# design 1

Design 1, routing congestion map:
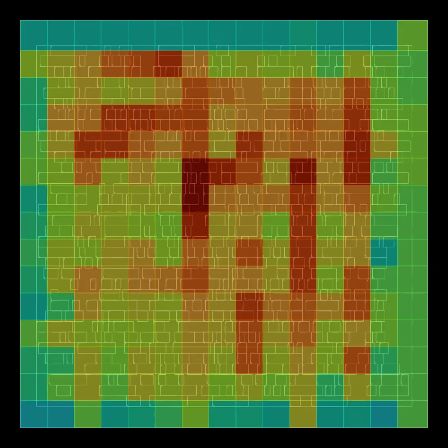

<file path="src/rtl/ps2_zx_keyboard.sv">
// PS/2 keyboard receiver driving an emulated ZX Spectrum 8x5 key matrix (kd, active-low).
// Optional frame watchdog enabled by defining PS2_WATCHDOG_EN.
module ps2_zx_keyboard #(
  parameter int unsigned TIMEOUT_CYCLES = 3500
) (
  input  logic       clkcpu,
  input  logic       rst_n,
  input  logic       ps2_clk,
  input  logic       ps2_dat,
  input  logic [7:0] a_hi,
  output logic [4:0] kd,
  output logic       rx_err
);

  typedef enum logic [1:0] {IDLE, DATA, PARITY, STOP} rx_state_t;

  rx_state_t       state_q, state_d;
  logic [1:0]      clk_sync, dat_sync;
  logic            clk_prev;
  logic            fall, dat;
  logic [2:0]      cnt_q, cnt_d;
  logic [7:0]      shreg_q, shreg_d;
  logic            par_q, par_d;
  logic            valid_q, valid_d;
  logic            err_d;
  logic            wd_expired;
  logic            rel_q, ext_q;
  logic [7:0][4:0] matrix;
  logic [6:0]      map_hit;

  // {hit, row, column}; both shift keys share CAPS SHIFT
  function automatic logic [6:0] key_map(input logic [7:0] code);
    case (code)
      8'h12, 8'h59: key_map = {1'b1, 3'd0, 3'd0};
      8'h1A: key_map = {1'b1, 3'd0, 3'd1};
      8'h22: key_map = {1'b1, 3'd0, 3'd2};
      8'h21: key_map = {1'b1, 3'd0, 3'd3};
      8'h2A: key_map = {1'b1, 3'd0, 3'd4};
      8'h1C: key_map = {1'b1, 3'd1, 3'd0};
      8'h1B: key_map = {1'b1, 3'd1, 3'd1};
      8'h23: key_map = {1'b1, 3'd1, 3'd2};
      8'h2B: key_map = {1'b1, 3'd1, 3'd3};
      8'h34: key_map = {1'b1, 3'd1, 3'd4};
      8'h15: key_map = {1'b1, 3'd2, 3'd0};
      8'h1D: key_map = {1'b1, 3'd2, 3'd1};
      8'h24: key_map = {1'b1, 3'd2, 3'd2};
      8'h2D: key_map = {1'b1, 3'd2, 3'd3};
      8'h2C: key_map = {1'b1, 3'd2, 3'd4};
      8'h16: key_map = {1'b1, 3'd3, 3'd0};
      8'h1E: key_map = {1'b1, 3'd3, 3'd1};
      8'h26: key_map = {1'b1, 3'd3, 3'd2};
      8'h25: key_map = {1'b1, 3'd3, 3'd3};
      8'h2E: key_map = {1'b1, 3'd3, 3'd4};
      8'h45: key_map = {1'b1, 3'd4, 3'd0};
      8'h46: key_map = {1'b1, 3'd4, 3'd1};
      8'h3E: key_map = {1'b1, 3'd4, 3'd2};
      8'h3D: key_map = {1'b1, 3'd4, 3'd3};
      8'h36: key_map = {1'b1, 3'd4, 3'd4};
      8'h4D: key_map = {1'b1, 3'd5, 3'd0};
      8'h44: key_map = {1'b1, 3'd5, 3'd1};
      8'h43: key_map = {1'b1, 3'd5, 3'd2};
      8'h3C: key_map = {1'b1, 3'd5, 3'd3};
      8'h35: key_map = {1'b1, 3'd5, 3'd4};
      8'h5A: key_map = {1'b1, 3'd6, 3'd0};
      8'h4B: key_map = {1'b1, 3'd6, 3'd1};
      8'h42: key_map = {1'b1, 3'd6, 3'd2};
      8'h3B: key_map = {1'b1, 3'd6, 3'd3};
      8'h33: key_map = {1'b1, 3'd6, 3'd4};
      8'h29: key_map = {1'b1, 3'd7, 3'd0};
      8'h14: key_map = {1'b1, 3'd7, 3'd1};
      8'h3A: key_map = {1'b1, 3'd7, 3'd2};
      8'h31: key_map = {1'b1, 3'd7, 3'd3};
      8'h32: key_map = {1'b1, 3'd7, 3'd4};
      default: key_map = '0;
    endcase
  endfunction

  always_ff @(posedge clkcpu or negedge rst_n) begin
    if (!rst_n) begin
      clk_sync <= '1;
      dat_sync <= '1;
      clk_prev <= 1'b1;
    end else begin
      clk_sync <= {clk_sync[0], ps2_clk};
      dat_sync <= {dat_sync[0], ps2_dat};
      clk_prev <= clk_sync[1];
    end
  end

  assign fall = clk_prev & ~clk_sync[1];
  assign dat  = dat_sync[1];

`ifdef PS2_WATCHDOG_EN
  localparam int unsigned WD_W = $clog2(TIMEOUT_CYCLES + 1);
  logic [WD_W-1:0] wd_q;

  always_ff @(posedge clkcpu or negedge rst_n) begin
    if (!rst_n) wd_q <= '0;
    else if (state_q == IDLE || fall) wd_q <= '0;
    else wd_q <= wd_q + 1'b1;
  end

  assign wd_expired = (state_q != IDLE) && !fall && (wd_q == WD_W'(TIMEOUT_CYCLES - 1));
`else
  assign wd_expired = 1'b0;
`endif

  always_ff @(posedge clkcpu or negedge rst_n) begin
    if (!rst_n) begin
      state_q <= IDLE;
      cnt_q   <= '0;
      shreg_q <= '0;
      par_q   <= 1'b0;
      valid_q <= 1'b0;
      rx_err  <= 1'b0;
    end else begin
      state_q <= state_d;
      cnt_q   <= cnt_d;
      shreg_q <= shreg_d;
      par_q   <= par_d;
      valid_q <= valid_d;
      rx_err  <= err_d;
    end
  end

  always_comb begin
    state_d = state_q;
    cnt_d   = cnt_q;
    shreg_d = shreg_q;
    par_d   = par_q;
    valid_d = 1'b0;
    err_d   = 1'b0;
    if (fall) begin
      case (state_q)
        IDLE: if (!dat) begin
          state_d = DATA;
          cnt_d   = '0;
        end
        DATA: begin
          shreg_d = {dat, shreg_q[7:1]};
          cnt_d   = cnt_q + 3'd1;
          if (cnt_q == 3'd7) state_d = PARITY;
        end
        PARITY: begin
          par_d   = dat;
          state_d = STOP;
        end
        STOP: begin
          if (dat && (^{shreg_q, par_q})) valid_d = 1'b1;
          else err_d = 1'b1;
          state_d = IDLE;
        end
        default: state_d = IDLE;
      endcase
    end
    if (wd_expired) begin
      state_d = IDLE;
      err_d   = 1'b1;
    end
  end

  // shreg_q stays stable until the next start bit, so it is read directly on valid_q
  assign map_hit = key_map(shreg_q);

  always_ff @(posedge clkcpu or negedge rst_n) begin
    if (!rst_n) begin
      matrix <= '0;
      rel_q  <= 1'b0;
      ext_q  <= 1'b0;
    end else if (valid_q) begin
      case (shreg_q)
        8'hF0: rel_q <= 1'b1;
        8'hE0: ext_q <= 1'b1;
        8'hAA, 8'hFA, 8'hEE: ;
        8'h00, 8'hFF: begin
          matrix <= '0;
          rel_q  <= 1'b0;
          ext_q  <= 1'b0;
        end
        default: begin
          if (map_hit[6] && !ext_q) matrix[map_hit[5:3]][map_hit[2:0]] <= ~rel_q;
          rel_q <= 1'b0;
          ext_q <= 1'b0;
        end
      endcase
    end
  end

  always_comb begin
    logic [4:0] pressed;
    pressed = '0;
    for (int unsigned r = 0; r < 8; r++) begin
      pressed = pressed | (matrix[r] & {5{~a_hi[r]}});
    end
    kd = ~pressed;
  end

endmodule

</file>
<file path="config.mk">
export PLATFORM = sky130hd
export DESIGN_NAME = ps2_zx_keyboard
export DESIGN_NICKNAME = d
export VERILOG_FILES = /design/src/rtl/ps2_zx_keyboard.sv
export SDC_FILE = /design/constraint.sdc
export NUM_CORES = 1
export LEC_CHECK = 0
export CAP_MARGIN = 10
export CELL_PAD_IN_SITES_DETAIL_PLACEMENT = 1
export CELL_PAD_IN_SITES_GLOBAL_PLACEMENT = 1
export CORE_MARGIN = 4
export CORE_UTILIZATION = 43
export CTS_BUF_LIST = sky130_fd_sc_hd__clkbuf_8 sky130_fd_sc_hd__clkbuf_16
export DETAILED_ROUTE_END_ITERATION = 10
export PLACE_DENSITY_LB_ADDON = 0.1
export SLEW_MARGIN = 20
export SYNTH_ARGS = -nofsm -noshare
export SYNTH_HDL_FRONTEND = slang
export SYNTH_SLANG_ARGS = --single-unit
</file>
<file path="constraint.sdc">
create_clock -name clkcpu -period 2.7 [get_ports clkcpu]
set_input_delay 0.54 -clock clkcpu [delete_from_list [all_inputs] [get_ports clkcpu]]
set_output_delay 0.54 -clock clkcpu [all_outputs]
set_load 0.02 [all_outputs]
</file>
# design 2

[src/rtl/scoreboarded_register_file_if.sv]
// Bundles the write, reserve and read buses of the scoreboarded register file.
// The master drives writes, reservations and read addresses; the slave is the register file.
interface scoreboarded_register_file_if #(
  parameter int DATA_WIDTH    = 32,
  parameter int ADDRESS_WIDTH = 5,
  parameter int READ_PORTS    = 2
);
  logic                                write_enable;
  logic [ADDRESS_WIDTH-1:0]            write_address;
  logic [DATA_WIDTH-1:0]               write_data;
  logic                                reserve_enable;
  logic [ADDRESS_WIDTH-1:0]            reserve_address;
  logic [READ_PORTS*ADDRESS_WIDTH-1:0] read_address;
  logic [READ_PORTS*DATA_WIDTH-1:0]    read_data;
  logic [READ_PORTS-1:0]               read_pending;
  logic [ADDRESS_WIDTH:0]              pending_count;

  modport master (
    output write_enable, write_address, write_data,
    output reserve_enable, reserve_address, read_address,
    input  read_data, read_pending, pending_count
  );

  modport slave (
    input  write_enable, write_address, write_data,
    input  reserve_enable, reserve_address, read_address,
    output read_data, read_pending, pending_count
  );
endinterface

[src/rtl/scoreboarded_register_file.sv]
// Register file with combinational read ports, one write port, optional write bypass
// and a per-register pending scoreboard for RAW hazard detection. r0 is always zero.
module scoreboarded_register_file #(
  parameter int DATA_WIDTH     = 32,
  parameter int REGISTER_COUNT = 32,
  parameter int ADDRESS_WIDTH  = $clog2(REGISTER_COUNT),
  parameter int READ_PORTS     = 2,
  parameter int WRITE_BYPASS   = 1
) (
  input logic                          system_clock,
  input logic                          system_reset,
  scoreboarded_register_file_if.slave  bus
);

  logic [DATA_WIDTH-1:0]     r_regs [REGISTER_COUNT];
  logic [REGISTER_COUNT-1:0] r_pending;
  logic [ADDRESS_WIDTH:0]    r_pending_count;
  logic [REGISTER_COUNT-1:0] w_pending_next;
  logic                      w_write_hit;
  logic                      w_reserve_hit;

  function automatic logic [ADDRESS_WIDTH:0] popcount(input logic [REGISTER_COUNT-1:0] v);
    logic [ADDRESS_WIDTH:0] c;
    c = '0;
    for (int i = 0; i < REGISTER_COUNT; i++) begin
      c = c + {{ADDRESS_WIDTH{1'b0}}, v[i]};
    end
    return c;
  endfunction

  assign w_write_hit   = bus.write_enable && (bus.write_address != '0);
  assign w_reserve_hit = bus.reserve_enable && (bus.reserve_address != '0);

  // Reserve is applied after the write clear so it wins on a same-address collision.
  always_comb begin
    w_pending_next = r_pending;
    if (w_write_hit) begin
      w_pending_next[bus.write_address] = 1'b0;
    end
    if (w_reserve_hit) begin
      w_pending_next[bus.reserve_address] = 1'b1;
    end
  end

  always_ff @(posedge system_clock or posedge system_reset) begin
    if (system_reset) begin
      for (int i = 0; i < REGISTER_COUNT; i++) begin
        r_regs[i] <= '0;
      end
      r_pending       <= '0;
      r_pending_count <= '0;
    end else begin
      if (w_write_hit) begin
        r_regs[bus.write_address] <= bus.write_data;
      end
      r_pending       <= w_pending_next;
      r_pending_count <= popcount(w_pending_next);
    end
  end

  assign bus.pending_count = r_pending_count;

  // A bypassed operand is reported ready even if it is being re-reserved this cycle.
  for (genvar p = 0; p < READ_PORTS; p++) begin : g_read
    logic [ADDRESS_WIDTH-1:0] w_addr;
    logic                     w_zero;
    logic                     w_bypass;

    assign w_addr   = bus.read_address[p*ADDRESS_WIDTH +: ADDRESS_WIDTH];
    assign w_zero   = system_reset || (w_addr == '0);
    assign w_bypass = (WRITE_BYPASS != 0) && bus.write_enable && (bus.write_address == w_addr);

    assign bus.read_data[p*DATA_WIDTH +: DATA_WIDTH] =
      w_zero   ? '0 :
      w_bypass ? bus.write_data :
                 r_regs[w_addr];
    assign bus.read_pending[p] = !w_zero && !w_bypass && r_pending[w_addr];
  end

endmodule

[src/flat_wrapper.sv]
// flat-port wrapper written by rule: the top's interface ports become plain ports
module scoreboarded_register_file_flat 
#(
  parameter int DATA_WIDTH     = 32,
  parameter int REGISTER_COUNT = 32,
  parameter int ADDRESS_WIDTH  = $clog2(REGISTER_COUNT),
  parameter int READ_PORTS     = 2,
  parameter int WRITE_BYPASS   = 1
)
  (system_clock, system_reset, bus_write_enable, bus_write_address, bus_write_data, bus_reserve_enable, bus_reserve_address, bus_read_address, bus_read_data, bus_read_pending, bus_pending_count);
  scoreboarded_register_file_if #(.DATA_WIDTH(DATA_WIDTH), .ADDRESS_WIDTH(ADDRESS_WIDTH), .READ_PORTS(READ_PORTS)) bus_i ();
  input logic system_clock;
  input logic system_reset;
  input wire logic [$bits(bus_i.write_enable)-1:0] bus_write_enable;
  input wire logic [$bits(bus_i.write_address)-1:0] bus_write_address;
  input wire logic [$bits(bus_i.write_data)-1:0] bus_write_data;
  input wire logic [$bits(bus_i.reserve_enable)-1:0] bus_reserve_enable;
  input wire logic [$bits(bus_i.reserve_address)-1:0] bus_reserve_address;
  input wire logic [$bits(bus_i.read_address)-1:0] bus_read_address;
  output wire logic [$bits(bus_i.read_data)-1:0] bus_read_data;
  output wire logic [$bits(bus_i.read_pending)-1:0] bus_read_pending;
  output wire logic [$bits(bus_i.pending_count)-1:0] bus_pending_count;
  assign bus_i.write_enable = bus_write_enable;
  assign bus_i.write_address = bus_write_address;
  assign bus_i.write_data = bus_write_data;
  assign bus_i.reserve_enable = bus_reserve_enable;
  assign bus_i.reserve_address = bus_reserve_address;
  assign bus_i.read_address = bus_read_address;
  assign bus_read_data = bus_i.read_data;
  assign bus_read_pending = bus_i.read_pending;
  assign bus_pending_count = bus_i.pending_count;
  scoreboarded_register_file #(.DATA_WIDTH(DATA_WIDTH), .REGISTER_COUNT(REGISTER_COUNT), .ADDRESS_WIDTH(ADDRESS_WIDTH), .READ_PORTS(READ_PORTS), .WRITE_BYPASS(WRITE_BYPASS)) u_core (.system_clock(system_clock), .system_reset(system_reset), .bus(bus_i));
endmodule
[config.mk]
export PLATFORM = sky130hd
export DESIGN_NAME = scoreboarded_register_file_flat
export DESIGN_NICKNAME = d
export VERILOG_FILES = /design/src/rtl/scoreboarded_register_file_if.sv /design/src/rtl/scoreboarded_register_file.sv /design/src/flat_wrapper.sv
export SDC_FILE = /design/constraint.sdc
export NUM_CORES = 2
export LEC_CHECK = 0
export CAP_MARGIN = 20
export CORE_MARGIN = 3
export CORE_UTILIZATION = 53
export DETAILED_ROUTE_END_ITERATION = 6
export PLACE_DENSITY = 0.78
export SLEW_MARGIN = 10
export SYNTH_ARGS = -nofsm -noshare
export SYNTH_HDL_FRONTEND = slang
export SYNTH_SLANG_ARGS = --single-unit
export TNS_END_PERCENT = 10
[constraint.sdc]
create_clock -name system_clock -period 35.6 [get_ports system_clock]
set_input_delay 5.34 -clock system_clock [delete_from_list [all_inputs] [get_ports system_clock]]
set_output_delay 5.34 -clock system_clock [all_outputs]
set_load 0.01 [all_outputs]
# design 3

**src/rtl/regfile_wb_if.sv**
```systemverilog
// Write-back / decode side bus of the architectural register file.
// The pipeline drives it through the master modport; the register file is the slave.
interface regfile_wb_if #(
   parameter int unsigned DATA_WIDTH = 64,
   parameter int unsigned ADDR_WIDTH = 5
);
   logic                  RegWrite;
   logic [ADDR_WIDTH-1:0] WriteRegister;
   logic [DATA_WIDTH-1:0] WriteData;
   logic [ADDR_WIDTH-1:0] ReadRegister1;
   logic [ADDR_WIDTH-1:0] ReadRegister2;
   logic [DATA_WIDTH-1:0] ReadData1;
   logic [DATA_WIDTH-1:0] ReadData2;

   modport master (
      output RegWrite, WriteRegister, WriteData, ReadRegister1, ReadRegister2,
      input  ReadData1, ReadData2
   );

   modport slave (
      input  RegWrite, WriteRegister, WriteData, ReadRegister1, ReadRegister2,
      output ReadData1, ReadData2
   );
endinterface

```
**src/rtl/regfile_wb.sv**
```systemverilog
// Architectural integer register file: one-hot decoded write port, two combinational
// read ports with same-cycle write bypass, and a storage-less hardwired-zero register.
module regfile_wb #(
   parameter int unsigned DATA_WIDTH = 64,
   parameter int unsigned ADDR_WIDTH = 5,
   parameter int unsigned ZERO_REG   = 31
) (
   input  logic         clk,
   input  logic         reset,
   regfile_wb_if.slave  bus
);
   localparam int unsigned NUM_REGS = 1 << ADDR_WIDTH;
   localparam int unsigned HI_W     = ADDR_WIDTH - 3;
   localparam int unsigned NUM_HI   = 1 << HI_W;

   logic [NUM_HI-1:0]                     hi_dec;
   logic [7:0]                            lo_dec;
   logic [NUM_REGS-1:0]                   en_raw;
   logic [NUM_REGS-1:0]                   en;
   logic [NUM_REGS-1:0][DATA_WIDTH-1:0]   file_q;
   logic [DATA_WIDTH-1:0]                 rd1;
   logic [DATA_WIDTH-1:0]                 rd2;

   // Upper address bits select one 3:8 decoder bank; RegWrite gates the bank select.
   always_comb begin
      hi_dec = '0;
      if (bus.RegWrite)
         hi_dec[bus.WriteRegister[ADDR_WIDTH-1:3]] = 1'b1;
   end

   always_comb begin
      lo_dec = '0;
      lo_dec[bus.WriteRegister[2:0]] = 1'b1;
   end

   for (genvar g = 0; g < NUM_HI; g++) begin : g_bank
      assign en_raw[g*8 +: 8] = hi_dec[g] ? lo_dec : '0;
   end

   always_comb begin
      en           = en_raw;
      en[ZERO_REG] = 1'b0;
   end

   for (genvar i = 0; i < NUM_REGS; i++) begin : g_reg
      if (i == ZERO_REG) begin : g_zero
         assign file_q[i] = '0;
      end else begin : g_store
         logic [DATA_WIDTH-1:0] q;

         always_ff @(posedge clk or negedge reset) begin
            if (!reset)
               q <= '0;
            else if (en[i])
               q <= bus.WriteData;
         end

         assign file_q[i] = q;
      end
   end

   // en already folds in RegWrite, the address match and the zero-register exclusion,
   // so indexing it by the read address is exactly the bypass condition.
   always_comb begin
      rd1 = '0;
      rd2 = '0;
      if (reset) begin
         rd1 = en[bus.ReadRegister1] ? bus.WriteData : file_q[bus.ReadRegister1];
         rd2 = en[bus.ReadRegister2] ? bus.WriteData : file_q[bus.ReadRegister2];
      end
   end

   assign bus.ReadData1 = rd1;
   assign bus.ReadData2 = rd2;
endmodule

```
**src/flat_wrapper.sv**
```systemverilog
// flat-port wrapper written by rule: the top's interface ports become plain ports
module regfile_wb_flat 
#(
   parameter int unsigned DATA_WIDTH = 64,
   parameter int unsigned ADDR_WIDTH = 5,
   parameter int unsigned ZERO_REG   = 31
)
  (clk, reset, bus_RegWrite, bus_WriteRegister, bus_WriteData, bus_ReadRegister1, bus_ReadRegister2, bus_ReadData1, bus_ReadData2);
  regfile_wb_if #(.DATA_WIDTH(DATA_WIDTH), .ADDR_WIDTH(ADDR_WIDTH)) bus_i ();
  input  logic clk;
  input  logic reset;
  input wire logic [$bits(bus_i.RegWrite)-1:0] bus_RegWrite;
  input wire logic [$bits(bus_i.WriteRegister)-1:0] bus_WriteRegister;
  input wire logic [$bits(bus_i.WriteData)-1:0] bus_WriteData;
  input wire logic [$bits(bus_i.ReadRegister1)-1:0] bus_ReadRegister1;
  input wire logic [$bits(bus_i.ReadRegister2)-1:0] bus_ReadRegister2;
  output wire logic [$bits(bus_i.ReadData1)-1:0] bus_ReadData1;
  output wire logic [$bits(bus_i.ReadData2)-1:0] bus_ReadData2;
  assign bus_i.RegWrite = bus_RegWrite;
  assign bus_i.WriteRegister = bus_WriteRegister;
  assign bus_i.WriteData = bus_WriteData;
  assign bus_i.ReadRegister1 = bus_ReadRegister1;
  assign bus_i.ReadRegister2 = bus_ReadRegister2;
  assign bus_ReadData1 = bus_i.ReadData1;
  assign bus_ReadData2 = bus_i.ReadData2;
  regfile_wb #(.DATA_WIDTH(DATA_WIDTH), .ADDR_WIDTH(ADDR_WIDTH), .ZERO_REG(ZERO_REG)) u_core (.clk(clk), .reset(reset), .bus(bus_i));
endmodule
```
**config.mk**
```make
export PLATFORM = sky130hd
export DESIGN_NAME = regfile_wb_flat
export DESIGN_NICKNAME = d
export VERILOG_FILES = /design/src/rtl/regfile_wb_if.sv /design/src/rtl/regfile_wb.sv /design/src/flat_wrapper.sv
export SDC_FILE = /design/constraint.sdc
export NUM_CORES = 2
export LEC_CHECK = 0
export CORE_UTILIZATION = 65
export DETAILED_ROUTE_END_ITERATION = 6
export PLACE_DENSITY = 0.9
export SETUP_SLACK_MARGIN = 0.5
export SLEW_MARGIN = 20
export SYNTH_ARGS = -nofsm -noshare
export SYNTH_HDL_FRONTEND = slang
export SYNTH_SLANG_ARGS = --single-unit
```
**constraint.sdc**
```tcl
create_clock -name clk -period 11 [get_ports clk]
set_input_delay 2.75 -clock clk [delete_from_list [all_inputs] [get_ports clk]]
set_output_delay 2.75 -clock clk [all_outputs]
set_load 0.01 [all_outputs]
```
# design 4

File: src/rtl/edge_detect_multi.sv
// Multi-channel edge detector: sync chain, glitch filter, edge select,
// one-cycle flag, sticky flag and saturating edge counter per channel.
module edge_detect_multi #(
    parameter int WIDTH       = 8,
    parameter int SYNC_STAGES = 2,
    parameter int FILT_CYCLES = 4,
    parameter int CNT_W       = 8
) (
    input  logic                   clock,
    input  logic                   rst_n,
    input  logic [WIDTH-1:0]       din,
    input  logic [1:0]             mode,
    input  logic [WIDTH-1:0]       clr,
    output logic [WIDTH-1:0]       flag,
    output logic                   any_flag,
    output logic [WIDTH-1:0]       sticky,
    output logic [WIDTH*CNT_W-1:0] edge_cnt
);

    localparam int FC_W =
        (FILT_CYCLES > 1) ? $clog2(FILT_CYCLES) : 1;
    localparam logic [FC_W-1:0] FC_LAST =
        FC_W'(FILT_CYCLES - 1);
    localparam logic [CNT_W-1:0] CNT_ONE = CNT_W'(1);

    localparam logic [1:0] MODE_RISE = 2'b00;
    localparam logic [1:0] MODE_FALL = 2'b01;
    localparam logic [1:0] MODE_BOTH = 2'b10;
    localparam logic [1:0] MODE_OFF  = 2'b11;

    logic [WIDTH-1:0] sync_r [SYNC_STAGES];
    logic [WIDTH-1:0] s;
    logic [WIDTH-1:0] q;
    logic [WIDTH-1:0] q_prev;
    logic [WIDTH-1:0] rise;
    logic [WIDTH-1:0] fall;
    logic [WIDTH-1:0] flag_nxt;
    logic [CNT_W-1:0] cnt_r [WIDTH];

    always_ff @(posedge clock or negedge rst_n) begin
        if (!rst_n) begin
            for (int k = 0; k < SYNC_STAGES; k++)
                sync_r[k] <= '0;
        end else begin
            sync_r[0] <= din;
            for (int k = 1; k < SYNC_STAGES; k++)
                sync_r[k] <= sync_r[k-1];
        end
    end

    assign s = sync_r[SYNC_STAGES-1];

    // The filter counts consecutive disagreeing samples; any agreeing
    // sample restarts the count so short pulses never reach q.
    for (genvar i = 0; i < WIDTH; i++) begin : g_filt
        logic [FC_W-1:0] fc;

        always_ff @(posedge clock or negedge rst_n) begin
            if (!rst_n) begin
                fc   <= '0;
                q[i] <= 1'b0;
            end else if (s[i] == q[i]) begin
                fc <= '0;
            end else if (fc == FC_LAST) begin
                fc   <= '0;
                q[i] <= s[i];
            end else begin
                fc <= fc + FC_W'(1);
            end
        end
    end

    always_ff @(posedge clock or negedge rst_n) begin
        if (!rst_n)
            q_prev <= '0;
        else
            q_prev <= q;
    end

    assign rise = q & ~q_prev;
    assign fall = ~q & q_prev;

    always_comb begin
        flag_nxt = '0;
        unique case (mode)
            MODE_RISE: flag_nxt = rise;
            MODE_FALL: flag_nxt = fall;
            MODE_BOTH: flag_nxt = rise | fall;
            MODE_OFF:  flag_nxt = '0;
        endcase
    end

    always_ff @(posedge clock or negedge rst_n) begin
        if (!rst_n) begin
            flag     <= '0;
            any_flag <= 1'b0;
        end else begin
            flag     <= flag_nxt;
            any_flag <= |flag_nxt;
        end
    end

    // A clear coinciding with a flag keeps the new event.
    always_ff @(posedge clock or negedge rst_n) begin
        if (!rst_n)
            sticky <= '0;
        else
            sticky <= flag | (sticky & ~clr);
    end

    for (genvar i = 0; i < WIDTH; i++) begin : g_cnt
        always_ff @(posedge clock or negedge rst_n) begin
            if (!rst_n)
                cnt_r[i] <= '0;
            else if (clr[i])
                cnt_r[i] <= flag[i] ? CNT_ONE : '0;
            else if (flag[i] && !(&cnt_r[i]))
                cnt_r[i] <= cnt_r[i] + CNT_ONE;
        end

        assign edge_cnt[i*CNT_W +: CNT_W] = cnt_r[i];
    end

endmodule
File: config.mk
export PLATFORM = sky130hd
export DESIGN_NAME = edge_detect_multi
export DESIGN_NICKNAME = d
export VERILOG_FILES = /design/src/rtl/edge_detect_multi.sv
export SDC_FILE = /design/constraint.sdc
export NUM_CORES = 1
export LEC_CHECK = 0
export CORE_MARGIN = 5
export CORE_UTILIZATION = 48
export CTS_CLUSTER_DIAMETER = 100
export CTS_CLUSTER_SIZE = 40
export DETAILED_ROUTE_END_ITERATION = 6
export GPL_TIMING_DRIVEN = 0
export HOLD_SLACK_MARGIN = 0.08
export PLACE_DENSITY_LB_ADDON = 0.08
export SLEW_MARGIN = 20
export SYNTH_ARGS = -nofsm -noshare
export SYNTH_HDL_FRONTEND = slang
export SYNTH_SLANG_ARGS = --single-unit
File: constraint.sdc
create_clock -name clock -period 1.5 [get_ports clock]
set_input_delay 0.3 -clock clock [delete_from_list [all_inputs] [get_ports clock]]
set_output_delay 0.3 -clock clock [all_outputs]
set_load 0.02 [all_outputs]

==> layout pictures side by side <==
PDN straps and rails.
panel A
Scale: 4 px per um. Pins as bars on the die edge.
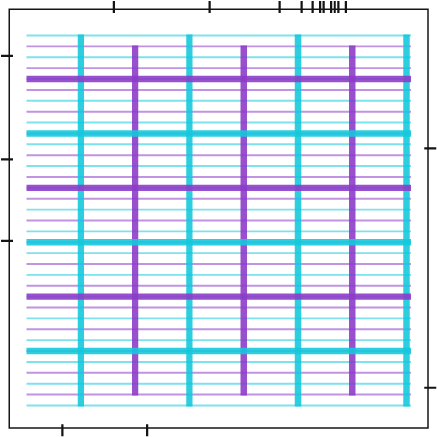
panel B
Scale: 1 px per um. Pins as bars on the die edge.
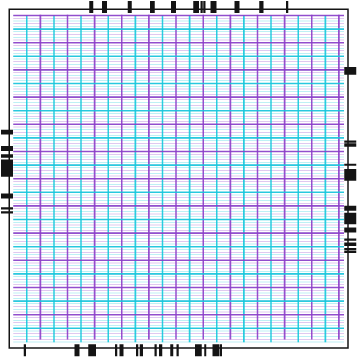
panel C
Scale: 1 px per um. Pins as bars on the die edge.
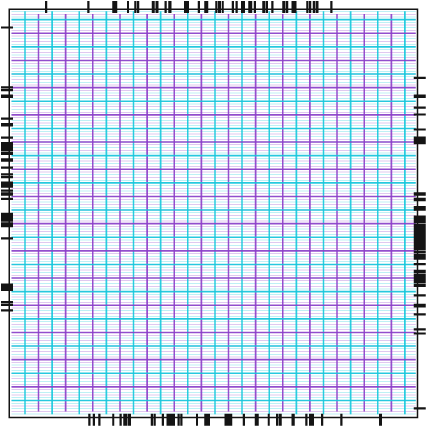
panel D
Scale: 3 px per um. Pins as bars on the die edge.
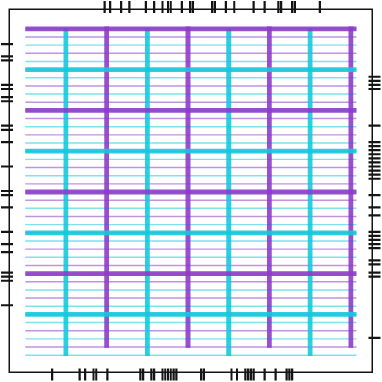
- fewest pins: panel A
- largest die: panel C
design 1: panel A
design 4: panel D
design 3: panel C
design 2: panel B

Key to panel C:
VDD: in purple. VSS: in cyan.
29 straps on met4. 210 signal pins sit on the boundary. 149 met1 rails follow the rows. 29 straps on met5. The core has 148 rows.

Design 2, placement by cell class:
Scale: 1.5 px per um. Fill, decap, tap and diode cells in grey.
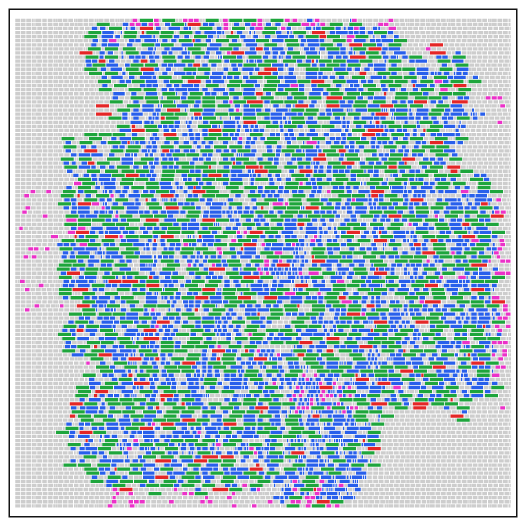
remaining logic cells: in blue, cells 2642. clock drivers and dummy loads: in red, cells 209. registers: in green, cells 1062. remaining buffers and delay cells: in magenta, cells 233.
Finished Cell Area: 64240 um^2
Core Util, Final: 59.51%
site row count: 120
flop share of the area: 41.37%
total core area: 108000 um^2

==> impl_metrics.yaml, design 2 <==
# physical design summary
status:
  status: "finished, final reports clean"
detailed_routing:
  drcViolationCount: 0
  wirelength_um: 170500
  vias: 38920
  route.met2.wl_um: 79790
  vias_per_cell: 7.004
  met3WireLength_um: 16360
  drt-initial-drc-count: 4330
synthesis:
  synth-simple-area-share_pct: 2.084
floorplanning:
  dieHeight_um: 337.3
  fp.dieW_um: 337.3
  fp_util_pct: 53.90
cells_and_area:
  drive_gt1_share_pct: 41.85
  area_growth_pct: 10.40
  design.seq.count: 1062
  final_cell_mix: "1062 x dfrtp_1, 996 x mux2_2, 382 x mux4_2"
sta:
  slew_violations: 0
  holdWs_ns: 0.3942
  worst_pin_slew_ns: 1.103
  rsz0062_at_grt: "no"
  max_freq_mhz: 66.17
global_route:
  grt_max_degree: 182
  grtUsageMet3_pct: 6.627
placement:
  dp_hpwl_um: 92690
  dp.cells: 5323
power:
  power.density_nw_per_um2: 62.02
  p_switching_mw: 1.185
  pg_comb_mw: 1.10
  ir_drop_mv: 0.1560
  p_seq_mw: 1.62
job:
  max_cap_viol_count: 0
setup_path:
  rrSetupSlack_ns: 30.16
  crit_arrival_ns: 9.77
  crit_path_end: "bus_read_data[62]"
  r2r-end: "u_core.bus.pending_count[4]$_DFF_PP0_"
  crit_type: "in -> out"
min_path:
  holdPathStages: 0
  min_path_type: "reg -> reg"
clock_network:
  cts.path.max_buffers: 3
  clk_pin_slew_worst_paths_ns: 0.06
  insertion_delay_ns: 0.69
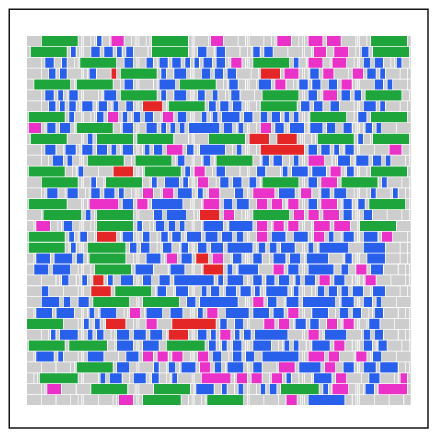
Design 1: placement by cell class
Scale: 4 px per um. Fill, decap, tap and diode cells in grey.
remaining buffers and delay cells: in magenta, cells 91. registers: in green, cells 63. remaining logic cells: in blue, cells 356. clock drivers and dummy loads: in red, cells 16.
flop share of the area: 29.94%
site row count: 34
Finished Cell Area: 5299 um^2
total core area: 8891 um^2
Core Util, Final: 59.60%

About 'routing congestion map' of design 1:
met2 usage: 36.49%
GRT met3 Usage: 3.538%
grt peak-use layer: met2

==> impl_metrics.yaml, design 1 <==
# physical design summary
synthesis:
  topCellsByArea: "dfrtp_1 36%, o22ai_1 7.8%, inv_1 4.7%, ha_1 4.1%, o211ai_1 3.4%"
  mux_share_pct: 4.142
  yosysTopAreaCellShare_pct: 36.40
  synth_top_cell_by_count: "dfrtp_1"
  ys_warn_count: 0
cells_and_area:
  logic_area_um2: 2351
  non_clock_inverter_count: 51
  comb_area_share_pct: 44.37
  clk_share_pct: 4.368
  largest_reg_flops: 40
  register_area_um2: 1587
  final_cell_mix: "59 x buf_4, 55 x dfrtp_1, 50 x o22ai_1, 50 x inv_1, 24 x nand2_1"
detailed_routing:
  drcViolationCount: 0
  vias_per_cell: 6.159
  route.met2.wl_um: 6637
  ant_nets: 0
status:
  status: "finished, final reports clean"
clock_network:
  cts.sink_count: 63
  cts.path.max_buffers: 2
  post_cts_buffers: 0
  insertion_delay_ns: 0.35
  hold_buffers: 0
placement:
  gp_congestion: 0.8978
  dpl_cell_area_um2: 4646
  dp.cells: 605
setup_path:
  path_buffers: 3
  reg2reg_depth: 11
  timing.critical_path.from: "a_hi[2]"
  crit_cells: 5
  crit_path_end: "kd[0]"
  cp-start-kind: "input pin"
  cpMaxStageDelayCell: "clkdlybuf4s50_1"
  critPathCaptureType: "output pin"
power:
  p_seq_mw: 1.24
  power.density_nw_per_um2: 964.2
  ir_drop_mv: 0.5223
job:
  max_cap_viol_count: 0
floorplanning:
  fp.dieW_um: 104.3
  taps: 108
  io-pin-count: 18
sta:
  hold_violations: 0
  rsz0062_at_grt: "yes"
  finalClockSkew_ns: 0.008298
global_route:
  grt.overflow.total: 0
  antenna_found_initial: 0
Design 3, a small window of the routed layout:
Region (295, 295) to (315, 315) um. Cells in grey, sequential cells in the stronger grey; small squares are vias.
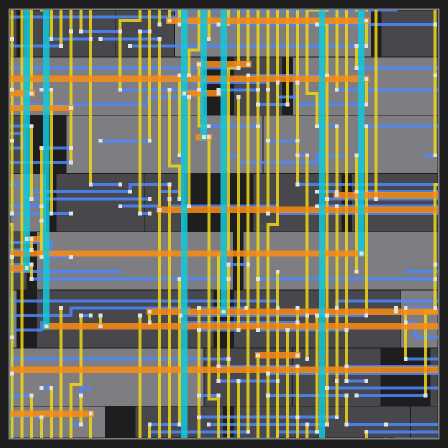
M3: in orange. M2: in yellow. M4: in cyan. M1: in blue.
Most frequent: mux2_2 (10), dfrtp_1 (8). 23 logic cells have their middle in the window. Netlist names of flops here include `u_core.g_reg.g_store.q` (8). Sequential cells in the window: 8.

==> impl_metrics.yaml, design 3 <==
# physical design summary
status:
  status: "complete, but fails checks"
  violations: "DRC"
global_route:
  top_usage_layer: "met2"
  grt_max_degree: 178
  grtUsageMet3_pct: 14.27
power:
  p_seq_mw: 9.91
  p_switching_mw: 6.156
  fin_total_pwr_mw: 21.56
  p_int_mw: 15.40
  p_leak_nw: 51.05
cells_and_area:
  nClkBuffers: 289
  final_util_pct: 71.78
  logic_area_um2: 53660
  num-multi-input-gates: 4728
  final_net_count: 7423
  largest_reg_flops: 1984
  comb_area_share_pct: 45.93
  register_area_um2: 49650
detailed_routing:
  route.met2.wl_um: 151100
  wirelength_um: 337800
  drcViolationCount: 2
  top_layer: "met5"
clock_network:
  clk_pin_slew_worst_paths_ns: 0.06
  hold_buffers: 0
  cts_tree: "built"
  insertion_delay_ns: 0.87
  ctsResizeCount: 0
  cts_inserted_buffers: 199
setup_path:
  cpMaxStageDelayCell: "o22a_4"
  critPathRequiredTime_ns: 8.25
  r2r-end: "u_core.g_reg[16].g_store.q[62]$_DFFE_PN0P_"
  reg2reg_depth: 1
  reg2reg_from: "u_core.g_reg[16].g_store.q[62]$_DFFE_PN0P_"
  cp_common_cell: "clkdlybuf4s50_1"
  timing.critical_path.from: "bus_WriteRegister[0]"
sta:
  setup_tns_ns: 0
  slew_violations: 0
  setup_violations: 0
floorplanning:
  fp.dieW_um: 406.8
  taps: 2175
  io-pin-count: 210
min_path:
  holdPathEnd: "u_core.g_reg[16].g_store.q[18]$_DFFE_PN0P_"
  min_path_type: "reg -> reg"
placement:
  gp_congestion: 0.8955
  dp.cells: 9313
job:
  max_cap_viol_count: 0
synthesis:
  ys_cells: 7556
  postSynthSeqShare_pct: 46.62
  ys_warn_count: 0
  synth.cellmix.compoundShare_pct: 5.822
  ys_ff: 1984
  yosysTopAreaCellShare_pct: 46.62
  synth_area_leader_cell: "dfrtp_1"
  topCellsByArea: "dfrtp_1 47%, mux2_2 21%, mux4_2 16%, mux2i_1 4.7%, clkbuf_1 1.9%"
  ys_types: 60
  fp_nets: 7638
Design 4, placement by cell class:
Scale: 4 px per um. Fill, decap, tap and diode cells in grey.
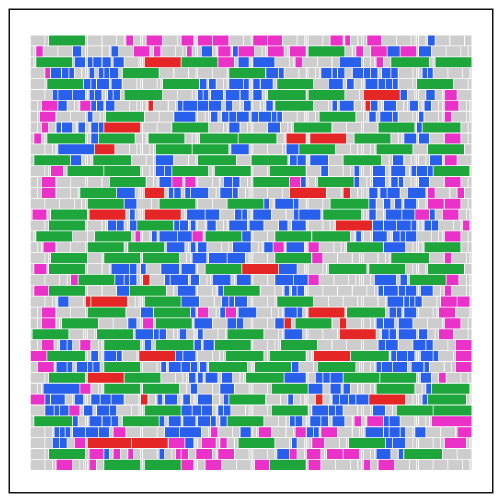
remaining logic cells: in blue, cells 394. clock drivers and dummy loads: in red, cells 30. remaining buffers and delay cells: in magenta, cells 119. registers: in green, cells 129.
Core Util, Final: 64.26%
flop share of the area: 42.36%
site row count: 40
Finished Cell Area: 7719 um^2

==> impl_metrics.yaml, design 4 <==
# physical design summary
status:
  status: "complete, but fails checks"
  violations: "setup timing"
setup_path:
  crit_type: "reg -> reg"
  crit_fanout: 4
  r2r-end: "any_flag$_DFF_PN0_"
  cp-start-kind: "register"
  crit_path_end: "any_flag$_DFF_PN0_"
  cp_top_family: "simple AND/OR/NAND/NOR gates"
clock_network:
  cts_inserted_buffers: 17
  hold_buffers: 1
  post_cts_buffers: 6
placement:
  place_ws_ns: -0.05886
synthesis:
  yosysTopAreaCellShare_pct: 55.07
  topCellsByArea: "dfrtp_1 55%, ha_1 6.8%, nand3_1 2.8%, mux2i_1 2.7%, nor2_1 2.6%"
  yosys-top-cells-count: "129 x dfrtp_1, 40 x nor2_1, 33 x inv_1, 33 x nand3_1, 32 x ha_1"
  syn_avg_cell_area_um2: 10.96
  ys_cells: 535
  synth_top_cell_by_count: "dfrtp_1"
  topCombFamilyByArea: "simple AND/OR/NAND/NOR gates"
  yosys_area_um2: 5862
cells_and_area:
  largest_reg_flops: 64
  buffer_area_share_pct: 13.44
  non_clock_inverter_count: 33
  fill_cells: 988
  nClkBuffers: 23
  antennaDiodeCount: 0
min_path:
  hold_start: "clr[6]"
  holdPathStages: 2
power:
  ir_drop_mv: 0.9591
  power_clock_mw: 3.78
detailed_routing:
  wl_met1_um: 5612
  top_layer: "met4"
sta:
  holdWs_ns: 0.1653
  finalClockSkew_ns: 0.003435
  setup_violations: 1
  rsz0062_at_grt: "yes"
  fin_ws_ns: -0.01585
  hold_violations: 0
  finalCritPeriodShare_pct: 101.1

# design 5

Design 5, PDN straps and rails:
Scale: 2 px per um. Pins as bars on the die edge.
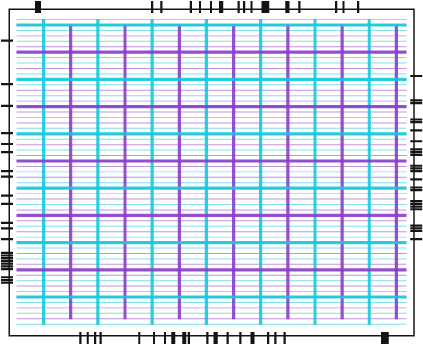

`src/rtl/fcbt_result_collector_pkg.sv`:
```
// Shared types and width helpers for the FCBT result collector.
package fcbt_collect_pkg;

   localparam int DEF_WIDTH           = 32;
   localparam int DEF_GROUP_ID_BITS   = 16;
   localparam int DEF_FIFO_DEPTH      = 8;
   localparam int DEF_MAX_OUTSTANDING = 16;

   // Width of a counter that must represent 0..max_value inclusive.
   function automatic int cnt_width(input int max_value);
      return $clog2(max_value + 1);
   endfunction

   localparam int DEF_PEND_W  = $clog2(DEF_MAX_OUTSTANDING + 1);
   localparam int DEF_COUNT_W = $clog2(DEF_FIFO_DEPTH + 1);

   // One buffered result at the default widths: the sum and the ID of its group.
   typedef struct packed {
      logic [DEF_WIDTH-1:0]         data;
      logic [DEF_GROUP_ID_BITS-1:0] group_id;
   } fcbt_result_t;

endpackage

```
`src/rtl/fcbt_result_collector_if.sv`:
```
// Bundle of accumulator-side, downstream-side and status signals of the collector.
interface fcbt_result_collector_if
   import fcbt_collect_pkg::*;
#(
   parameter int WIDTH           = DEF_WIDTH,
   parameter int GROUP_ID_BITS   = DEF_GROUP_ID_BITS,
   parameter int MAX_OUTSTANDING = DEF_MAX_OUTSTANDING
);

   localparam int PEND_W = cnt_width(MAX_OUTSTANDING);

   logic                     acc_valid_out;
   logic [WIDTH-1:0]         acc_out;
   logic                     group_issued;
   logic [WIDTH-1:0]         out_data;
   logic [GROUP_ID_BITS-1:0] out_group_id;
   logic                     out_valid;
   logic                     out_ready;
   logic                     credit_ok;
   logic [PEND_W-1:0]        pending;
   logic                     idle;
   logic                     overflow;
   logic                     unexpected;
   logic                     clear_errors;

   // Environment side: source strobes, downstream ready, error clear.
   modport master (
      output acc_valid_out, acc_out, group_issued, out_ready, clear_errors,
      input  out_data, out_group_id, out_valid, credit_ok, pending, idle,
             overflow, unexpected
   );

   // Collector side.
   modport slave (
      input  acc_valid_out, acc_out, group_issued, out_ready, clear_errors,
      output out_data, out_group_id, out_valid, credit_ok, pending, idle,
             overflow, unexpected
   );

endinterface

```
`src/rtl/fcbt_result_collector_fifo.sv`:
```
// First-word-fall-through FIFO; a push into a full FIFO is taken when a pop
// happens in the same cycle.
module fcbt_result_fifo
   import fcbt_collect_pkg::*;
#(
   parameter  int DATA_W  = 48,
   parameter  int DEPTH   = 8,
   localparam int PTR_W   = $clog2(DEPTH),
   localparam int COUNT_W = cnt_width(DEPTH)
) (
   input  logic               clk,
   input  logic               rst_n,
   input  logic               push,
   input  logic [DATA_W-1:0]  wr_data,
   input  logic               pop,
   output logic [DATA_W-1:0]  rd_data,
   output logic               full,
   output logic               empty,
   output logic [COUNT_W-1:0] count
);

   logic [DATA_W-1:0]  mem [DEPTH];
   logic [PTR_W-1:0]   wr_ptr;
   logic [PTR_W-1:0]   rd_ptr;
   logic               do_push;
   logic               do_pop;

   assign empty   = (count == '0);
   assign full    = (count == COUNT_W'(DEPTH));
   assign do_pop  = pop & ~empty;
   assign do_push = push & (~full | do_pop);

   // Head entry is shown straight from the array; forced to zero when empty so
   // the output is defined after reset without clearing the storage.
   assign rd_data = empty ? '0 : mem[rd_ptr];

   // Pointer and occupancy bookkeeping.
   always_ff @(posedge clk or negedge rst_n) begin
      if (!rst_n) begin
         wr_ptr <= '0;
         rd_ptr <= '0;
         count  <= '0;
      end else begin
         // NOTE: non-blocking assignments everywhere in clocked blocks so every
         // register samples pre-edge values regardless of statement order.
         if (do_push) wr_ptr <= wr_ptr + PTR_W'(1);
         if (do_pop)  rd_ptr <= rd_ptr + PTR_W'(1);
         case ({do_push, do_pop})
            2'b10:   count <= count + COUNT_W'(1);
            2'b01:   count <= count - COUNT_W'(1);
            default: count <= count;
         endcase
      end
   end

   // Storage write; full-with-pop writes the slot being vacated this cycle.
   // NOTE: the array has no reset; stale contents are never visible because
   // rd_data is qualified by empty.
   always_ff @(posedge clk) begin
      if (do_push) mem[wr_ptr] <= wr_data;
   end

endmodule

```
`src/rtl/fcbt_result_collector.sv`:
```
// Collects accumulator group sums, tags them with a group ID, buffers them and
// tracks in-flight groups to grant credit back to the source.
module fcbt_result_collector
   import fcbt_collect_pkg::*;
#(
   parameter int WIDTH           = DEF_WIDTH,
   parameter int FIFO_DEPTH      = DEF_FIFO_DEPTH,
   parameter int GROUP_ID_BITS   = DEF_GROUP_ID_BITS,
   parameter int MAX_OUTSTANDING = DEF_MAX_OUTSTANDING
) (
   input logic                   clk,
   input logic                   rst_n,
   fcbt_result_collector_if.slave bus
);

   localparam int PEND_W   = cnt_width(MAX_OUTSTANDING);
   localparam int COUNT_W  = cnt_width(FIFO_DEPTH);
   localparam int CREDIT_W = cnt_width(FIFO_DEPTH + MAX_OUTSTANDING);

   typedef struct packed {
      logic [WIDTH-1:0]         data;
      logic [GROUP_ID_BITS-1:0] group_id;
   } entry_t;

   entry_t                   wr_entry;
   entry_t                   rd_entry;
   logic [GROUP_ID_BITS-1:0] group_id_q;
   logic [PEND_W-1:0]        pending_q;
   logic                     overflow_q;
   logic                     unexpected_q;
   logic                     fifo_full;
   logic                     fifo_empty;
   logic [COUNT_W-1:0]       fifo_count;
   logic                     pop;
   logic                     drop;
   logic                     pend_underflow;
   logic                     pend_overflow;
   logic [CREDIT_W-1:0]      committed;

   assign pop      = ~fifo_empty & bus.out_ready;
   assign wr_entry = '{data: bus.acc_out, group_id: group_id_q};

   fcbt_result_fifo #(
      .DATA_W ($bits(entry_t)),
      .DEPTH  (FIFO_DEPTH)
   ) u_fifo (
      .clk     (clk),
      .rst_n   (rst_n),
      .push    (bus.acc_valid_out),
      .wr_data (wr_entry),
      .pop     (pop),
      .rd_data (rd_entry),
      .full    (fifo_full),
      .empty   (fifo_empty),
      .count   (fifo_count)
   );

   // A result is lost only when the FIFO is full and nothing leaves this cycle.
   assign drop = bus.acc_valid_out & fifo_full & ~pop;

   // A result with nothing outstanding is always suspicious, even if a group is
   // issued in the same cycle (the accumulator cannot turn a group around that
   // fast). Issue at the ceiling is only an error if no result frees a slot.
   assign pend_underflow = bus.acc_valid_out & (pending_q == '0);
   assign pend_overflow  = bus.group_issued & ~bus.acc_valid_out &
                           (pending_q == PEND_W'(MAX_OUTSTANDING));

   // Group ID counter: advances on every result, kept or dropped.
   always_ff @(posedge clk or negedge rst_n) begin
      if (!rst_n)                 group_id_q <= '0;
      else if (bus.acc_valid_out) group_id_q <= group_id_q + GROUP_ID_BITS'(1);
   end

   // In-flight group counter, saturating at both ends.
   always_ff @(posedge clk or negedge rst_n) begin
      if (!rst_n) begin
         pending_q <= '0;
      end else if (bus.group_issued & ~bus.acc_valid_out & ~pend_overflow) begin
         pending_q <= pending_q + PEND_W'(1);
      end else if (bus.acc_valid_out & ~bus.group_issued & ~pend_underflow) begin
         pending_q <= pending_q - PEND_W'(1);
      end
   end

   // Sticky error flags; a new event in the clearing cycle keeps the flag set.
   always_ff @(posedge clk or negedge rst_n) begin
      if (!rst_n) begin
         overflow_q   <= 1'b0;
         unexpected_q <= 1'b0;
      end else begin
         overflow_q   <= (overflow_q & ~bus.clear_errors) | drop;
         unexpected_q <= (unexpected_q & ~bus.clear_errors) |
                         pend_underflow | pend_overflow;
      end
   end

   // Every slot already promised (buffered or in flight) counts against credit.
   assign committed = CREDIT_W'(fifo_count) + CREDIT_W'(pending_q);

   assign bus.out_data     = rd_entry.data;
   assign bus.out_group_id = rd_entry.group_id;
   assign bus.out_valid    = ~fifo_empty;
   assign bus.credit_ok    = committed < CREDIT_W'(FIFO_DEPTH);
   assign bus.pending      = pending_q;
   assign bus.idle         = (pending_q == '0) & fifo_empty;
   assign bus.overflow     = overflow_q;
   assign bus.unexpected   = unexpected_q;

endmodule

```
`src/flat_wrapper.sv`:
```
// flat-port wrapper written by rule: the top's interface ports become plain ports
module fcbt_result_collector_flat import fcbt_collect_pkg::*;
#(
   parameter int WIDTH           = DEF_WIDTH,
   parameter int FIFO_DEPTH      = DEF_FIFO_DEPTH,
   parameter int GROUP_ID_BITS   = DEF_GROUP_ID_BITS,
   parameter int MAX_OUTSTANDING = DEF_MAX_OUTSTANDING
)
  (clk, rst_n, bus_acc_valid_out, bus_acc_out, bus_group_issued, bus_out_ready, bus_clear_errors, bus_out_data, bus_out_group_id, bus_out_valid, bus_credit_ok, bus_pending, bus_idle, bus_overflow, bus_unexpected);
  fcbt_result_collector_if #(.WIDTH(WIDTH), .GROUP_ID_BITS(GROUP_ID_BITS), .MAX_OUTSTANDING(MAX_OUTSTANDING)) bus_i ();
  input logic clk;
  input logic rst_n;
  input wire logic [$bits(bus_i.acc_valid_out)-1:0] bus_acc_valid_out;
  input wire logic [$bits(bus_i.acc_out)-1:0] bus_acc_out;
  input wire logic [$bits(bus_i.group_issued)-1:0] bus_group_issued;
  input wire logic [$bits(bus_i.out_ready)-1:0] bus_out_ready;
  input wire logic [$bits(bus_i.clear_errors)-1:0] bus_clear_errors;
  output wire logic [$bits(bus_i.out_data)-1:0] bus_out_data;
  output wire logic [$bits(bus_i.out_group_id)-1:0] bus_out_group_id;
  output wire logic [$bits(bus_i.out_valid)-1:0] bus_out_valid;
  output wire logic [$bits(bus_i.credit_ok)-1:0] bus_credit_ok;
  output wire logic [$bits(bus_i.pending)-1:0] bus_pending;
  output wire logic [$bits(bus_i.idle)-1:0] bus_idle;
  output wire logic [$bits(bus_i.overflow)-1:0] bus_overflow;
  output wire logic [$bits(bus_i.unexpected)-1:0] bus_unexpected;
  assign bus_i.acc_valid_out = bus_acc_valid_out;
  assign bus_i.acc_out = bus_acc_out;
  assign bus_i.group_issued = bus_group_issued;
  assign bus_i.out_ready = bus_out_ready;
  assign bus_i.clear_errors = bus_clear_errors;
  assign bus_out_data = bus_i.out_data;
  assign bus_out_group_id = bus_i.out_group_id;
  assign bus_out_valid = bus_i.out_valid;
  assign bus_credit_ok = bus_i.credit_ok;
  assign bus_pending = bus_i.pending;
  assign bus_idle = bus_i.idle;
  assign bus_overflow = bus_i.overflow;
  assign bus_unexpected = bus_i.unexpected;
  fcbt_result_collector #(.WIDTH(WIDTH), .FIFO_DEPTH(FIFO_DEPTH), .GROUP_ID_BITS(GROUP_ID_BITS), .MAX_OUTSTANDING(MAX_OUTSTANDING)) u_core (.clk(clk), .rst_n(rst_n), .bus(bus_i));
endmodule
```
`config.mk`:
```
export PLATFORM = sky130hd
export DESIGN_NAME = fcbt_result_collector_flat
export DESIGN_NICKNAME = d
export VERILOG_FILES = /design/src/rtl/fcbt_result_collector_pkg.sv /design/src/rtl/fcbt_result_collector_if.sv /design/src/rtl/fcbt_result_collector_fifo.sv /design/src/rtl/fcbt_result_collector.sv /design/src/flat_wrapper.sv
export SDC_FILE = /design/constraint.sdc
export NUM_CORES = 1
export LEC_CHECK = 0
export ABC_AREA = 1
export CAP_MARGIN = 20
export CORE_ASPECT_RATIO = 0.8
export CORE_MARGIN = 3
export CORE_UTILIZATION = 55
export DETAILED_ROUTE_END_ITERATION = 10
export PLACE_DENSITY = 0.71
export SYNTH_ARGS = -nofsm -noshare
export SYNTH_HDL_FRONTEND = slang
export SYNTH_SLANG_ARGS = --single-unit
```
`constraint.sdc`:
```
create_clock -name clk -period 10.05 [get_ports clk]
set_clock_uncertainty 0.1 [all_clocks]
set_input_delay 1.5075 -clock clk [delete_from_list [all_inputs] [get_ports clk]]
set_output_delay 1.5075 -clock clk [all_outputs]
set_load 0.01 [all_outputs]
```
# design 6

==> config.mk <==
export PLATFORM = sky130hd
export DESIGN_NAME = param_up_down_counter_flat
export DESIGN_NICKNAME = d
export VERILOG_FILES = /design/src/rtl/param_up_down_counter_pkg.sv /design/src/rtl/param_up_down_counter_if.sv /design/src/rtl/param_up_down_counter_cnt_next_calc.sv /design/src/rtl/param_up_down_counter.sv /design/src/flat_wrapper.sv
export SDC_FILE = /design/constraint.sdc
export NUM_CORES = 1
export LEC_CHECK = 0
export CORE_MARGIN = 1
export CORE_UTILIZATION = 39
export DETAILED_ROUTE_END_ITERATION = 10
export GPL_TIMING_DRIVEN = 0
export PLACE_DENSITY = 0.7
export REMOVE_ABC_BUFFERS = 1
export SYNTH_ARGS = -nofsm -noshare
export SYNTH_HDL_FRONTEND = slang
export SYNTH_SLANG_ARGS = --single-unit
export TNS_END_PERCENT = 1
==> constraint.sdc <==
create_clock -name clk -period 4.7 [get_ports clk]
set_input_delay 1.175 -clock clk [delete_from_list [all_inputs] [get_ports clk]]
set_output_delay 1.175 -clock clk [all_outputs]
set_load 0.01 [all_outputs]
==> src/rtl/param_up_down_counter_pkg.sv <==
// -----------------------------------------------------------------------------
// cnt_pkg
// Shared definitions for the parametrised up/down counter family.
//   cnt_mode_e : boundary behaviour (CNT_WRAP = modulo wrap, CNT_SAT = clamp)
//   clamp_max  : limits a value to a ceiling; used to clamp load values
// -----------------------------------------------------------------------------
package cnt_pkg;

    typedef enum logic {
        CNT_WRAP = 1'b0,
        CNT_SAT  = 1'b1
    } cnt_mode_e;

    // Operates on a fixed 32-bit width so any counter width up to 32 can
    // zero-extend into it and truncate back out.
    function automatic logic [31:0] clamp_max(input logic [31:0] value,
                                              input logic [31:0] max);
        return (value > max) ? max : value;
    endfunction

endpackage

==> src/rtl/param_up_down_counter_if.sv <==
// -----------------------------------------------------------------------------
// param_up_down_counter_if
// Control/status bundle of the parametrised up/down counter.
//   enable, up_down, preset, load, load_val, step, clr_flags : control inputs
//   counter, tc, ovf, unf                                   : registered status
// Modports:
//   master : drives control, observes status (the counter's user)
//   slave  : the counter itself
// -----------------------------------------------------------------------------
interface param_up_down_counter_if #(
    parameter int unsigned WIDTH = 4
);
    logic             enable;
    logic             up_down;
    logic             preset;
    logic             load;
    logic [WIDTH-1:0] load_val;
    logic [WIDTH-1:0] step;
    logic             clr_flags;
    logic [WIDTH-1:0] counter;
    logic             tc;
    logic             ovf;
    logic             unf;

    modport master (
        output enable, up_down, preset, load, load_val, step, clr_flags,
        input  counter, tc, ovf, unf
    );

    modport slave (
        input  enable, up_down, preset, load, load_val, step, clr_flags,
        output counter, tc, ovf, unf
    );
endinterface

==> src/rtl/param_up_down_counter_cnt_next_calc.sv <==
// -----------------------------------------------------------------------------
// cnt_next_calc
// Purely combinational next-count calculation for one enabled count step.
//   counter_i    : current count (always <= MAX_VAL)
//   step_i       : increment/decrement amount
//   up_down_i    : 1 = up, 0 = down
//   next_count_o : count after the step (wrapped or saturated)
//   ovf_evt_o    : step crossed above MAX_VAL (including a push at the rail)
//   unf_evt_o    : step crossed below 0 (including a push at the rail)
// -----------------------------------------------------------------------------
module cnt_next_calc
    import cnt_pkg::*;
#(
    parameter int unsigned WIDTH    = 4,
    parameter int unsigned MAX_VAL  = (1 << WIDTH) - 1,
    parameter int unsigned SATURATE = 0
) (
    input  logic [WIDTH-1:0] counter_i,
    input  logic [WIDTH-1:0] step_i,
    input  logic             up_down_i,
    output logic [WIDTH-1:0] next_count_o,
    output logic             ovf_evt_o,
    output logic             unf_evt_o
);

    localparam cnt_mode_e      MODE  = (SATURATE != 0) ? CNT_SAT : CNT_WRAP;
    localparam logic [WIDTH:0] MAX_X = (WIDTH+1)'(MAX_VAL);
    localparam logic [WIDTH:0] MOD_X = MAX_X + (WIDTH+1)'(1);

    logic [WIDTH:0] cnt_x;
    logic [WIDTH:0] step_x;
    logic [WIDTH:0] sum_x;
    logic [WIDTH:0] raw_x;

    always_comb begin
        cnt_x     = {1'b0, counter_i};
        step_x    = {1'b0, step_i};
        sum_x     = cnt_x + step_x;
        raw_x     = cnt_x;
        ovf_evt_o = 1'b0;
        unf_evt_o = 1'b0;

        if (up_down_i) begin
            if (sum_x <= MAX_X) begin
                raw_x = sum_x;
            end else begin
                ovf_evt_o = 1'b1;
                raw_x     = (MODE == CNT_SAT) ? MAX_X : (sum_x - MOD_X);
            end
        end else begin
            if (step_x <= cnt_x) begin
                raw_x = cnt_x - step_x;
            end else begin
                unf_evt_o = 1'b1;
                raw_x     = (MODE == CNT_SAT) ? '0 : (cnt_x + MOD_X - step_x);
            end
        end

        // An out-of-range step can leave the wrapped value above the rail;
        // pin it so the count register never leaves 0..MAX_VAL.
        if (raw_x > MAX_X) begin
            raw_x = MAX_X;
        end

        next_count_o = raw_x[WIDTH-1:0];
    end

endmodule

==> src/rtl/param_up_down_counter.sv <==
// -----------------------------------------------------------------------------
// param_up_down_counter
// Parametrised up/down event counter with programmable step, synchronous
// preset/load, wrap or saturate at the boundaries, a one-cycle terminal-count
// pulse and sticky overflow/underflow flags.
//   clk   : rising-edge clock
//   reset : asynchronous active-low reset
//   bus   : control/status bundle (slave side), see param_up_down_counter_if
// Edge priority: reset > preset > load > enabled count > hold.
// -----------------------------------------------------------------------------
module param_up_down_counter
    import cnt_pkg::*;
#(
    parameter int unsigned WIDTH    = 4,
    parameter int unsigned MAX_VAL  = (1 << WIDTH) - 1,
    parameter int unsigned SATURATE = 0
) (
    input  logic                    clk,
    input  logic                    reset,
    param_up_down_counter_if.slave  bus
);

    localparam logic [WIDTH-1:0] MAX_W = WIDTH'(MAX_VAL);

    logic [WIDTH-1:0] counter_q;
    logic [WIDTH-1:0] counter_d;
    logic             tc_q;
    logic             tc_d;
    logic             ovf_q;
    logic             ovf_d;
    logic             unf_q;
    logic             unf_d;

    logic [WIDTH-1:0] calc_next;
    logic [WIDTH-1:0] load_clamped;
    logic             ovf_evt;
    logic             unf_evt;
    logic             count_en;

    cnt_next_calc #(
        .WIDTH    (WIDTH),
        .MAX_VAL  (MAX_VAL),
        .SATURATE (SATURATE)
    ) u_next_calc (
        .counter_i    (counter_q),
        .step_i       (bus.step),
        .up_down_i    (bus.up_down),
        .next_count_o (calc_next),
        .ovf_evt_o    (ovf_evt),
        .unf_evt_o    (unf_evt)
    );

    always_comb begin
        load_clamped = WIDTH'(clamp_max(32'(bus.load_val), 32'(MAX_VAL)));
        count_en     = !bus.preset && !bus.load && bus.enable;

        counter_d = counter_q;
        tc_d      = 1'b0;

        if (bus.preset) begin
            counter_d = MAX_W;
        end else if (bus.load) begin
            counter_d = load_clamped;
        end else if (bus.enable) begin
            counter_d = calc_next;
            tc_d      = ovf_evt | unf_evt;
        end

        // A fresh event on the clearing edge re-sets its flag.
        ovf_d = (ovf_q & ~bus.clr_flags) | (count_en & ovf_evt);
        unf_d = (unf_q & ~bus.clr_flags) | (count_en & unf_evt);
    end

    always_ff @(posedge clk or negedge reset) begin
        if (!reset) begin
            counter_q <= '0;
            tc_q      <= 1'b0;
            ovf_q     <= 1'b0;
            unf_q     <= 1'b0;
        end else begin
            counter_q <= counter_d;
            tc_q      <= tc_d;
            ovf_q     <= ovf_d;
            unf_q     <= unf_d;
        end
    end

    assign bus.counter = counter_q;
    assign bus.tc      = tc_q;
    assign bus.ovf     = ovf_q;
    assign bus.unf     = unf_q;

endmodule

==> src/flat_wrapper.sv <==
// flat-port wrapper written by rule: the top's interface ports become plain ports
module param_up_down_counter_flat import cnt_pkg::*;
#(
    parameter int unsigned WIDTH    = 4,
    parameter int unsigned MAX_VAL  = (1 << WIDTH) - 1,
    parameter int unsigned SATURATE = 0
)
  (clk, reset, bus_enable, bus_up_down, bus_preset, bus_load, bus_load_val, bus_step, bus_clr_flags, bus_counter, bus_tc, bus_ovf, bus_unf);
  param_up_down_counter_if #(.WIDTH(WIDTH)) bus_i ();
  input  logic clk;
  input  logic reset;
  input wire logic [$bits(bus_i.enable)-1:0] bus_enable;
  input wire logic [$bits(bus_i.up_down)-1:0] bus_up_down;
  input wire logic [$bits(bus_i.preset)-1:0] bus_preset;
  input wire logic [$bits(bus_i.load)-1:0] bus_load;
  input wire logic [$bits(bus_i.load_val)-1:0] bus_load_val;
  input wire logic [$bits(bus_i.step)-1:0] bus_step;
  input wire logic [$bits(bus_i.clr_flags)-1:0] bus_clr_flags;
  output wire logic [$bits(bus_i.counter)-1:0] bus_counter;
  output wire logic [$bits(bus_i.tc)-1:0] bus_tc;
  output wire logic [$bits(bus_i.ovf)-1:0] bus_ovf;
  output wire logic [$bits(bus_i.unf)-1:0] bus_unf;
  assign bus_i.enable = bus_enable;
  assign bus_i.up_down = bus_up_down;
  assign bus_i.preset = bus_preset;
  assign bus_i.load = bus_load;
  assign bus_i.load_val = bus_load_val;
  assign bus_i.step = bus_step;
  assign bus_i.clr_flags = bus_clr_flags;
  assign bus_counter = bus_i.counter;
  assign bus_tc = bus_i.tc;
  assign bus_ovf = bus_i.ovf;
  assign bus_unf = bus_i.unf;
  param_up_down_counter #(.WIDTH(WIDTH), .MAX_VAL(MAX_VAL), .SATURATE(SATURATE)) u_core (.clk(clk), .reset(reset), .bus(bus_i));
endmodule
# design 7

--- src/rtl/machine_pkg.sv ---
// Shared types and field helpers for the machine datapath width converters.
package machine_pkg;

    localparam int unsigned TAG_W  = 4;
    localparam int unsigned DATA_W = 8;
    localparam int unsigned WORD_W = TAG_W + DATA_W;

    typedef enum logic [2:0] {
        S_EVEN,
        S_ODD,
        S_TAIL,
        S_PAD,
        S_CSUM
    } state_e;

    function automatic logic [TAG_W-1:0] word_tag(input logic [WORD_W-1:0] w);
        return w[WORD_W-1:DATA_W];
    endfunction

    function automatic logic [DATA_W-1:0] word_data(input logic [WORD_W-1:0] w);
        return w[DATA_W-1:0];
    endfunction

endpackage

--- src/rtl/machine_tx_packer_if.sv ---
// Word-in / byte-out stream bundle for machine_tx_packer; slave is the packer's view.
interface machine_tx_packer_if;
    import machine_pkg::*;

    logic [WORD_W-1:0] in_data;
    logic              in_valid;
    logic              in_last;
    logic              in_ready;
    logic [DATA_W-1:0] out_data;
    logic              out_valid;
    logic              out_last;
    logic              out_ready;

    modport slave (
        input  in_data, in_valid, in_last, out_ready,
        output in_ready, out_data, out_valid, out_last
    );

    modport master (
        output in_data, in_valid, in_last, out_ready,
        input  in_ready, out_data, out_valid, out_last
    );

endinterface

--- src/rtl/machine_tx_outreg.sv ---
// Registered output byte slot: holds data/last while stalled, exposes slot_free.
module machine_tx_outreg
    import machine_pkg::*;
(
    input  logic              clk,
    input  logic              rst_n,
    input  logic              load,
    input  logic [DATA_W-1:0] load_data,
    input  logic              load_last,
    input  logic              out_ready,
    output logic [DATA_W-1:0] out_data,
    output logic              out_valid,
    output logic              out_last,
    output logic              slot_free
);

    logic [DATA_W-1:0] data_q, data_d;
    logic              valid_q, valid_d;
    logic              last_q, last_d;

    assign slot_free = !valid_q | out_ready;

    always_comb begin
        data_d  = data_q;
        valid_d = valid_q;
        last_d  = last_q;
        if (load) begin
            data_d  = load_data;
            last_d  = load_last;
            valid_d = 1'b1;
        end else if (out_ready) begin
            valid_d = 1'b0;
        end
    end

    always_ff @(posedge clk or negedge rst_n) begin
        if (!rst_n) begin
            data_q  <= '0;
            valid_q <= 1'b0;
            last_q  <= 1'b0;
        end else begin
            data_q  <= data_d;
            valid_q <= valid_d;
            last_q  <= last_d;
        end
    end

    assign out_data  = data_q;
    assign out_valid = valid_q;
    assign out_last  = last_q;

endmodule

--- src/rtl/machine_tx_packer.sv ---
// Packs 12-bit {tag,data} words into a dense byte stream (2 words -> 3 bytes).
// Optional per-frame XOR checksum byte: define MACHINE_TX_PACKER_CHECKSUM_EN.
module machine_tx_packer
    import machine_pkg::*;
#(
    parameter logic [3:0] PAD_NIBBLE = 4'h0
)(
    input  logic               system1000,
    input  logic               system1000_rstn,
    machine_tx_packer_if.slave bus
);

    state_e            state_q, state_d;
    logic [3:0]        residue_q, residue_d;
    logic [DATA_W-1:0] residue8_q, residue8_d;
    logic              last_q, last_d;

    logic              load;
    logic [DATA_W-1:0] load_data;
    logic              load_last;
    logic              slot_free;
    logic              accept;
    logic [TAG_W-1:0]  in_tag;
    logic [DATA_W-1:0] in_dat;

    assign in_tag      = word_tag(bus.in_data);
    assign in_dat      = word_data(bus.in_data);
    assign bus.in_ready = slot_free & (state_q == S_EVEN || state_q == S_ODD);
    assign accept      = bus.in_valid & bus.in_ready;

`ifdef MACHINE_TX_PACKER_CHECKSUM_EN
    logic [DATA_W-1:0] csum_q, csum_d, csum_now;
    logic              csum_out_q, csum_out_d;
    logic              xfer;

    // csum_now folds in the byte leaving this cycle so the checksum load sees it
    assign xfer     = bus.out_valid & bus.out_ready;
    assign csum_now = csum_q ^ (xfer ? bus.out_data : '0);

    always_comb begin
        csum_d     = (xfer && csum_out_q) ? '0 : csum_now;
        csum_out_d = load ? (state_q == S_CSUM) : csum_out_q;
    end

    always_ff @(posedge system1000 or negedge system1000_rstn) begin
        if (!system1000_rstn) begin
            csum_q     <= '0;
            csum_out_q <= 1'b0;
        end else begin
            csum_q     <= csum_d;
            csum_out_q <= csum_out_d;
        end
    end
`endif

    always_comb begin
        state_d    = state_q;
        residue_d  = residue_q;
        residue8_d = residue8_q;
        last_d     = last_q;
        load       = 1'b0;
        load_data  = '0;
        load_last  = 1'b0;
        case (state_q)
            S_EVEN: if (accept) begin
                load      = 1'b1;
                load_data = {in_tag, in_dat[7:4]};
                residue_d = in_dat[3:0];
                state_d   = bus.in_last ? S_PAD : S_ODD;
            end
            S_ODD: if (accept) begin
                load       = 1'b1;
                load_data  = {residue_q, in_tag};
                residue8_d = in_dat;
                last_d     = bus.in_last;
                state_d    = S_TAIL;
            end
            S_TAIL: if (slot_free) begin
                load      = 1'b1;
                load_data = residue8_q;
`ifdef MACHINE_TX_PACKER_CHECKSUM_EN
                state_d   = last_q ? S_CSUM : S_EVEN;
`else
                load_last = last_q;
                state_d   = S_EVEN;
`endif
            end
            S_PAD: if (slot_free) begin
                load      = 1'b1;
                load_data = {residue_q, PAD_NIBBLE};
`ifdef MACHINE_TX_PACKER_CHECKSUM_EN
                state_d   = S_CSUM;
`else
                load_last = 1'b1;
                state_d   = S_EVEN;
`endif
            end
`ifdef MACHINE_TX_PACKER_CHECKSUM_EN
            S_CSUM: if (slot_free) begin
                load      = 1'b1;
                load_data = csum_now;
                load_last = 1'b1;
                state_d   = S_EVEN;
            end
`endif
            default: state_d = S_EVEN;
        endcase
    end

    always_ff @(posedge system1000 or negedge system1000_rstn) begin
        if (!system1000_rstn) begin
            state_q    <= S_EVEN;
            residue_q  <= '0;
            residue8_q <= '0;
            last_q     <= 1'b0;
        end else begin
            state_q    <= state_d;
            residue_q  <= residue_d;
            residue8_q <= residue8_d;
            last_q     <= last_d;
        end
    end

    machine_tx_outreg u_outreg (
        .clk       (system1000),
        .rst_n     (system1000_rstn),
        .load      (load),
        .load_data (load_data),
        .load_last (load_last),
        .out_ready (bus.out_ready),
        .out_data  (bus.out_data),
        .out_valid (bus.out_valid),
        .out_last  (bus.out_last),
        .slot_free (slot_free)
    );

endmodule

--- src/flat_wrapper.sv ---
// flat-port wrapper written by rule: the top's interface ports become plain ports
module machine_tx_packer_flat import machine_pkg::*;
#(
    parameter logic [3:0] PAD_NIBBLE = 4'h0
)
  (system1000, system1000_rstn, bus_in_data, bus_in_valid, bus_in_last, bus_out_ready, bus_in_ready, bus_out_data, bus_out_valid, bus_out_last);
  machine_tx_packer_if bus_i ();
  input  logic system1000;
  input  logic system1000_rstn;
  input wire logic [$bits(bus_i.in_data)-1:0] bus_in_data;
  input wire logic [$bits(bus_i.in_valid)-1:0] bus_in_valid;
  input wire logic [$bits(bus_i.in_last)-1:0] bus_in_last;
  input wire logic [$bits(bus_i.out_ready)-1:0] bus_out_ready;
  output wire logic [$bits(bus_i.in_ready)-1:0] bus_in_ready;
  output wire logic [$bits(bus_i.out_data)-1:0] bus_out_data;
  output wire logic [$bits(bus_i.out_valid)-1:0] bus_out_valid;
  output wire logic [$bits(bus_i.out_last)-1:0] bus_out_last;
  assign bus_i.in_data = bus_in_data;
  assign bus_i.in_valid = bus_in_valid;
  assign bus_i.in_last = bus_in_last;
  assign bus_i.out_ready = bus_out_ready;
  assign bus_in_ready = bus_i.in_ready;
  assign bus_out_data = bus_i.out_data;
  assign bus_out_valid = bus_i.out_valid;
  assign bus_out_last = bus_i.out_last;
  machine_tx_packer #(.PAD_NIBBLE(PAD_NIBBLE)) u_core (.system1000(system1000), .system1000_rstn(system1000_rstn), .bus(bus_i));
endmodule
--- config.mk ---
export PLATFORM = sky130hd
export DESIGN_NAME = machine_tx_packer_flat
export DESIGN_NICKNAME = d
export VERILOG_FILES = /design/src/rtl/machine_pkg.sv /design/src/rtl/machine_tx_packer_if.sv /design/src/rtl/machine_tx_outreg.sv /design/src/rtl/machine_tx_packer.sv /design/src/flat_wrapper.sv
export SDC_FILE = /design/constraint.sdc
export NUM_CORES = 1
export LEC_CHECK = 0
export CAP_MARGIN = 20
export CORE_MARGIN = 5
export CORE_UTILIZATION = 34
export DETAILED_ROUTE_END_ITERATION = 8
export DONT_BUFFER_PORTS = 1
export PLACE_DENSITY = 0.62
export SLEW_MARGIN = 10
export SYNTH_ARGS = -nofsm -noshare
export SYNTH_HDL_FRONTEND = slang
export SYNTH_SLANG_ARGS = --single-unit
--- constraint.sdc ---
create_clock -name system1000 -period 1.2 [get_ports system1000]
set_input_delay 0.18 -clock system1000 [delete_from_list [all_inputs] [get_ports system1000]]
set_output_delay 0.18 -clock system1000 [all_outputs]
set_load 0.03 [all_outputs]
Design 5, routed clock nets over the placement:
Scale: 3 px per um.
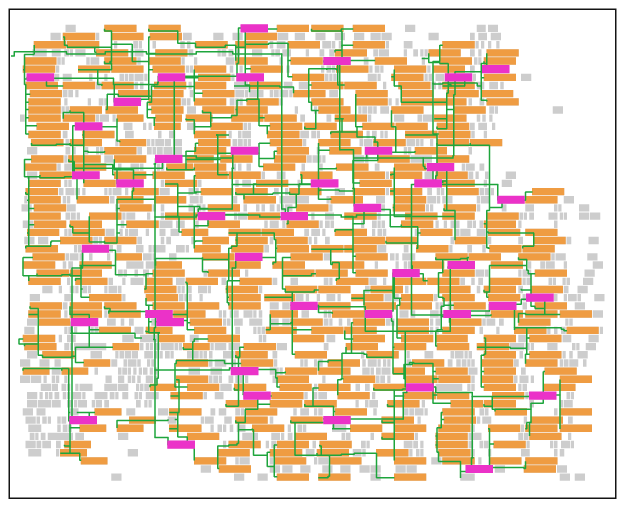
flip-flops: in orange, count 417. clock-net drivers: in magenta, count 41. clock wires: in green, length 4440 um.
Position of the flops: spread over the die. There are 42 routed clock nets.
Worst-Skew Late Latency: 0.54 ns
P_clk: 1.49 mW
clock power share: 24.6%

Design 5, placement by cell class:
Scale: 2 px per um. Fill, decap, tap and diode cells in grey.
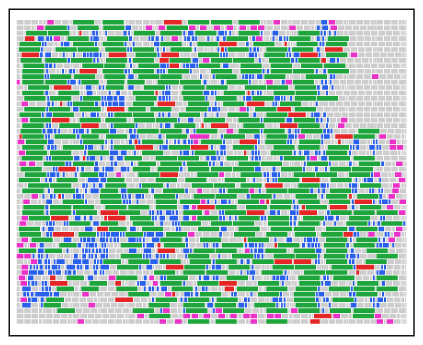
remaining buffers and delay cells: in magenta, cells 109. remaining logic cells: in blue, cells 804. clock drivers and dummy loads: in red, cells 76. registers: in green, cells 417.
total core area: 29710 um^2
flop share of the area: 63.79%
site row count: 56
Finished Cell Area: 19390 um^2
Core Util, Final: 65.25%

Notes on 'PDN straps and rails' of design 5 above:
VDD: in purple. VSS: in cyan.
11 straps on met5. 14 straps on met4. 57 met1 rails follow the rows.
Die Y: 162.5 um
Peak VDD IR: 0.1937 mV
Die X: 201.7 um

==> impl_metrics.yaml, design 5 <==
# physical design summary
status:
  status: "finished, final reports clean"
detailed_routing:
  route.met2.wl_um: 17300
  ant_nets: 0
  dr.pass1.iters: 5
  vias: 10530
  drt-initial-drc-count: 1051
  drcViolationCount: 0
synthesis:
  adder_share_pct: 0.8616
  ys_cells: 1300
  edf_count: 384
  yosys-top-cells-count: "401 x nor2_1, 384 x edfxtp_1, 127 x o21ai_0"
  yosysTopAreaCellShare_pct: 68.45
  flop_cell: "edfxtp_1"
  postSynthSeqShare_pct: 73.36
  ys_async_sr_fraction_pct: 7.914
clock_network:
  cts_tree: "built"
  cts.path.max_buffers: 3
  htreeDepth: 2
  root_buffer: "clkbuf_16"
  post_cts_buffers: 0
  ctsResizeCount: 0
setup_path:
  cpMaxStageDelayCell: "dfrtp_4"
  timing.critical_path.from: "u_core.u_fifo.rd_ptr[0]$_DFFE_PN0N_"
  crit_path_end: "bus_out_data[13]"
  critPathRequiredTime_ns: 8.44
  r2r-end: "u_core.u_fifo.mem[6][27]$_DFFE_PP_"
global_route:
  grt_pass1_vias: 10280
  grtUsageMet3_pct: 3.556
  grtUsageMet1_pct: 32.28
  groute.layer.met2.usage_pct: 35.83
  grt.total_usage_pct: 22.24
  grt_pass1_wl_um: 57100
job:
  max_cap_viol_count: 0
cells_and_area:
  antennaDiodeCount: 0
  clk_share_pct: 6.822
  final_cell_mix: "393 x nor2_1, 384 x edfxtp_1, 127 x o21ai_0"
  dominant-cell-class: "registers"
  non_clock_inverter_count: 31
  drive_gt1_share_pct: 7.681
  fill_cells: 2184
power:
  power.density_nw_per_um2: 311.7
  p_switching_mw: 2.145
floorplanning:
  taps: 406
  io-pin-count: 96
sta:
  worst_pin_slew_ns: 1.088
  fin_crit_ns: 5.881
  fin_ws_ns: 4.169
  slew_headroom_pct: 27.44
  setup_tns_ns: 0
min_path:
  hold_start: "u_core.bus.overflow$_DFF_PN0_"
  holdPathEnd: "u_core.bus.overflow$_DFF_PN0_"
placement:
  place_ws_ns: 4.549
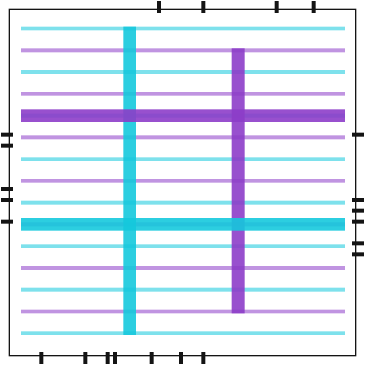
Design 6: PDN straps and rails
Scale: 8 px per um. Pins as bars on the die edge.
VDD: in purple. VSS: in cyan.
15 met1 rails follow the rows. 22 signal pins sit on the boundary. 2 straps on met5. 2 straps on met4.
Die X: 43.12 um
Peak VDD IR: 0.2018 mV

==> impl_metrics.yaml, design 6 <==
# physical design summary
cells_and_area:
  final_cell_mix: "21 x clkdlybuf4s50_1, 16 x inv_1, 8 x nor2_1, 8 x a21oi_1, 8 x ha_1"
  drive_gt1_share_pct: 3.846
  nClkBuffers: 4
  final_net_count: 130
  non_clock_inverter_count: 16
  seq_share_pct: 19.44
  design.seq.count: 7
setup_path:
  cp_top_family: "AND-OR/OR-AND gates"
  path_buffers: 2
  timing.critical_path.from: "bus_step[1]"
  crit_fanout: 3
global_route:
  grt.overflow.total: 0
  top_usage_layer: "met2"
clock_network:
  htreeDepth: 1
  ctsResizeCount: 0
  hold_buffers: 0
  insertion_delay_ns: 0.25
  root_buffer: "clkbuf_4"
  cts_inserted_buffers: 3
power:
  fin_total_pwr_mw: 0.2074
  power_clock_mw: 0.0545
synthesis:
  mux_share_pct: 1.518
  synth_area_um2: 659.4
  syn_avg_cell_area_um2: 8.141
  postSynthSeqShare_pct: 26.57
  ys_cells: 81
sta:
  holdWs_ns: 0.5259
  setup_tns_ns: 0
status:
  status: "finished, final reports clean"
placement:
  io_buffers: 21
detailed_routing:
  vias: 622
Design 7, sequential cells grouped by signal name:
Scale: 6 px per um. Other sequential cells in the stronger grey, the rest of the logic in the fainter grey.
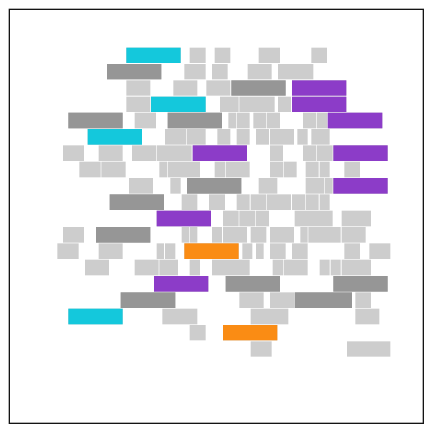
`u_core.residue_q`: in cyan, placed flops 4. `u_core.state_q`: in orange, placed flops 2. `u_core.u_outreg.out_data`: in purple, placed flops 8.
flop share of the area: 38.96%
Core Util, Final: 48.22%
Seq group: 1.63 mW
Register Area: 626.9 um^2

==> impl_metrics.yaml, design 7 <==
# physical design summary
status:
  status: "complete, but fails checks"
  violations: "setup timing"
global_route:
  grt_max_degree: 26
  grt_pass1_vias: 980
  top_usage_layer: "met2"
  grtUsageMet1_pct: 17.63
setup_path:
  crit_path_end: "bus_in_ready"
  cp_common_cell: "buf_6"
  cpMaxStageDelayCell: "dfrtp_1"
  critPathCaptureType: "output pin"
  crit_cells: 3
  crit_arrival_ns: 1.14
  path_cells: "buf_6 -> nor2_4 -> buf_6"
  crit_type: "reg -> out"
  timing.critical_path.from: "u_core.state_q[1]$_DFFE_PN0P_"
  crit_fanout: 4
clock_network:
  cts.path.max_buffers: 2
  insertion_delay_ns: 0.32
  root_buffer: "clkbuf_4"
  cts_tree: "built"
  clk_pin_slew_worst_paths_ns: 0.13
power:
  pg_comb_mw: 1.38
  p_switching_mw: 1.324
  fin_total_pwr_mw: 3.389
  ir_drop_mv: 0.5950
  p_int_mw: 2.064
  p_leak_nw: 0.6572
  comb_power_share_pct: 40.8
  p_clk_share_pct: 11.1
  power_frac_seq_pct: 48.1
  power_clock_mw: 0.375
synthesis:
  syn_inst: 103
  yosys-top-cells-count: "25 x dfrtp_1, 13 x mux2_2, 11 x nand4_1"
  fp_nets: 120
  synth-simple-area-share_pct: 15.78
  topCellsByArea: "dfrtp_1 53%, mux2_2 12%, nand4_1 5.9%, o21ai_0 3.4%, a32oi_1 3.0%"
  postSynthSeqShare_pct: 53.30
  ys_async_sr_fraction_pct: 100.0
  mux_share_pct: 12.47
  synth.cellmix.compoundShare_pct: 13.54
detailed_routing:
  route.met2.wl_um: 1497
  routedWlPerCell_um: 17.38
  ant_nets: 0
  drt-initial-drc-count: 60
  wirelength_um: 3058
cells_and_area:
  comb_area_share_pct: 36.63
  area_growth_pct: 37.10
  design.seq.count: 25
  logic_area_um2: 589.3
  final_cell_mix: "24 x dfrtp_1, 13 x mux2_2, 13 x buf_4"
  buffer_area_share_pct: 18.74
  fin_cells: 176
  num-multi-input-gates: 68
  non_clock_inverter_count: 2
  final_net_count: 148
  drive_gt1_share_pct: 43.85
  clk_share_pct: 1.633
floorplanning:
  dieArea_um2: 4727
  dieHeight_um: 68.75
  fp_util_pct: 35.17
sta:
  setup_tns_ns: -1.222
  fin_ws_ns: -0.1166
  setup_violations: 19
  finalCritPeriodShare_pct: 109.7
  worst_pin_slew_ns: 0.3175
  finalClockSkew_ns: 0.003724
placement:
  gp_congestion: 0.8533
  dpl_cell_area_um2: 1308
min_path:
  min_path_type: "in -> reg"
  holdPathEnd: "u_core.residue_q[0]$_DFFE_PN0P_"

==> gallery <==
Routing congestion map.
Plate I
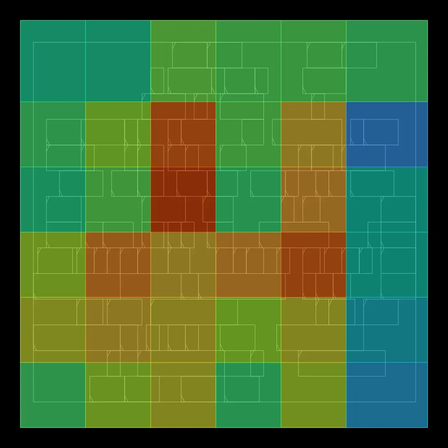
Plate II
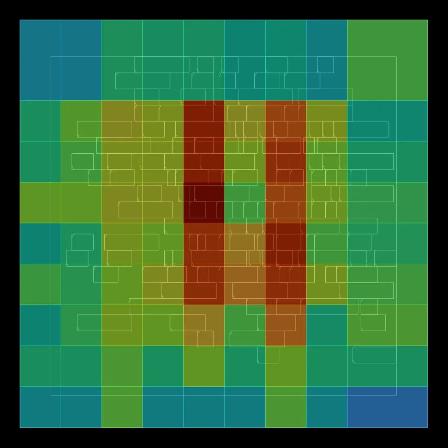
Plate III
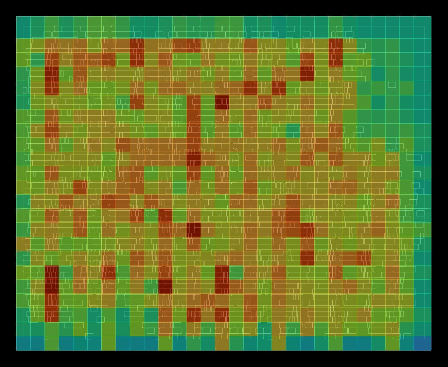
Plate III is design 5.
Plate II is design 7.
Plate I is design 6.
Of these, most wire per cell: Plate III


# design 8

Design 8, sequential cells grouped by signal name:
Scale: 6 px per um. Other sequential cells in the stronger grey, the rest of the logic in the fainter grey.
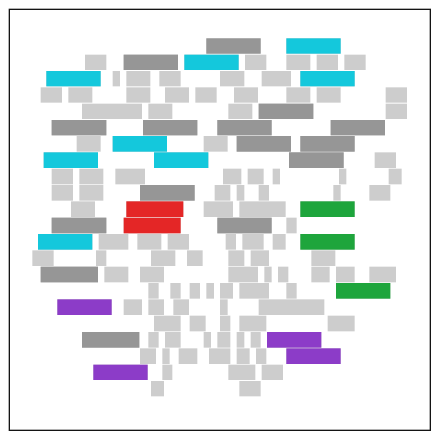

==> src/rtl/uart_rx.sv <==
// ---------------------------------------------------------------------------
// uart_rx - 8N1 UART receiver with 16x (OVERSAMPLE) oversampling.
//
// Recovers frames from the asynchronous rx_pin and hands each good byte to
// the consumer over a valid/ready port. Every bit is decided by a 3-sample
// majority vote around mid-bit. The stop bit is decided at mid-bit and the
// FSM returns to IDLE straight away, so back-to-back frames are not missed.
//
// Ports:
//   clk        system clock
//   rst_n      asynchronous active-low reset
//   baud_clk   one-clk-wide enable at OVERSAMPLE x baud rate
//   rx_pin     serial input, asynchronous, idle high
//   data_out   last good received byte
//   rx_valid   data_out holds an unconsumed byte
//   rx_ready   consumer accepts the byte when rx_valid && rx_ready
//   frame_err  one-clk pulse: stop bit sampled low (byte discarded)
//   overrun    one-clk pulse: an unconsumed byte was overwritten
//   rx_busy    FSM is not in IDLE
// ---------------------------------------------------------------------------
module uart_rx #(
    parameter int OVERSAMPLE = 16,
    parameter int DATA_BITS  = 8
) (
    input  logic                 clk,
    input  logic                 rst_n,
    input  logic                 baud_clk,
    input  logic                 rx_pin,
    output logic [DATA_BITS-1:0] data_out,
    output logic                 rx_valid,
    input  logic                 rx_ready,
    output logic                 frame_err,
    output logic                 overrun,
    output logic                 rx_busy
);

    localparam int TW = $clog2(OVERSAMPLE);
    localparam int BW = (DATA_BITS > 1) ? $clog2(DATA_BITS) : 1;

    localparam logic [TW-1:0] MID       = TW'(OVERSAMPLE / 2);
    localparam logic [TW-1:0] LAST_TICK = TW'(OVERSAMPLE - 1);
    localparam logic [BW-1:0] LAST_BIT  = BW'(DATA_BITS - 1);

    typedef enum logic [1:0] {IDLE, START, DATA, STOP} state_t;

    state_t                 state, state_nxt;
    logic                   sync1, sync2, rxs;
    logic [TW-1:0]          tick_cnt;
    logic [BW-1:0]          bit_cnt;
    logic [1:0]             smp;
    logic [DATA_BITS-1:0]   shreg;
    logic                   smp_tick, decide, bit_end, maj;
    logic                   byte_done, stop_bad;

    // Two-flop synchronizer; both flops reset high so the line looks idle
    // coming out of reset and no false start is seen.
    always_ff @(posedge clk or negedge rst_n) begin
        if (!rst_n) begin
            sync1 <= 1'b1;
            sync2 <= 1'b1;
        end else begin
            sync1 <= rx_pin;
            sync2 <= sync1;
        end
    end

    assign rxs = sync2;

    // Sampling points: the first two votes are stored, the third is the live
    // rxs at the decision tick.
    assign smp_tick = baud_clk && (tick_cnt == MID - TW'(1) || tick_cnt == MID);
    assign decide   = baud_clk && (state != IDLE) && (tick_cnt == MID + TW'(1));
    assign bit_end  = baud_clk && (tick_cnt == LAST_TICK);
    assign maj      = (smp[1] & smp[0]) | (smp[1] & rxs) | (smp[0] & rxs);

    // State register
    always_ff @(posedge clk or negedge rst_n) begin
        if (!rst_n) state <= IDLE;
        else        state <= state_nxt;
    end

    // Next-state logic
    always_comb begin
        state_nxt = state;
        case (state)
            IDLE:  if (baud_clk && !rxs) state_nxt = START;
            START: begin
                if (decide && maj)  state_nxt = IDLE;   // false start
                else if (bit_end)   state_nxt = DATA;
            end
            DATA:  if (bit_end && bit_cnt == LAST_BIT) state_nxt = STOP;
            STOP:  if (decide) state_nxt = IDLE;
            default: state_nxt = IDLE;
        endcase
    end

    // Output / event decode
    always_comb begin
        rx_busy   = (state != IDLE);
        byte_done = (state == STOP) && decide && maj;
        stop_bad  = (state == STOP) && decide && !maj;
    end

    // Bit timing, vote samples and shift register; only advance on ticks.
    always_ff @(posedge clk or negedge rst_n) begin
        if (!rst_n) begin
            tick_cnt <= '0;
            bit_cnt  <= '0;
            smp      <= 2'b11;
            shreg    <= '0;
        end else if (baud_clk) begin
            if (state == IDLE || tick_cnt == LAST_TICK) tick_cnt <= '0;
            else                                        tick_cnt <= tick_cnt + TW'(1);

            if (state != DATA)  bit_cnt <= '0;
            else if (bit_end)   bit_cnt <= bit_cnt + BW'(1);

            if (smp_tick && state != IDLE) smp <= {smp[0], rxs};

            // LSB arrives first, so shift in at the MSB end.
            if (state == DATA && decide) begin
                if (DATA_BITS > 1) shreg <= {maj, shreg[DATA_BITS-1:1]};
                else               shreg <= DATA_BITS'(maj);
            end
        end
    end

    // Consumer port and status pulses; these run on every clk.
    always_ff @(posedge clk or negedge rst_n) begin
        if (!rst_n) begin
            data_out  <= '0;
            rx_valid  <= 1'b0;
            frame_err <= 1'b0;
            overrun   <= 1'b0;
        end else begin
            frame_err <= stop_bad;
            // An accept on the same edge as a new byte is not an overrun.
            overrun   <= byte_done && rx_valid && !rx_ready;
            if (byte_done) begin
                data_out <= shreg;
                rx_valid <= 1'b1;
            end else if (rx_ready) begin
                rx_valid <= 1'b0;
            end
        end
    end

endmodule

==> config.mk <==
export PLATFORM = sky130hd
export DESIGN_NAME = uart_rx
export DESIGN_NICKNAME = d
export VERILOG_FILES = /design/src/rtl/uart_rx.sv
export SDC_FILE = /design/constraint.sdc
export NUM_CORES = 1
export LEC_CHECK = 0
export CAP_MARGIN = 10
export CELL_PAD_IN_SITES_DETAIL_PLACEMENT = 1
export CELL_PAD_IN_SITES_GLOBAL_PLACEMENT = 2
export CORE_MARGIN = 3
export CORE_UTILIZATION = 35
export DETAILED_ROUTE_END_ITERATION = 6
export GPL_TIMING_DRIVEN = 0
export PLACE_DENSITY = 0.77
export SYNTH_ARGS = -nofsm -noshare
export SYNTH_HDL_FRONTEND = slang
export SYNTH_SLANG_ARGS = --single-unit
==> constraint.sdc <==
create_clock -name clk -period 3.6 [get_ports clk]
set_clock_uncertainty 0.1 [all_clocks]
set_input_delay 0.36 -clock clk [delete_from_list [all_inputs] [get_ports clk]]
set_output_delay 0.36 -clock clk [all_outputs]
set_load 0.02 [all_outputs]
# design 9

===== src/rtl/alu_muldiv_ctrl_if.sv =====
// Execute-stage bundle between the pipeline and the ALU control / mul-div sequencer.
// Latency: n/a (signal bundle only).
// Backpressure: stall/busy travel slave->master; the master holds its instruction while stall is high.
interface alu_muldiv_ctrl_if #(
    parameter int WIDTH = 32
);
    logic             valid;
    logic [5:0]       opcode;
    logic [5:0]       rtype_fncode;
    logic [WIDTH-1:0] a;
    logic [WIDTH-1:0] b;
    logic [5:0]       fncode;
    logic             stall;
    logic             busy;
    logic [WIDTH-1:0] hi;
    logic [WIDTH-1:0] lo;

    // Pipeline side: presents the instruction, observes decode and HI/LO state
    modport master (
        output valid, opcode, rtype_fncode, a, b,
        input  fncode, stall, busy, hi, lo
    );

    // Execute block side
    modport slave (
        input  valid, opcode, rtype_fncode, a, b,
        output fncode, stall, busy, hi, lo
    );
endinterface


===== src/rtl/alu_muldiv_ctrl.sv =====
// ALU function decode plus iterative MULT/MULTU/DIV/DIVU sequencer owning the HI/LO pair.
// Latency: fncode/stall combinational; MTHI/MTLO one edge; mul/div WIDTH+1 busy cycles.
// Backpressure: HI/LO-class instructions stall while busy; all other instructions never stall.
module alu_muldiv_ctrl #(
    parameter int WIDTH = 32
) (
    input  logic              clk,
    input  logic              reset,
    alu_muldiv_ctrl_if.slave  bus
);
    localparam int CW = $clog2(WIDTH) + 1;

    localparam logic [5:0] FN_MFHI  = 6'h10;
    localparam logic [5:0] FN_MTHI  = 6'h11;
    localparam logic [5:0] FN_MFLO  = 6'h12;
    localparam logic [5:0] FN_MTLO  = 6'h13;
    localparam logic [5:0] FN_MULT  = 6'h18;
    localparam logic [5:0] FN_MULTU = 6'h19;
    localparam logic [5:0] FN_DIV   = 6'h1A;
    localparam logic [5:0] FN_DIVU  = 6'h1B;

    typedef enum logic [1:0] {
        S_IDLE,
        S_RUN,
        S_FIN
    } state_t;

    state_t             state_q, state_d;
    logic               busy_q, busy_d;
    logic [CW-1:0]      count_q, count_d;
    logic [2*WIDTH-1:0] acc_q, acc_d;
    logic [WIDTH-1:0]   op_b_q, op_b_d;
    logic               is_div_q, is_div_d;
    logic               neg_res_q, neg_res_d;
    logic               neg_rem_q, neg_rem_d;
    logic               div_zero_q, div_zero_d;
    logic [WIDTH-1:0]   hi_q, hi_d;
    logic [WIDTH-1:0]   lo_q, lo_d;

    logic [5:0]         fncode_c;
    logic               hilo_cls;
    logic               accept;

    // ALU function code from the opcode; immediates and memory ops map onto their R-type twins
    always_comb begin
        fncode_c = 6'h3F;
        case (bus.opcode)
            6'h09, 6'h20, 6'h21, 6'h23, 6'h24,
            6'h25, 6'h28, 6'h29, 6'h2B: fncode_c = 6'h21;
            6'h0C:                      fncode_c = 6'h24;
            6'h0D:                      fncode_c = 6'h25;
            6'h0E:                      fncode_c = 6'h26;
            6'h0A:                      fncode_c = 6'h2A;
            6'h0B:                      fncode_c = 6'h2B;
            6'h04, 6'h05:               fncode_c = 6'h23;
            6'h00:                      fncode_c = bus.rtype_fncode;
            default:                    fncode_c = 6'h3F;
        endcase
    end

    // Identify instructions that touch HI/LO or the sequencer
    always_comb begin
        hilo_cls = 1'b0;
        if (bus.opcode == 6'h00) begin
            case (bus.rtype_fncode)
                FN_MFHI, FN_MTHI, FN_MFLO, FN_MTLO,
                FN_MULT, FN_MULTU, FN_DIV, FN_DIVU: hilo_cls = 1'b1;
                default:                            hilo_cls = 1'b0;
            endcase
        end
    end

    assign accept     = bus.valid & hilo_cls & ~busy_q;
    assign bus.stall  = bus.valid & hilo_cls & busy_q;
    assign bus.fncode = fncode_c;
    assign bus.busy   = busy_q;
    assign bus.hi     = hi_q;
    assign bus.lo     = lo_q;

    // Operand preparation at acceptance: magnitudes for signed ops, raw values otherwise
    logic             in_signed;
    logic             in_div;
    logic [WIDTH-1:0] a_mag;
    logic [WIDTH-1:0] b_mag;
    assign in_signed = (bus.rtype_fncode == FN_MULT) || (bus.rtype_fncode == FN_DIV);
    assign in_div    = (bus.rtype_fncode == FN_DIV)  || (bus.rtype_fncode == FN_DIVU);
    assign a_mag     = (in_signed && bus.a[WIDTH-1]) ? ('0 - bus.a) : bus.a;
    assign b_mag     = (in_signed && bus.b[WIDTH-1]) ? ('0 - bus.b) : bus.b;

    // Multiply step: add the multiplicand when the current low bit is set, then shift right
    logic [WIDTH:0] mul_sum;
    assign mul_sum = {1'b0, acc_q[2*WIDTH-1:WIDTH]} + (acc_q[0] ? {1'b0, op_b_q} : '0);

    // Divide step: restoring; remainder lives in the upper half, quotient bits shift into the lower
    logic [WIDTH:0]   div_shift;
    logic             div_ok;
    logic [WIDTH-1:0] div_diff;
    assign div_shift = {acc_q[2*WIDTH-1:WIDTH], acc_q[WIDTH-1]};
    assign div_ok    = (div_shift >= {1'b0, op_b_q});
    assign div_diff  = div_shift[WIDTH-1:0] - op_b_q;

    logic [2*WIDTH-1:0] step_acc;
    assign step_acc = is_div_q
        ? {(div_ok ? div_diff : div_shift[WIDTH-1:0]), acc_q[WIDTH-2:0], div_ok}
        : {mul_sum, acc_q[WIDTH-1:1]};

    // Sign correction applied in FIN; divide-by-zero forces an all-ones quotient
    logic [2*WIDTH-1:0] prod_fin;
    logic [WIDTH-1:0]   quo_neg;
    logic [WIDTH-1:0]   quo_fin;
    logic [WIDTH-1:0]   rem_fin;
    assign prod_fin = neg_res_q ? ('0 - acc_q) : acc_q;
    assign quo_neg  = '0 - acc_q[WIDTH-1:0];
    assign quo_fin  = div_zero_q ? '1 : (neg_res_q ? quo_neg : acc_q[WIDTH-1:0]);
    assign rem_fin  = neg_rem_q ? ('0 - acc_q[2*WIDTH-1:WIDTH]) : acc_q[2*WIDTH-1:WIDTH];

    // Sequencer next-state: accept in IDLE, iterate WIDTH times in RUN, commit HI/LO out of FIN
    always_comb begin
        state_d    = state_q;
        count_d    = count_q;
        acc_d      = acc_q;
        op_b_d     = op_b_q;
        is_div_d   = is_div_q;
        neg_res_d  = neg_res_q;
        neg_rem_d  = neg_rem_q;
        div_zero_d = div_zero_q;
        hi_d       = hi_q;
        lo_d       = lo_q;

        case (state_q)
            S_IDLE: begin
                if (accept) begin
                    case (bus.rtype_fncode)
                        FN_MTHI: hi_d = bus.a;
                        FN_MTLO: lo_d = bus.a;
                        FN_MULT, FN_MULTU, FN_DIV, FN_DIVU: begin
                            state_d    = S_RUN;
                            count_d    = '0;
                            acc_d      = {{WIDTH{1'b0}}, a_mag};
                            op_b_d     = b_mag;
                            is_div_d   = in_div;
                            neg_res_d  = in_signed & (bus.a[WIDTH-1] ^ bus.b[WIDTH-1]);
                            neg_rem_d  = in_signed & in_div & bus.a[WIDTH-1];
                            div_zero_d = in_div & (bus.b == '0);
                        end
                        default: ;
                    endcase
                end
            end
            S_RUN: begin
                acc_d   = step_acc;
                count_d = count_q + CW'(1);
                if (count_q == CW'(WIDTH - 1)) begin
                    state_d = S_FIN;
                end
            end
            S_FIN: begin
                if (is_div_q) begin
                    hi_d = rem_fin;
                    lo_d = quo_fin;
                end else begin
                    hi_d = prod_fin[2*WIDTH-1:WIDTH];
                    lo_d = prod_fin[WIDTH-1:0];
                end
                count_d = '0;
                state_d = S_IDLE;
            end
            default: state_d = S_IDLE;
        endcase

        busy_d = (state_d != S_IDLE);
    end

    // State registers; reset wins over a same-edge acceptance and clears HI/LO
    always_ff @(posedge clk) begin
        if (reset) begin
            state_q    <= S_IDLE;
            busy_q     <= 1'b0;
            count_q    <= '0;
            acc_q      <= '0;
            op_b_q     <= '0;
            is_div_q   <= 1'b0;
            neg_res_q  <= 1'b0;
            neg_rem_q  <= 1'b0;
            div_zero_q <= 1'b0;
            hi_q       <= '0;
            lo_q       <= '0;
        end else begin
            state_q    <= state_d;
            busy_q     <= busy_d;
            count_q    <= count_d;
            acc_q      <= acc_d;
            op_b_q     <= op_b_d;
            is_div_q   <= is_div_d;
            neg_res_q  <= neg_res_d;
            neg_rem_q  <= neg_rem_d;
            div_zero_q <= div_zero_d;
            hi_q       <= hi_d;
            lo_q       <= lo_d;
        end
    end
endmodule


===== src/flat_wrapper.sv =====
// flat-port wrapper written by rule: the top's interface ports become plain ports
module alu_muldiv_ctrl_flat 
#(
    parameter int WIDTH = 32
)
  (clk, reset, bus_valid, bus_opcode, bus_rtype_fncode, bus_a, bus_b, bus_fncode, bus_stall, bus_busy, bus_hi, bus_lo);
  alu_muldiv_ctrl_if #(.WIDTH(WIDTH)) bus_i ();
  input  logic clk;
  input  logic reset;
  input wire logic [$bits(bus_i.valid)-1:0] bus_valid;
  input wire logic [$bits(bus_i.opcode)-1:0] bus_opcode;
  input wire logic [$bits(bus_i.rtype_fncode)-1:0] bus_rtype_fncode;
  input wire logic [$bits(bus_i.a)-1:0] bus_a;
  input wire logic [$bits(bus_i.b)-1:0] bus_b;
  output wire logic [$bits(bus_i.fncode)-1:0] bus_fncode;
  output wire logic [$bits(bus_i.stall)-1:0] bus_stall;
  output wire logic [$bits(bus_i.busy)-1:0] bus_busy;
  output wire logic [$bits(bus_i.hi)-1:0] bus_hi;
  output wire logic [$bits(bus_i.lo)-1:0] bus_lo;
  assign bus_i.valid = bus_valid;
  assign bus_i.opcode = bus_opcode;
  assign bus_i.rtype_fncode = bus_rtype_fncode;
  assign bus_i.a = bus_a;
  assign bus_i.b = bus_b;
  assign bus_fncode = bus_i.fncode;
  assign bus_stall = bus_i.stall;
  assign bus_busy = bus_i.busy;
  assign bus_hi = bus_i.hi;
  assign bus_lo = bus_i.lo;
  alu_muldiv_ctrl #(.WIDTH(WIDTH)) u_core (.clk(clk), .reset(reset), .bus(bus_i));
endmodule

===== config.mk =====
export PLATFORM = sky130hd
export DESIGN_NAME = alu_muldiv_ctrl_flat
export DESIGN_NICKNAME = d
export VERILOG_FILES = /design/src/rtl/alu_muldiv_ctrl_if.sv /design/src/rtl/alu_muldiv_ctrl.sv /design/src/flat_wrapper.sv
export SDC_FILE = /design/constraint.sdc
export NUM_CORES = 1
export LEC_CHECK = 0
export ABC_AREA = 1
export CAP_MARGIN = 0
export CORE_MARGIN = 8
export CORE_UTILIZATION = 65
export CTS_BUF_LIST = sky130_fd_sc_hd__clkbuf_4
export DETAILED_ROUTE_END_ITERATION = 7
export GPL_TIMING_DRIVEN = 1
export PLACE_DENSITY_LB_ADDON = 0.05
export SLEW_MARGIN = 25
export SYNTH_ARGS = -nofsm -noshare
export SYNTH_HDL_FRONTEND = slang
export SYNTH_SLANG_ARGS = --single-unit

===== constraint.sdc =====
create_clock -name clk -period 7.71 [get_ports clk]
set_input_delay 1.9275 -clock clk [delete_from_list [all_inputs] [get_ports clk]]
set_output_delay 1.9275 -clock clk [all_outputs]
set_load 0.005 [all_outputs]

# design 10

===== src/rtl/pb_event_sched.sv =====
// Push-button event scheduler: synchronizes and debounces active-low buttons,
// runs a press/hold/release FSM per button, and arbitrates the resulting events
// round-robin into a small first-word-fall-through FIFO with valid/ready output.
module pb_event_sched #(
   parameter int NUM_PB       = 4,
   parameter int DEBOUNCE_CYC = 16,
   parameter int LONG_CYC     = 1024,
   parameter int FIFO_DEPTH   = 4,
   localparam int IDW         = $clog2(NUM_PB)
) (
   input  logic           clk,
   input  logic           rst_n,
   input  logic [NUM_PB-1:0] pb,
   output logic           evt_valid,
   input  logic           evt_ready,
   output logic [IDW-1:0] evt_id,
   output logic [1:0]     evt_type,
   output logic           overflow,
   input  logic           ovf_clr
);

   localparam int CW   = $clog2(DEBOUNCE_CYC);
   localparam int HW   = $clog2(LONG_CYC);
   localparam int AW   = $clog2(FIFO_DEPTH);
   localparam int CNTW = AW + 1;

   localparam logic [1:0] EV_PRESS    = 2'b00;
   localparam logic [1:0] EV_RELEASE  = 2'b01;
   localparam logic [1:0] EV_LONG     = 2'b10;
   localparam logic [1:0] EV_LONG_REL = 2'b11;

   typedef enum logic [1:0] {
      ST_IDLE    = 2'd0,
      ST_PRESSED = 2'd1,
      ST_HELD    = 2'd2
   } state_t;

   logic [NUM_PB-1:0] sync1, sync2, stable;
   logic [CW-1:0]     db_cnt [NUM_PB];

   state_t            state     [NUM_PB];
   state_t            state_nxt [NUM_PB];
   logic [HW-1:0]     hold      [NUM_PB];
   logic [HW-1:0]     hold_nxt  [NUM_PB];
   logic [NUM_PB-1:0] emit;
   logic [1:0]        emit_type [NUM_PB];

   logic [NUM_PB-1:0] slot_valid;
   logic [1:0]        slot_type [NUM_PB];
   logic [NUM_PB-1:0] drained, drop;
   logic [IDW-1:0]    rr_ptr;
   logic              grant_valid;
   logic [IDW-1:0]    grant;

   logic [IDW-1:0]    mem_id   [FIFO_DEPTH];
   logic [1:0]        mem_type [FIFO_DEPTH];
   logic [AW-1:0]     wr_ptr, rd_ptr, head_ptr;
   logic [CNTW-1:0]   count;
   logic              fifo_full, push, pop;

   // Two-flop synchronizer plus per-button debounce counter.
   // NOTE: sequential state uses non-blocking assignments so every flop samples pre-edge values.
   always_ff @(posedge clk or negedge rst_n) begin
      if (!rst_n) begin
         sync1  <= '1;
         sync2  <= '1;
         stable <= '1;
         for (int i = 0; i < NUM_PB; i++) db_cnt[i] <= '0;
      end else begin
         sync1 <= pb;
         sync2 <= sync1;
         for (int i = 0; i < NUM_PB; i++) begin
            if (sync2[i] == stable[i]) begin
               db_cnt[i] <= '0;
            end else if (db_cnt[i] == CW'(DEBOUNCE_CYC - 1)) begin
               stable[i] <= sync2[i];
               db_cnt[i] <= '0;
            end else begin
               db_cnt[i] <= db_cnt[i] + CW'(1);
            end
         end
      end
   end

   // Per-button FSM state and hold-time registers.
   always_ff @(posedge clk or negedge rst_n) begin
      if (!rst_n) begin
         for (int i = 0; i < NUM_PB; i++) begin
            state[i] <= ST_IDLE;
            hold[i]  <= '0;
         end
      end else begin
         state <= state_nxt;
         hold  <= hold_nxt;
      end
   end

   // Per-button next state and event emission; release wins over long-hold.
   // NOTE: every output of this block is defaulted first so no path can infer a latch.
   always_comb begin
      emit = '0;
      for (int i = 0; i < NUM_PB; i++) begin
         state_nxt[i] = state[i];
         hold_nxt[i]  = hold[i];
         emit_type[i] = EV_PRESS;
         case (state[i])
            ST_IDLE: begin
               if (!stable[i]) begin
                  state_nxt[i] = ST_PRESSED;
                  hold_nxt[i]  = '0;
                  emit[i]      = 1'b1;
                  emit_type[i] = EV_PRESS;
               end
            end
            ST_PRESSED: begin
               if (stable[i]) begin
                  state_nxt[i] = ST_IDLE;
                  emit[i]      = 1'b1;
                  emit_type[i] = EV_RELEASE;
               end else if (hold[i] == HW'(LONG_CYC - 1)) begin
                  state_nxt[i] = ST_HELD;
                  emit[i]      = 1'b1;
                  emit_type[i] = EV_LONG;
               end else begin
                  hold_nxt[i] = hold[i] + HW'(1);
               end
            end
            ST_HELD: begin
               if (stable[i]) begin
                  state_nxt[i] = ST_IDLE;
                  emit[i]      = 1'b1;
                  emit_type[i] = EV_LONG_REL;
               end
            end
            default: state_nxt[i] = ST_IDLE;
         endcase
      end
   end

   // Round-robin grant of the first occupied slot at or above the pointer.
   always_comb begin
      int            sum;
      logic [IDW-1:0] idx;
      sum         = 0;
      idx         = '0;
      grant_valid = 1'b0;
      grant       = '0;
      drained     = '0;
      for (int k = 0; k < NUM_PB; k++) begin
         sum = int'(rr_ptr) + k;
         if (sum >= NUM_PB) sum = sum - NUM_PB;
         idx = IDW'(sum);
         if (!grant_valid && !fifo_full && slot_valid[idx]) begin
            grant_valid = 1'b1;
            grant       = idx;
         end
      end
      for (int i = 0; i < NUM_PB; i++) begin
         drained[i] = grant_valid && (grant == IDW'(i));
      end
      drop = emit & slot_valid & ~drained;
   end

   // Pending slots, round-robin pointer and sticky overflow flag.
   always_ff @(posedge clk or negedge rst_n) begin
      if (!rst_n) begin
         slot_valid <= '0;
         for (int i = 0; i < NUM_PB; i++) slot_type[i] <= EV_PRESS;
         rr_ptr     <= '0;
         overflow   <= 1'b0;
      end else begin
         for (int i = 0; i < NUM_PB; i++) begin
            if (emit[i] && (!slot_valid[i] || drained[i])) begin
               slot_valid[i] <= 1'b1;
               slot_type[i]  <= emit_type[i];
            end else if (drained[i]) begin
               slot_valid[i] <= 1'b0;
            end
         end
         if (grant_valid) begin
            rr_ptr <= (grant == IDW'(NUM_PB - 1)) ? '0 : grant + IDW'(1);
         end
         if (|drop) begin
            overflow <= 1'b1;
         end else if (ovf_clr) begin
            overflow <= 1'b0;
         end
      end
   end

   assign fifo_full = (count == CNTW'(FIFO_DEPTH));
   assign evt_valid = (count != '0);
   assign push      = grant_valid;
   assign pop       = evt_valid && evt_ready;

   // Event FIFO storage, pointers and occupancy.
   // NOTE: the storage is reset so an empty FIFO presents zeros through the held-head view after reset.
   always_ff @(posedge clk or negedge rst_n) begin
      if (!rst_n) begin
         for (int i = 0; i < FIFO_DEPTH; i++) begin
            mem_id[i]   <= '0;
            mem_type[i] <= EV_PRESS;
         end
         wr_ptr <= '0;
         rd_ptr <= '0;
         count  <= '0;
      end else begin
         if (push) begin
            mem_id[wr_ptr]   <= grant;
            mem_type[wr_ptr] <= slot_type[grant];
            wr_ptr           <= wr_ptr + AW'(1);
         end
         if (pop) rd_ptr <= rd_ptr + AW'(1);
         case ({push, pop})
            2'b10:   count <= count + CNTW'(1);
            2'b01:   count <= count - CNTW'(1);
            default: count <= count;
         endcase
      end
   end

   // When empty the last popped entry (one behind the read pointer) stays visible.
   assign head_ptr = evt_valid ? rd_ptr : rd_ptr - AW'(1);
   assign evt_id   = mem_id[head_ptr];
   assign evt_type = mem_type[head_ptr];

endmodule


===== config.mk =====
export PLATFORM = sky130hd
export DESIGN_NAME = pb_event_sched
export DESIGN_NICKNAME = d
export VERILOG_FILES = /design/src/rtl/pb_event_sched.sv
export SDC_FILE = /design/constraint.sdc
export NUM_CORES = 1
export LEC_CHECK = 0
export ABC_AREA = 1
export CORE_UTILIZATION = 25
export DETAILED_ROUTE_END_ITERATION = 12
export SLEW_MARGIN = 30
export SYNTH_ARGS = -nofsm -noshare
export SYNTH_HDL_FRONTEND = slang
export SYNTH_SLANG_ARGS = --single-unit

===== constraint.sdc =====
create_clock -name clk -period 2.07 [get_ports clk]
set_input_delay 0.207 -clock clk [delete_from_list [all_inputs] [get_ports clk]]
set_output_delay 0.207 -clock clk [all_outputs]
set_load 0.01 [all_outputs]

Design 8, routed clock nets over the placement:
Scale: 8 px per um.
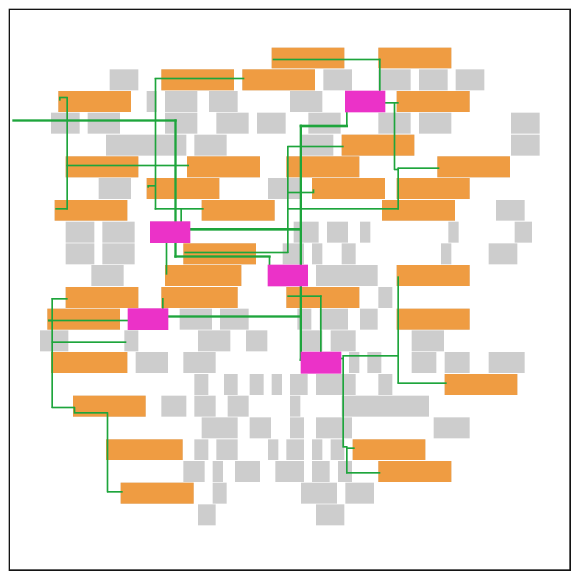
clock wires: in green, length 418 um. flip-flops: in orange, count 32. clock-net drivers: in magenta, count 5.
There are 6 routed clock nets.
P_clk: 0.329 mW
Worst-Skew Late Latency: 0.28 ns
clock power share: 31.8%

About 'sequential cells grouped by signal name' of design 8:
`bit_cnt`: in green, placed flops 3. `data_out`: in cyan, placed flops 8. `tick_cnt`: in purple, placed flops 4. `smp`: in red, placed flops 2.
Another 15 sequential cells are not coloured.
flop share of the area: 45.13%
Core Util, Final: 47.00%
Seq group: 0.445 mW
Register Area: 805.8 um^2

==> impl_metrics.yaml, design 8 <==
# physical design summary
status:
  status: "finished, final reports clean"
detailed_routing:
  route.met2.wl_um: 1257
  dr.pass1.iters: 4
global_route:
  grt_max_degree: 20
  grt.overflow.total: 0
cells_and_area:
  drive_gt1_share_pct: 31.06
  reg_top3: "data_out x8, shreg x8, tick_cnt x4"
  dominant-cell-class: "registers"
synthesis:
  yosys_area_um2: 1430
  synth_area_leader_cell: "dfrtp_1"
  ys_types: 31
  edf_count: 0
setup_path:
  critPathCaptureType: "output pin"
placement:
  place_ws_ns: 1.537
clock_network:
  hold_buffers: 0
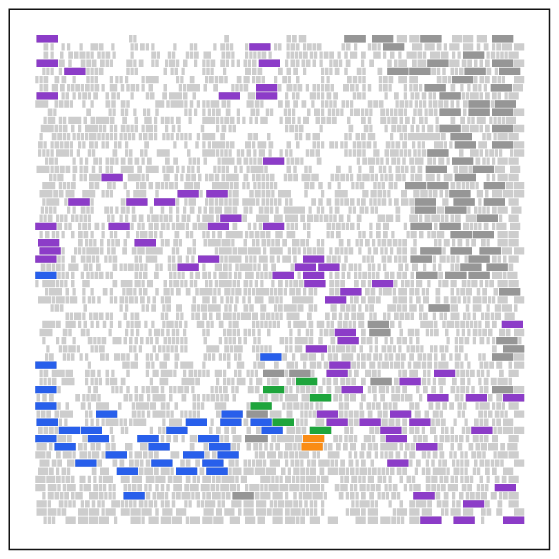
Design 9: sequential cells grouped by signal name
Scale: 3 px per um. Other sequential cells in the stronger grey, the rest of the logic in the fainter grey.
`u_core.op_b_q`: in blue, placed flops 32. `u_core.state_q`: in orange, placed flops 2. `u_core.count_q`: in green, placed flops 6, where south. `u_core.acc_q`: in purple, placed flops 64, where spread over the die.
Seq group: 0.896 mW
flop share of the area: 18.02%
Register Area: 3465 um^2
Core Util, Final: 72.16%

==> impl_metrics.yaml, design 9 <==
# physical design summary
sta:
  rsz0062_at_grt: "no"
  finalClockSkew_ns: 0.06440
status:
  violations: "DRC"
  status: "complete, but fails checks"
power:
  p_clk_share_pct: 36.4
detailed_routing:
  drcViolationCount: 3
min_path:
  hold_start: "u_core.bus.lo[0]$_SDFFE_PP0P_"
synthesis:
  adder_share_pct: 5.193
  synth.cellmix.compoundShare_pct: 19.74
  ys_cells: 3133
  ys_ff: 173
cells_and_area:
  num-multi-input-gates: 2364
  antennaDiodeCount: 1
  logic_area_um2: 11610
  drive_gt1_share_pct: 3.358
  area_growth_pct: 10.56
clock_network:
  cts.path.max_buffers: 2
placement:
  dpl_cell_area_um2: 18920
job:
  max_cap_viol_count: 0
floorplanning:
  fp_util_pct: 65.27
Design 10, routing congestion map:
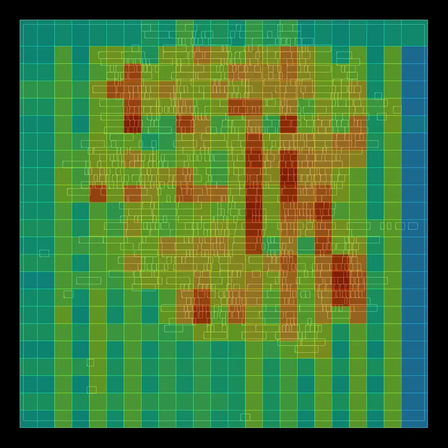
grt peak-use layer: met2
met2 usage: 17.83%

==> impl_metrics.yaml, design 10 <==
# physical design summary
cells_and_area:
  final_cell_mix: "145 x nand2_1, 100 x dfrtp_1, 95 x inv_1"
  num-multi-input-gates: 553
  final_util_pct: 33.47
  non_clock_inverter_count: 106
  final_common_cell: "nand2_1"
  design_area_um2: 8429
  antennaDiodeCount: 0
power:
  power_frac_seq_pct: 23.9
  p_clk_share_pct: 23.1
  power_clock_mw: 3.03
sta:
  worst_pin_slew_ns: 0.5606
  holdWs_ns: 0.2011
  fin_ws_ns: -0.1792
  slew_violations: 0
  setup_violations: 11
  finalCritPeriodShare_pct: 108.7
min_path:
  min_path_type: "in -> reg"
synthesis:
  synth_area_leader_cell: "dfrtp_1"
  topCombFamilyByArea: "simple AND/OR/NAND/NOR gates"
  syn_inst: 780
detailed_routing:
  route.met2.wl_um: 6192
  wl_met1_um: 6432
setup_path:
  crit_cells: 15
  crit_fanout: 8
clock_network:
  cts_inserted_buffers: 17
  insertion_delay_ns: 0.41
status:
  status: "complete, but fails checks"
  violations: "setup timing"
floorplanning:
  rows: 58


==> gallery <==
Routed clock nets over the placement.
shot_01.png
Scale: 6 px per um.
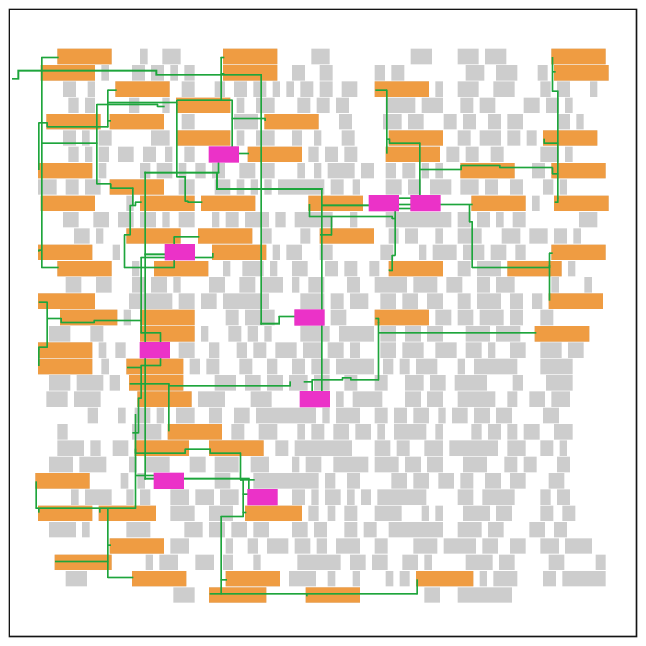
shot_02.png
Scale: 12 px per um.
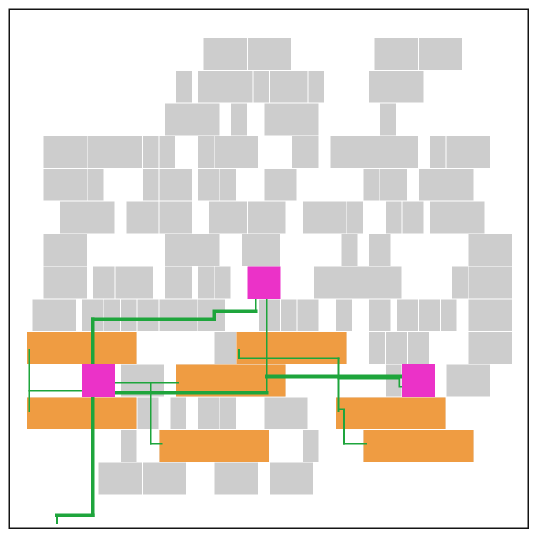
shot_03.png
Scale: 4 px per um.
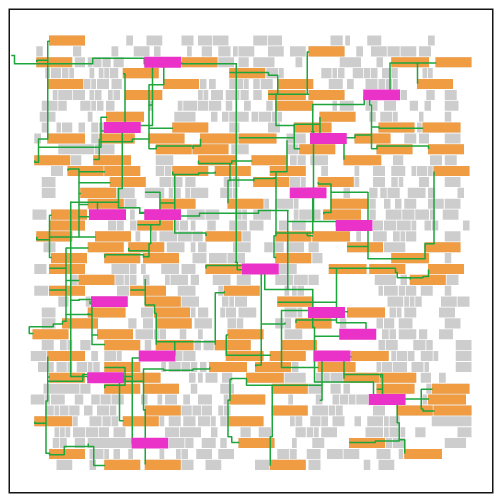
shot_04.png
Scale: 1.5 px per um.
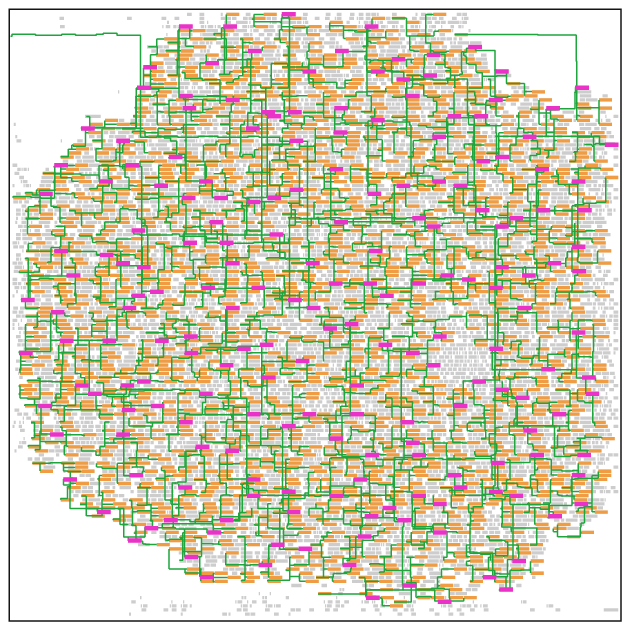
shot_05.png
Scale: 8 px per um.
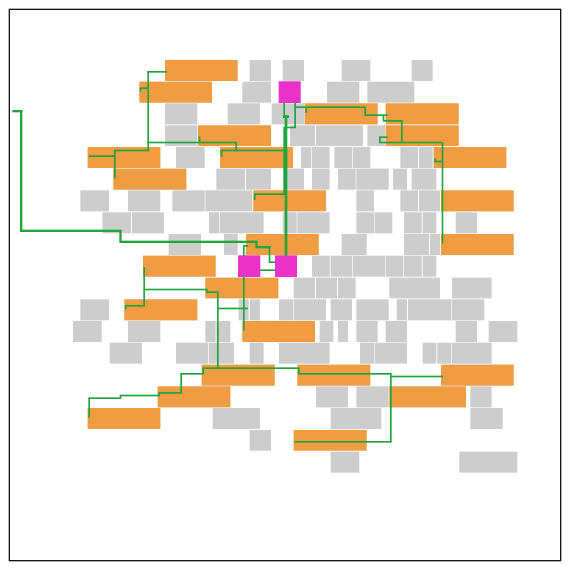
shot_06.png
Scale: 4 px per um.
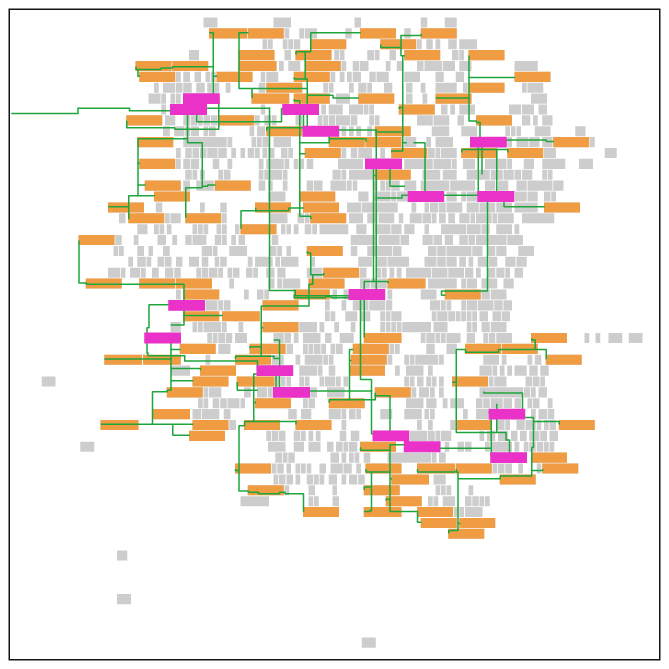
shot_04.png -> design 3
shot_03.png -> design 4
shot_02.png -> design 6
shot_01.png -> design 1
shot_06.png -> design 10
shot_05.png -> design 7
The one with the largest die is shot_04.png.
The one with the fewest sequential cells is shot_02.png.


## Gallery

Routing congestion map.
picture 1
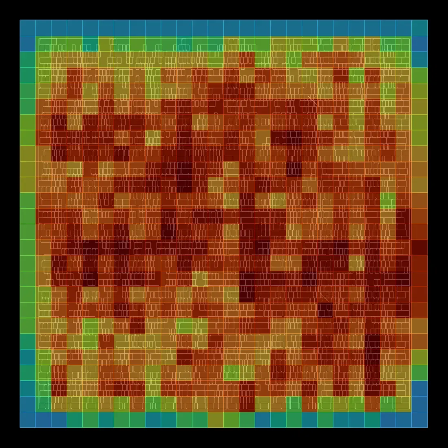
picture 2
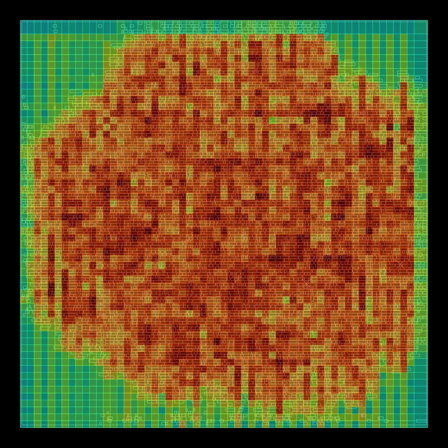
picture 3
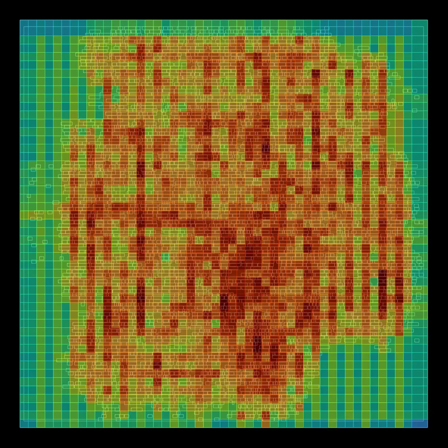
picture 4
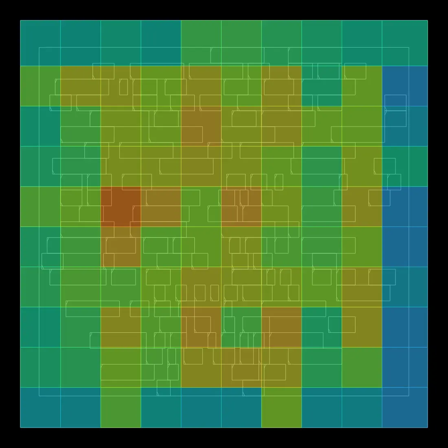
picture 5
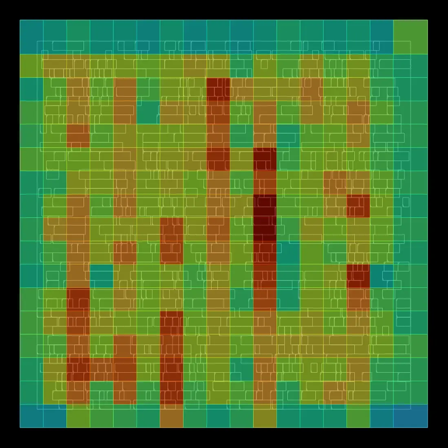
| picture | from |
|---|---|
| picture 1 | design 9 |
| picture 2 | design 3 |
| picture 3 | design 2 |
| picture 5 | design 4 |
| picture 4 | design 8 |

Power and IR drop assume default switching activity.
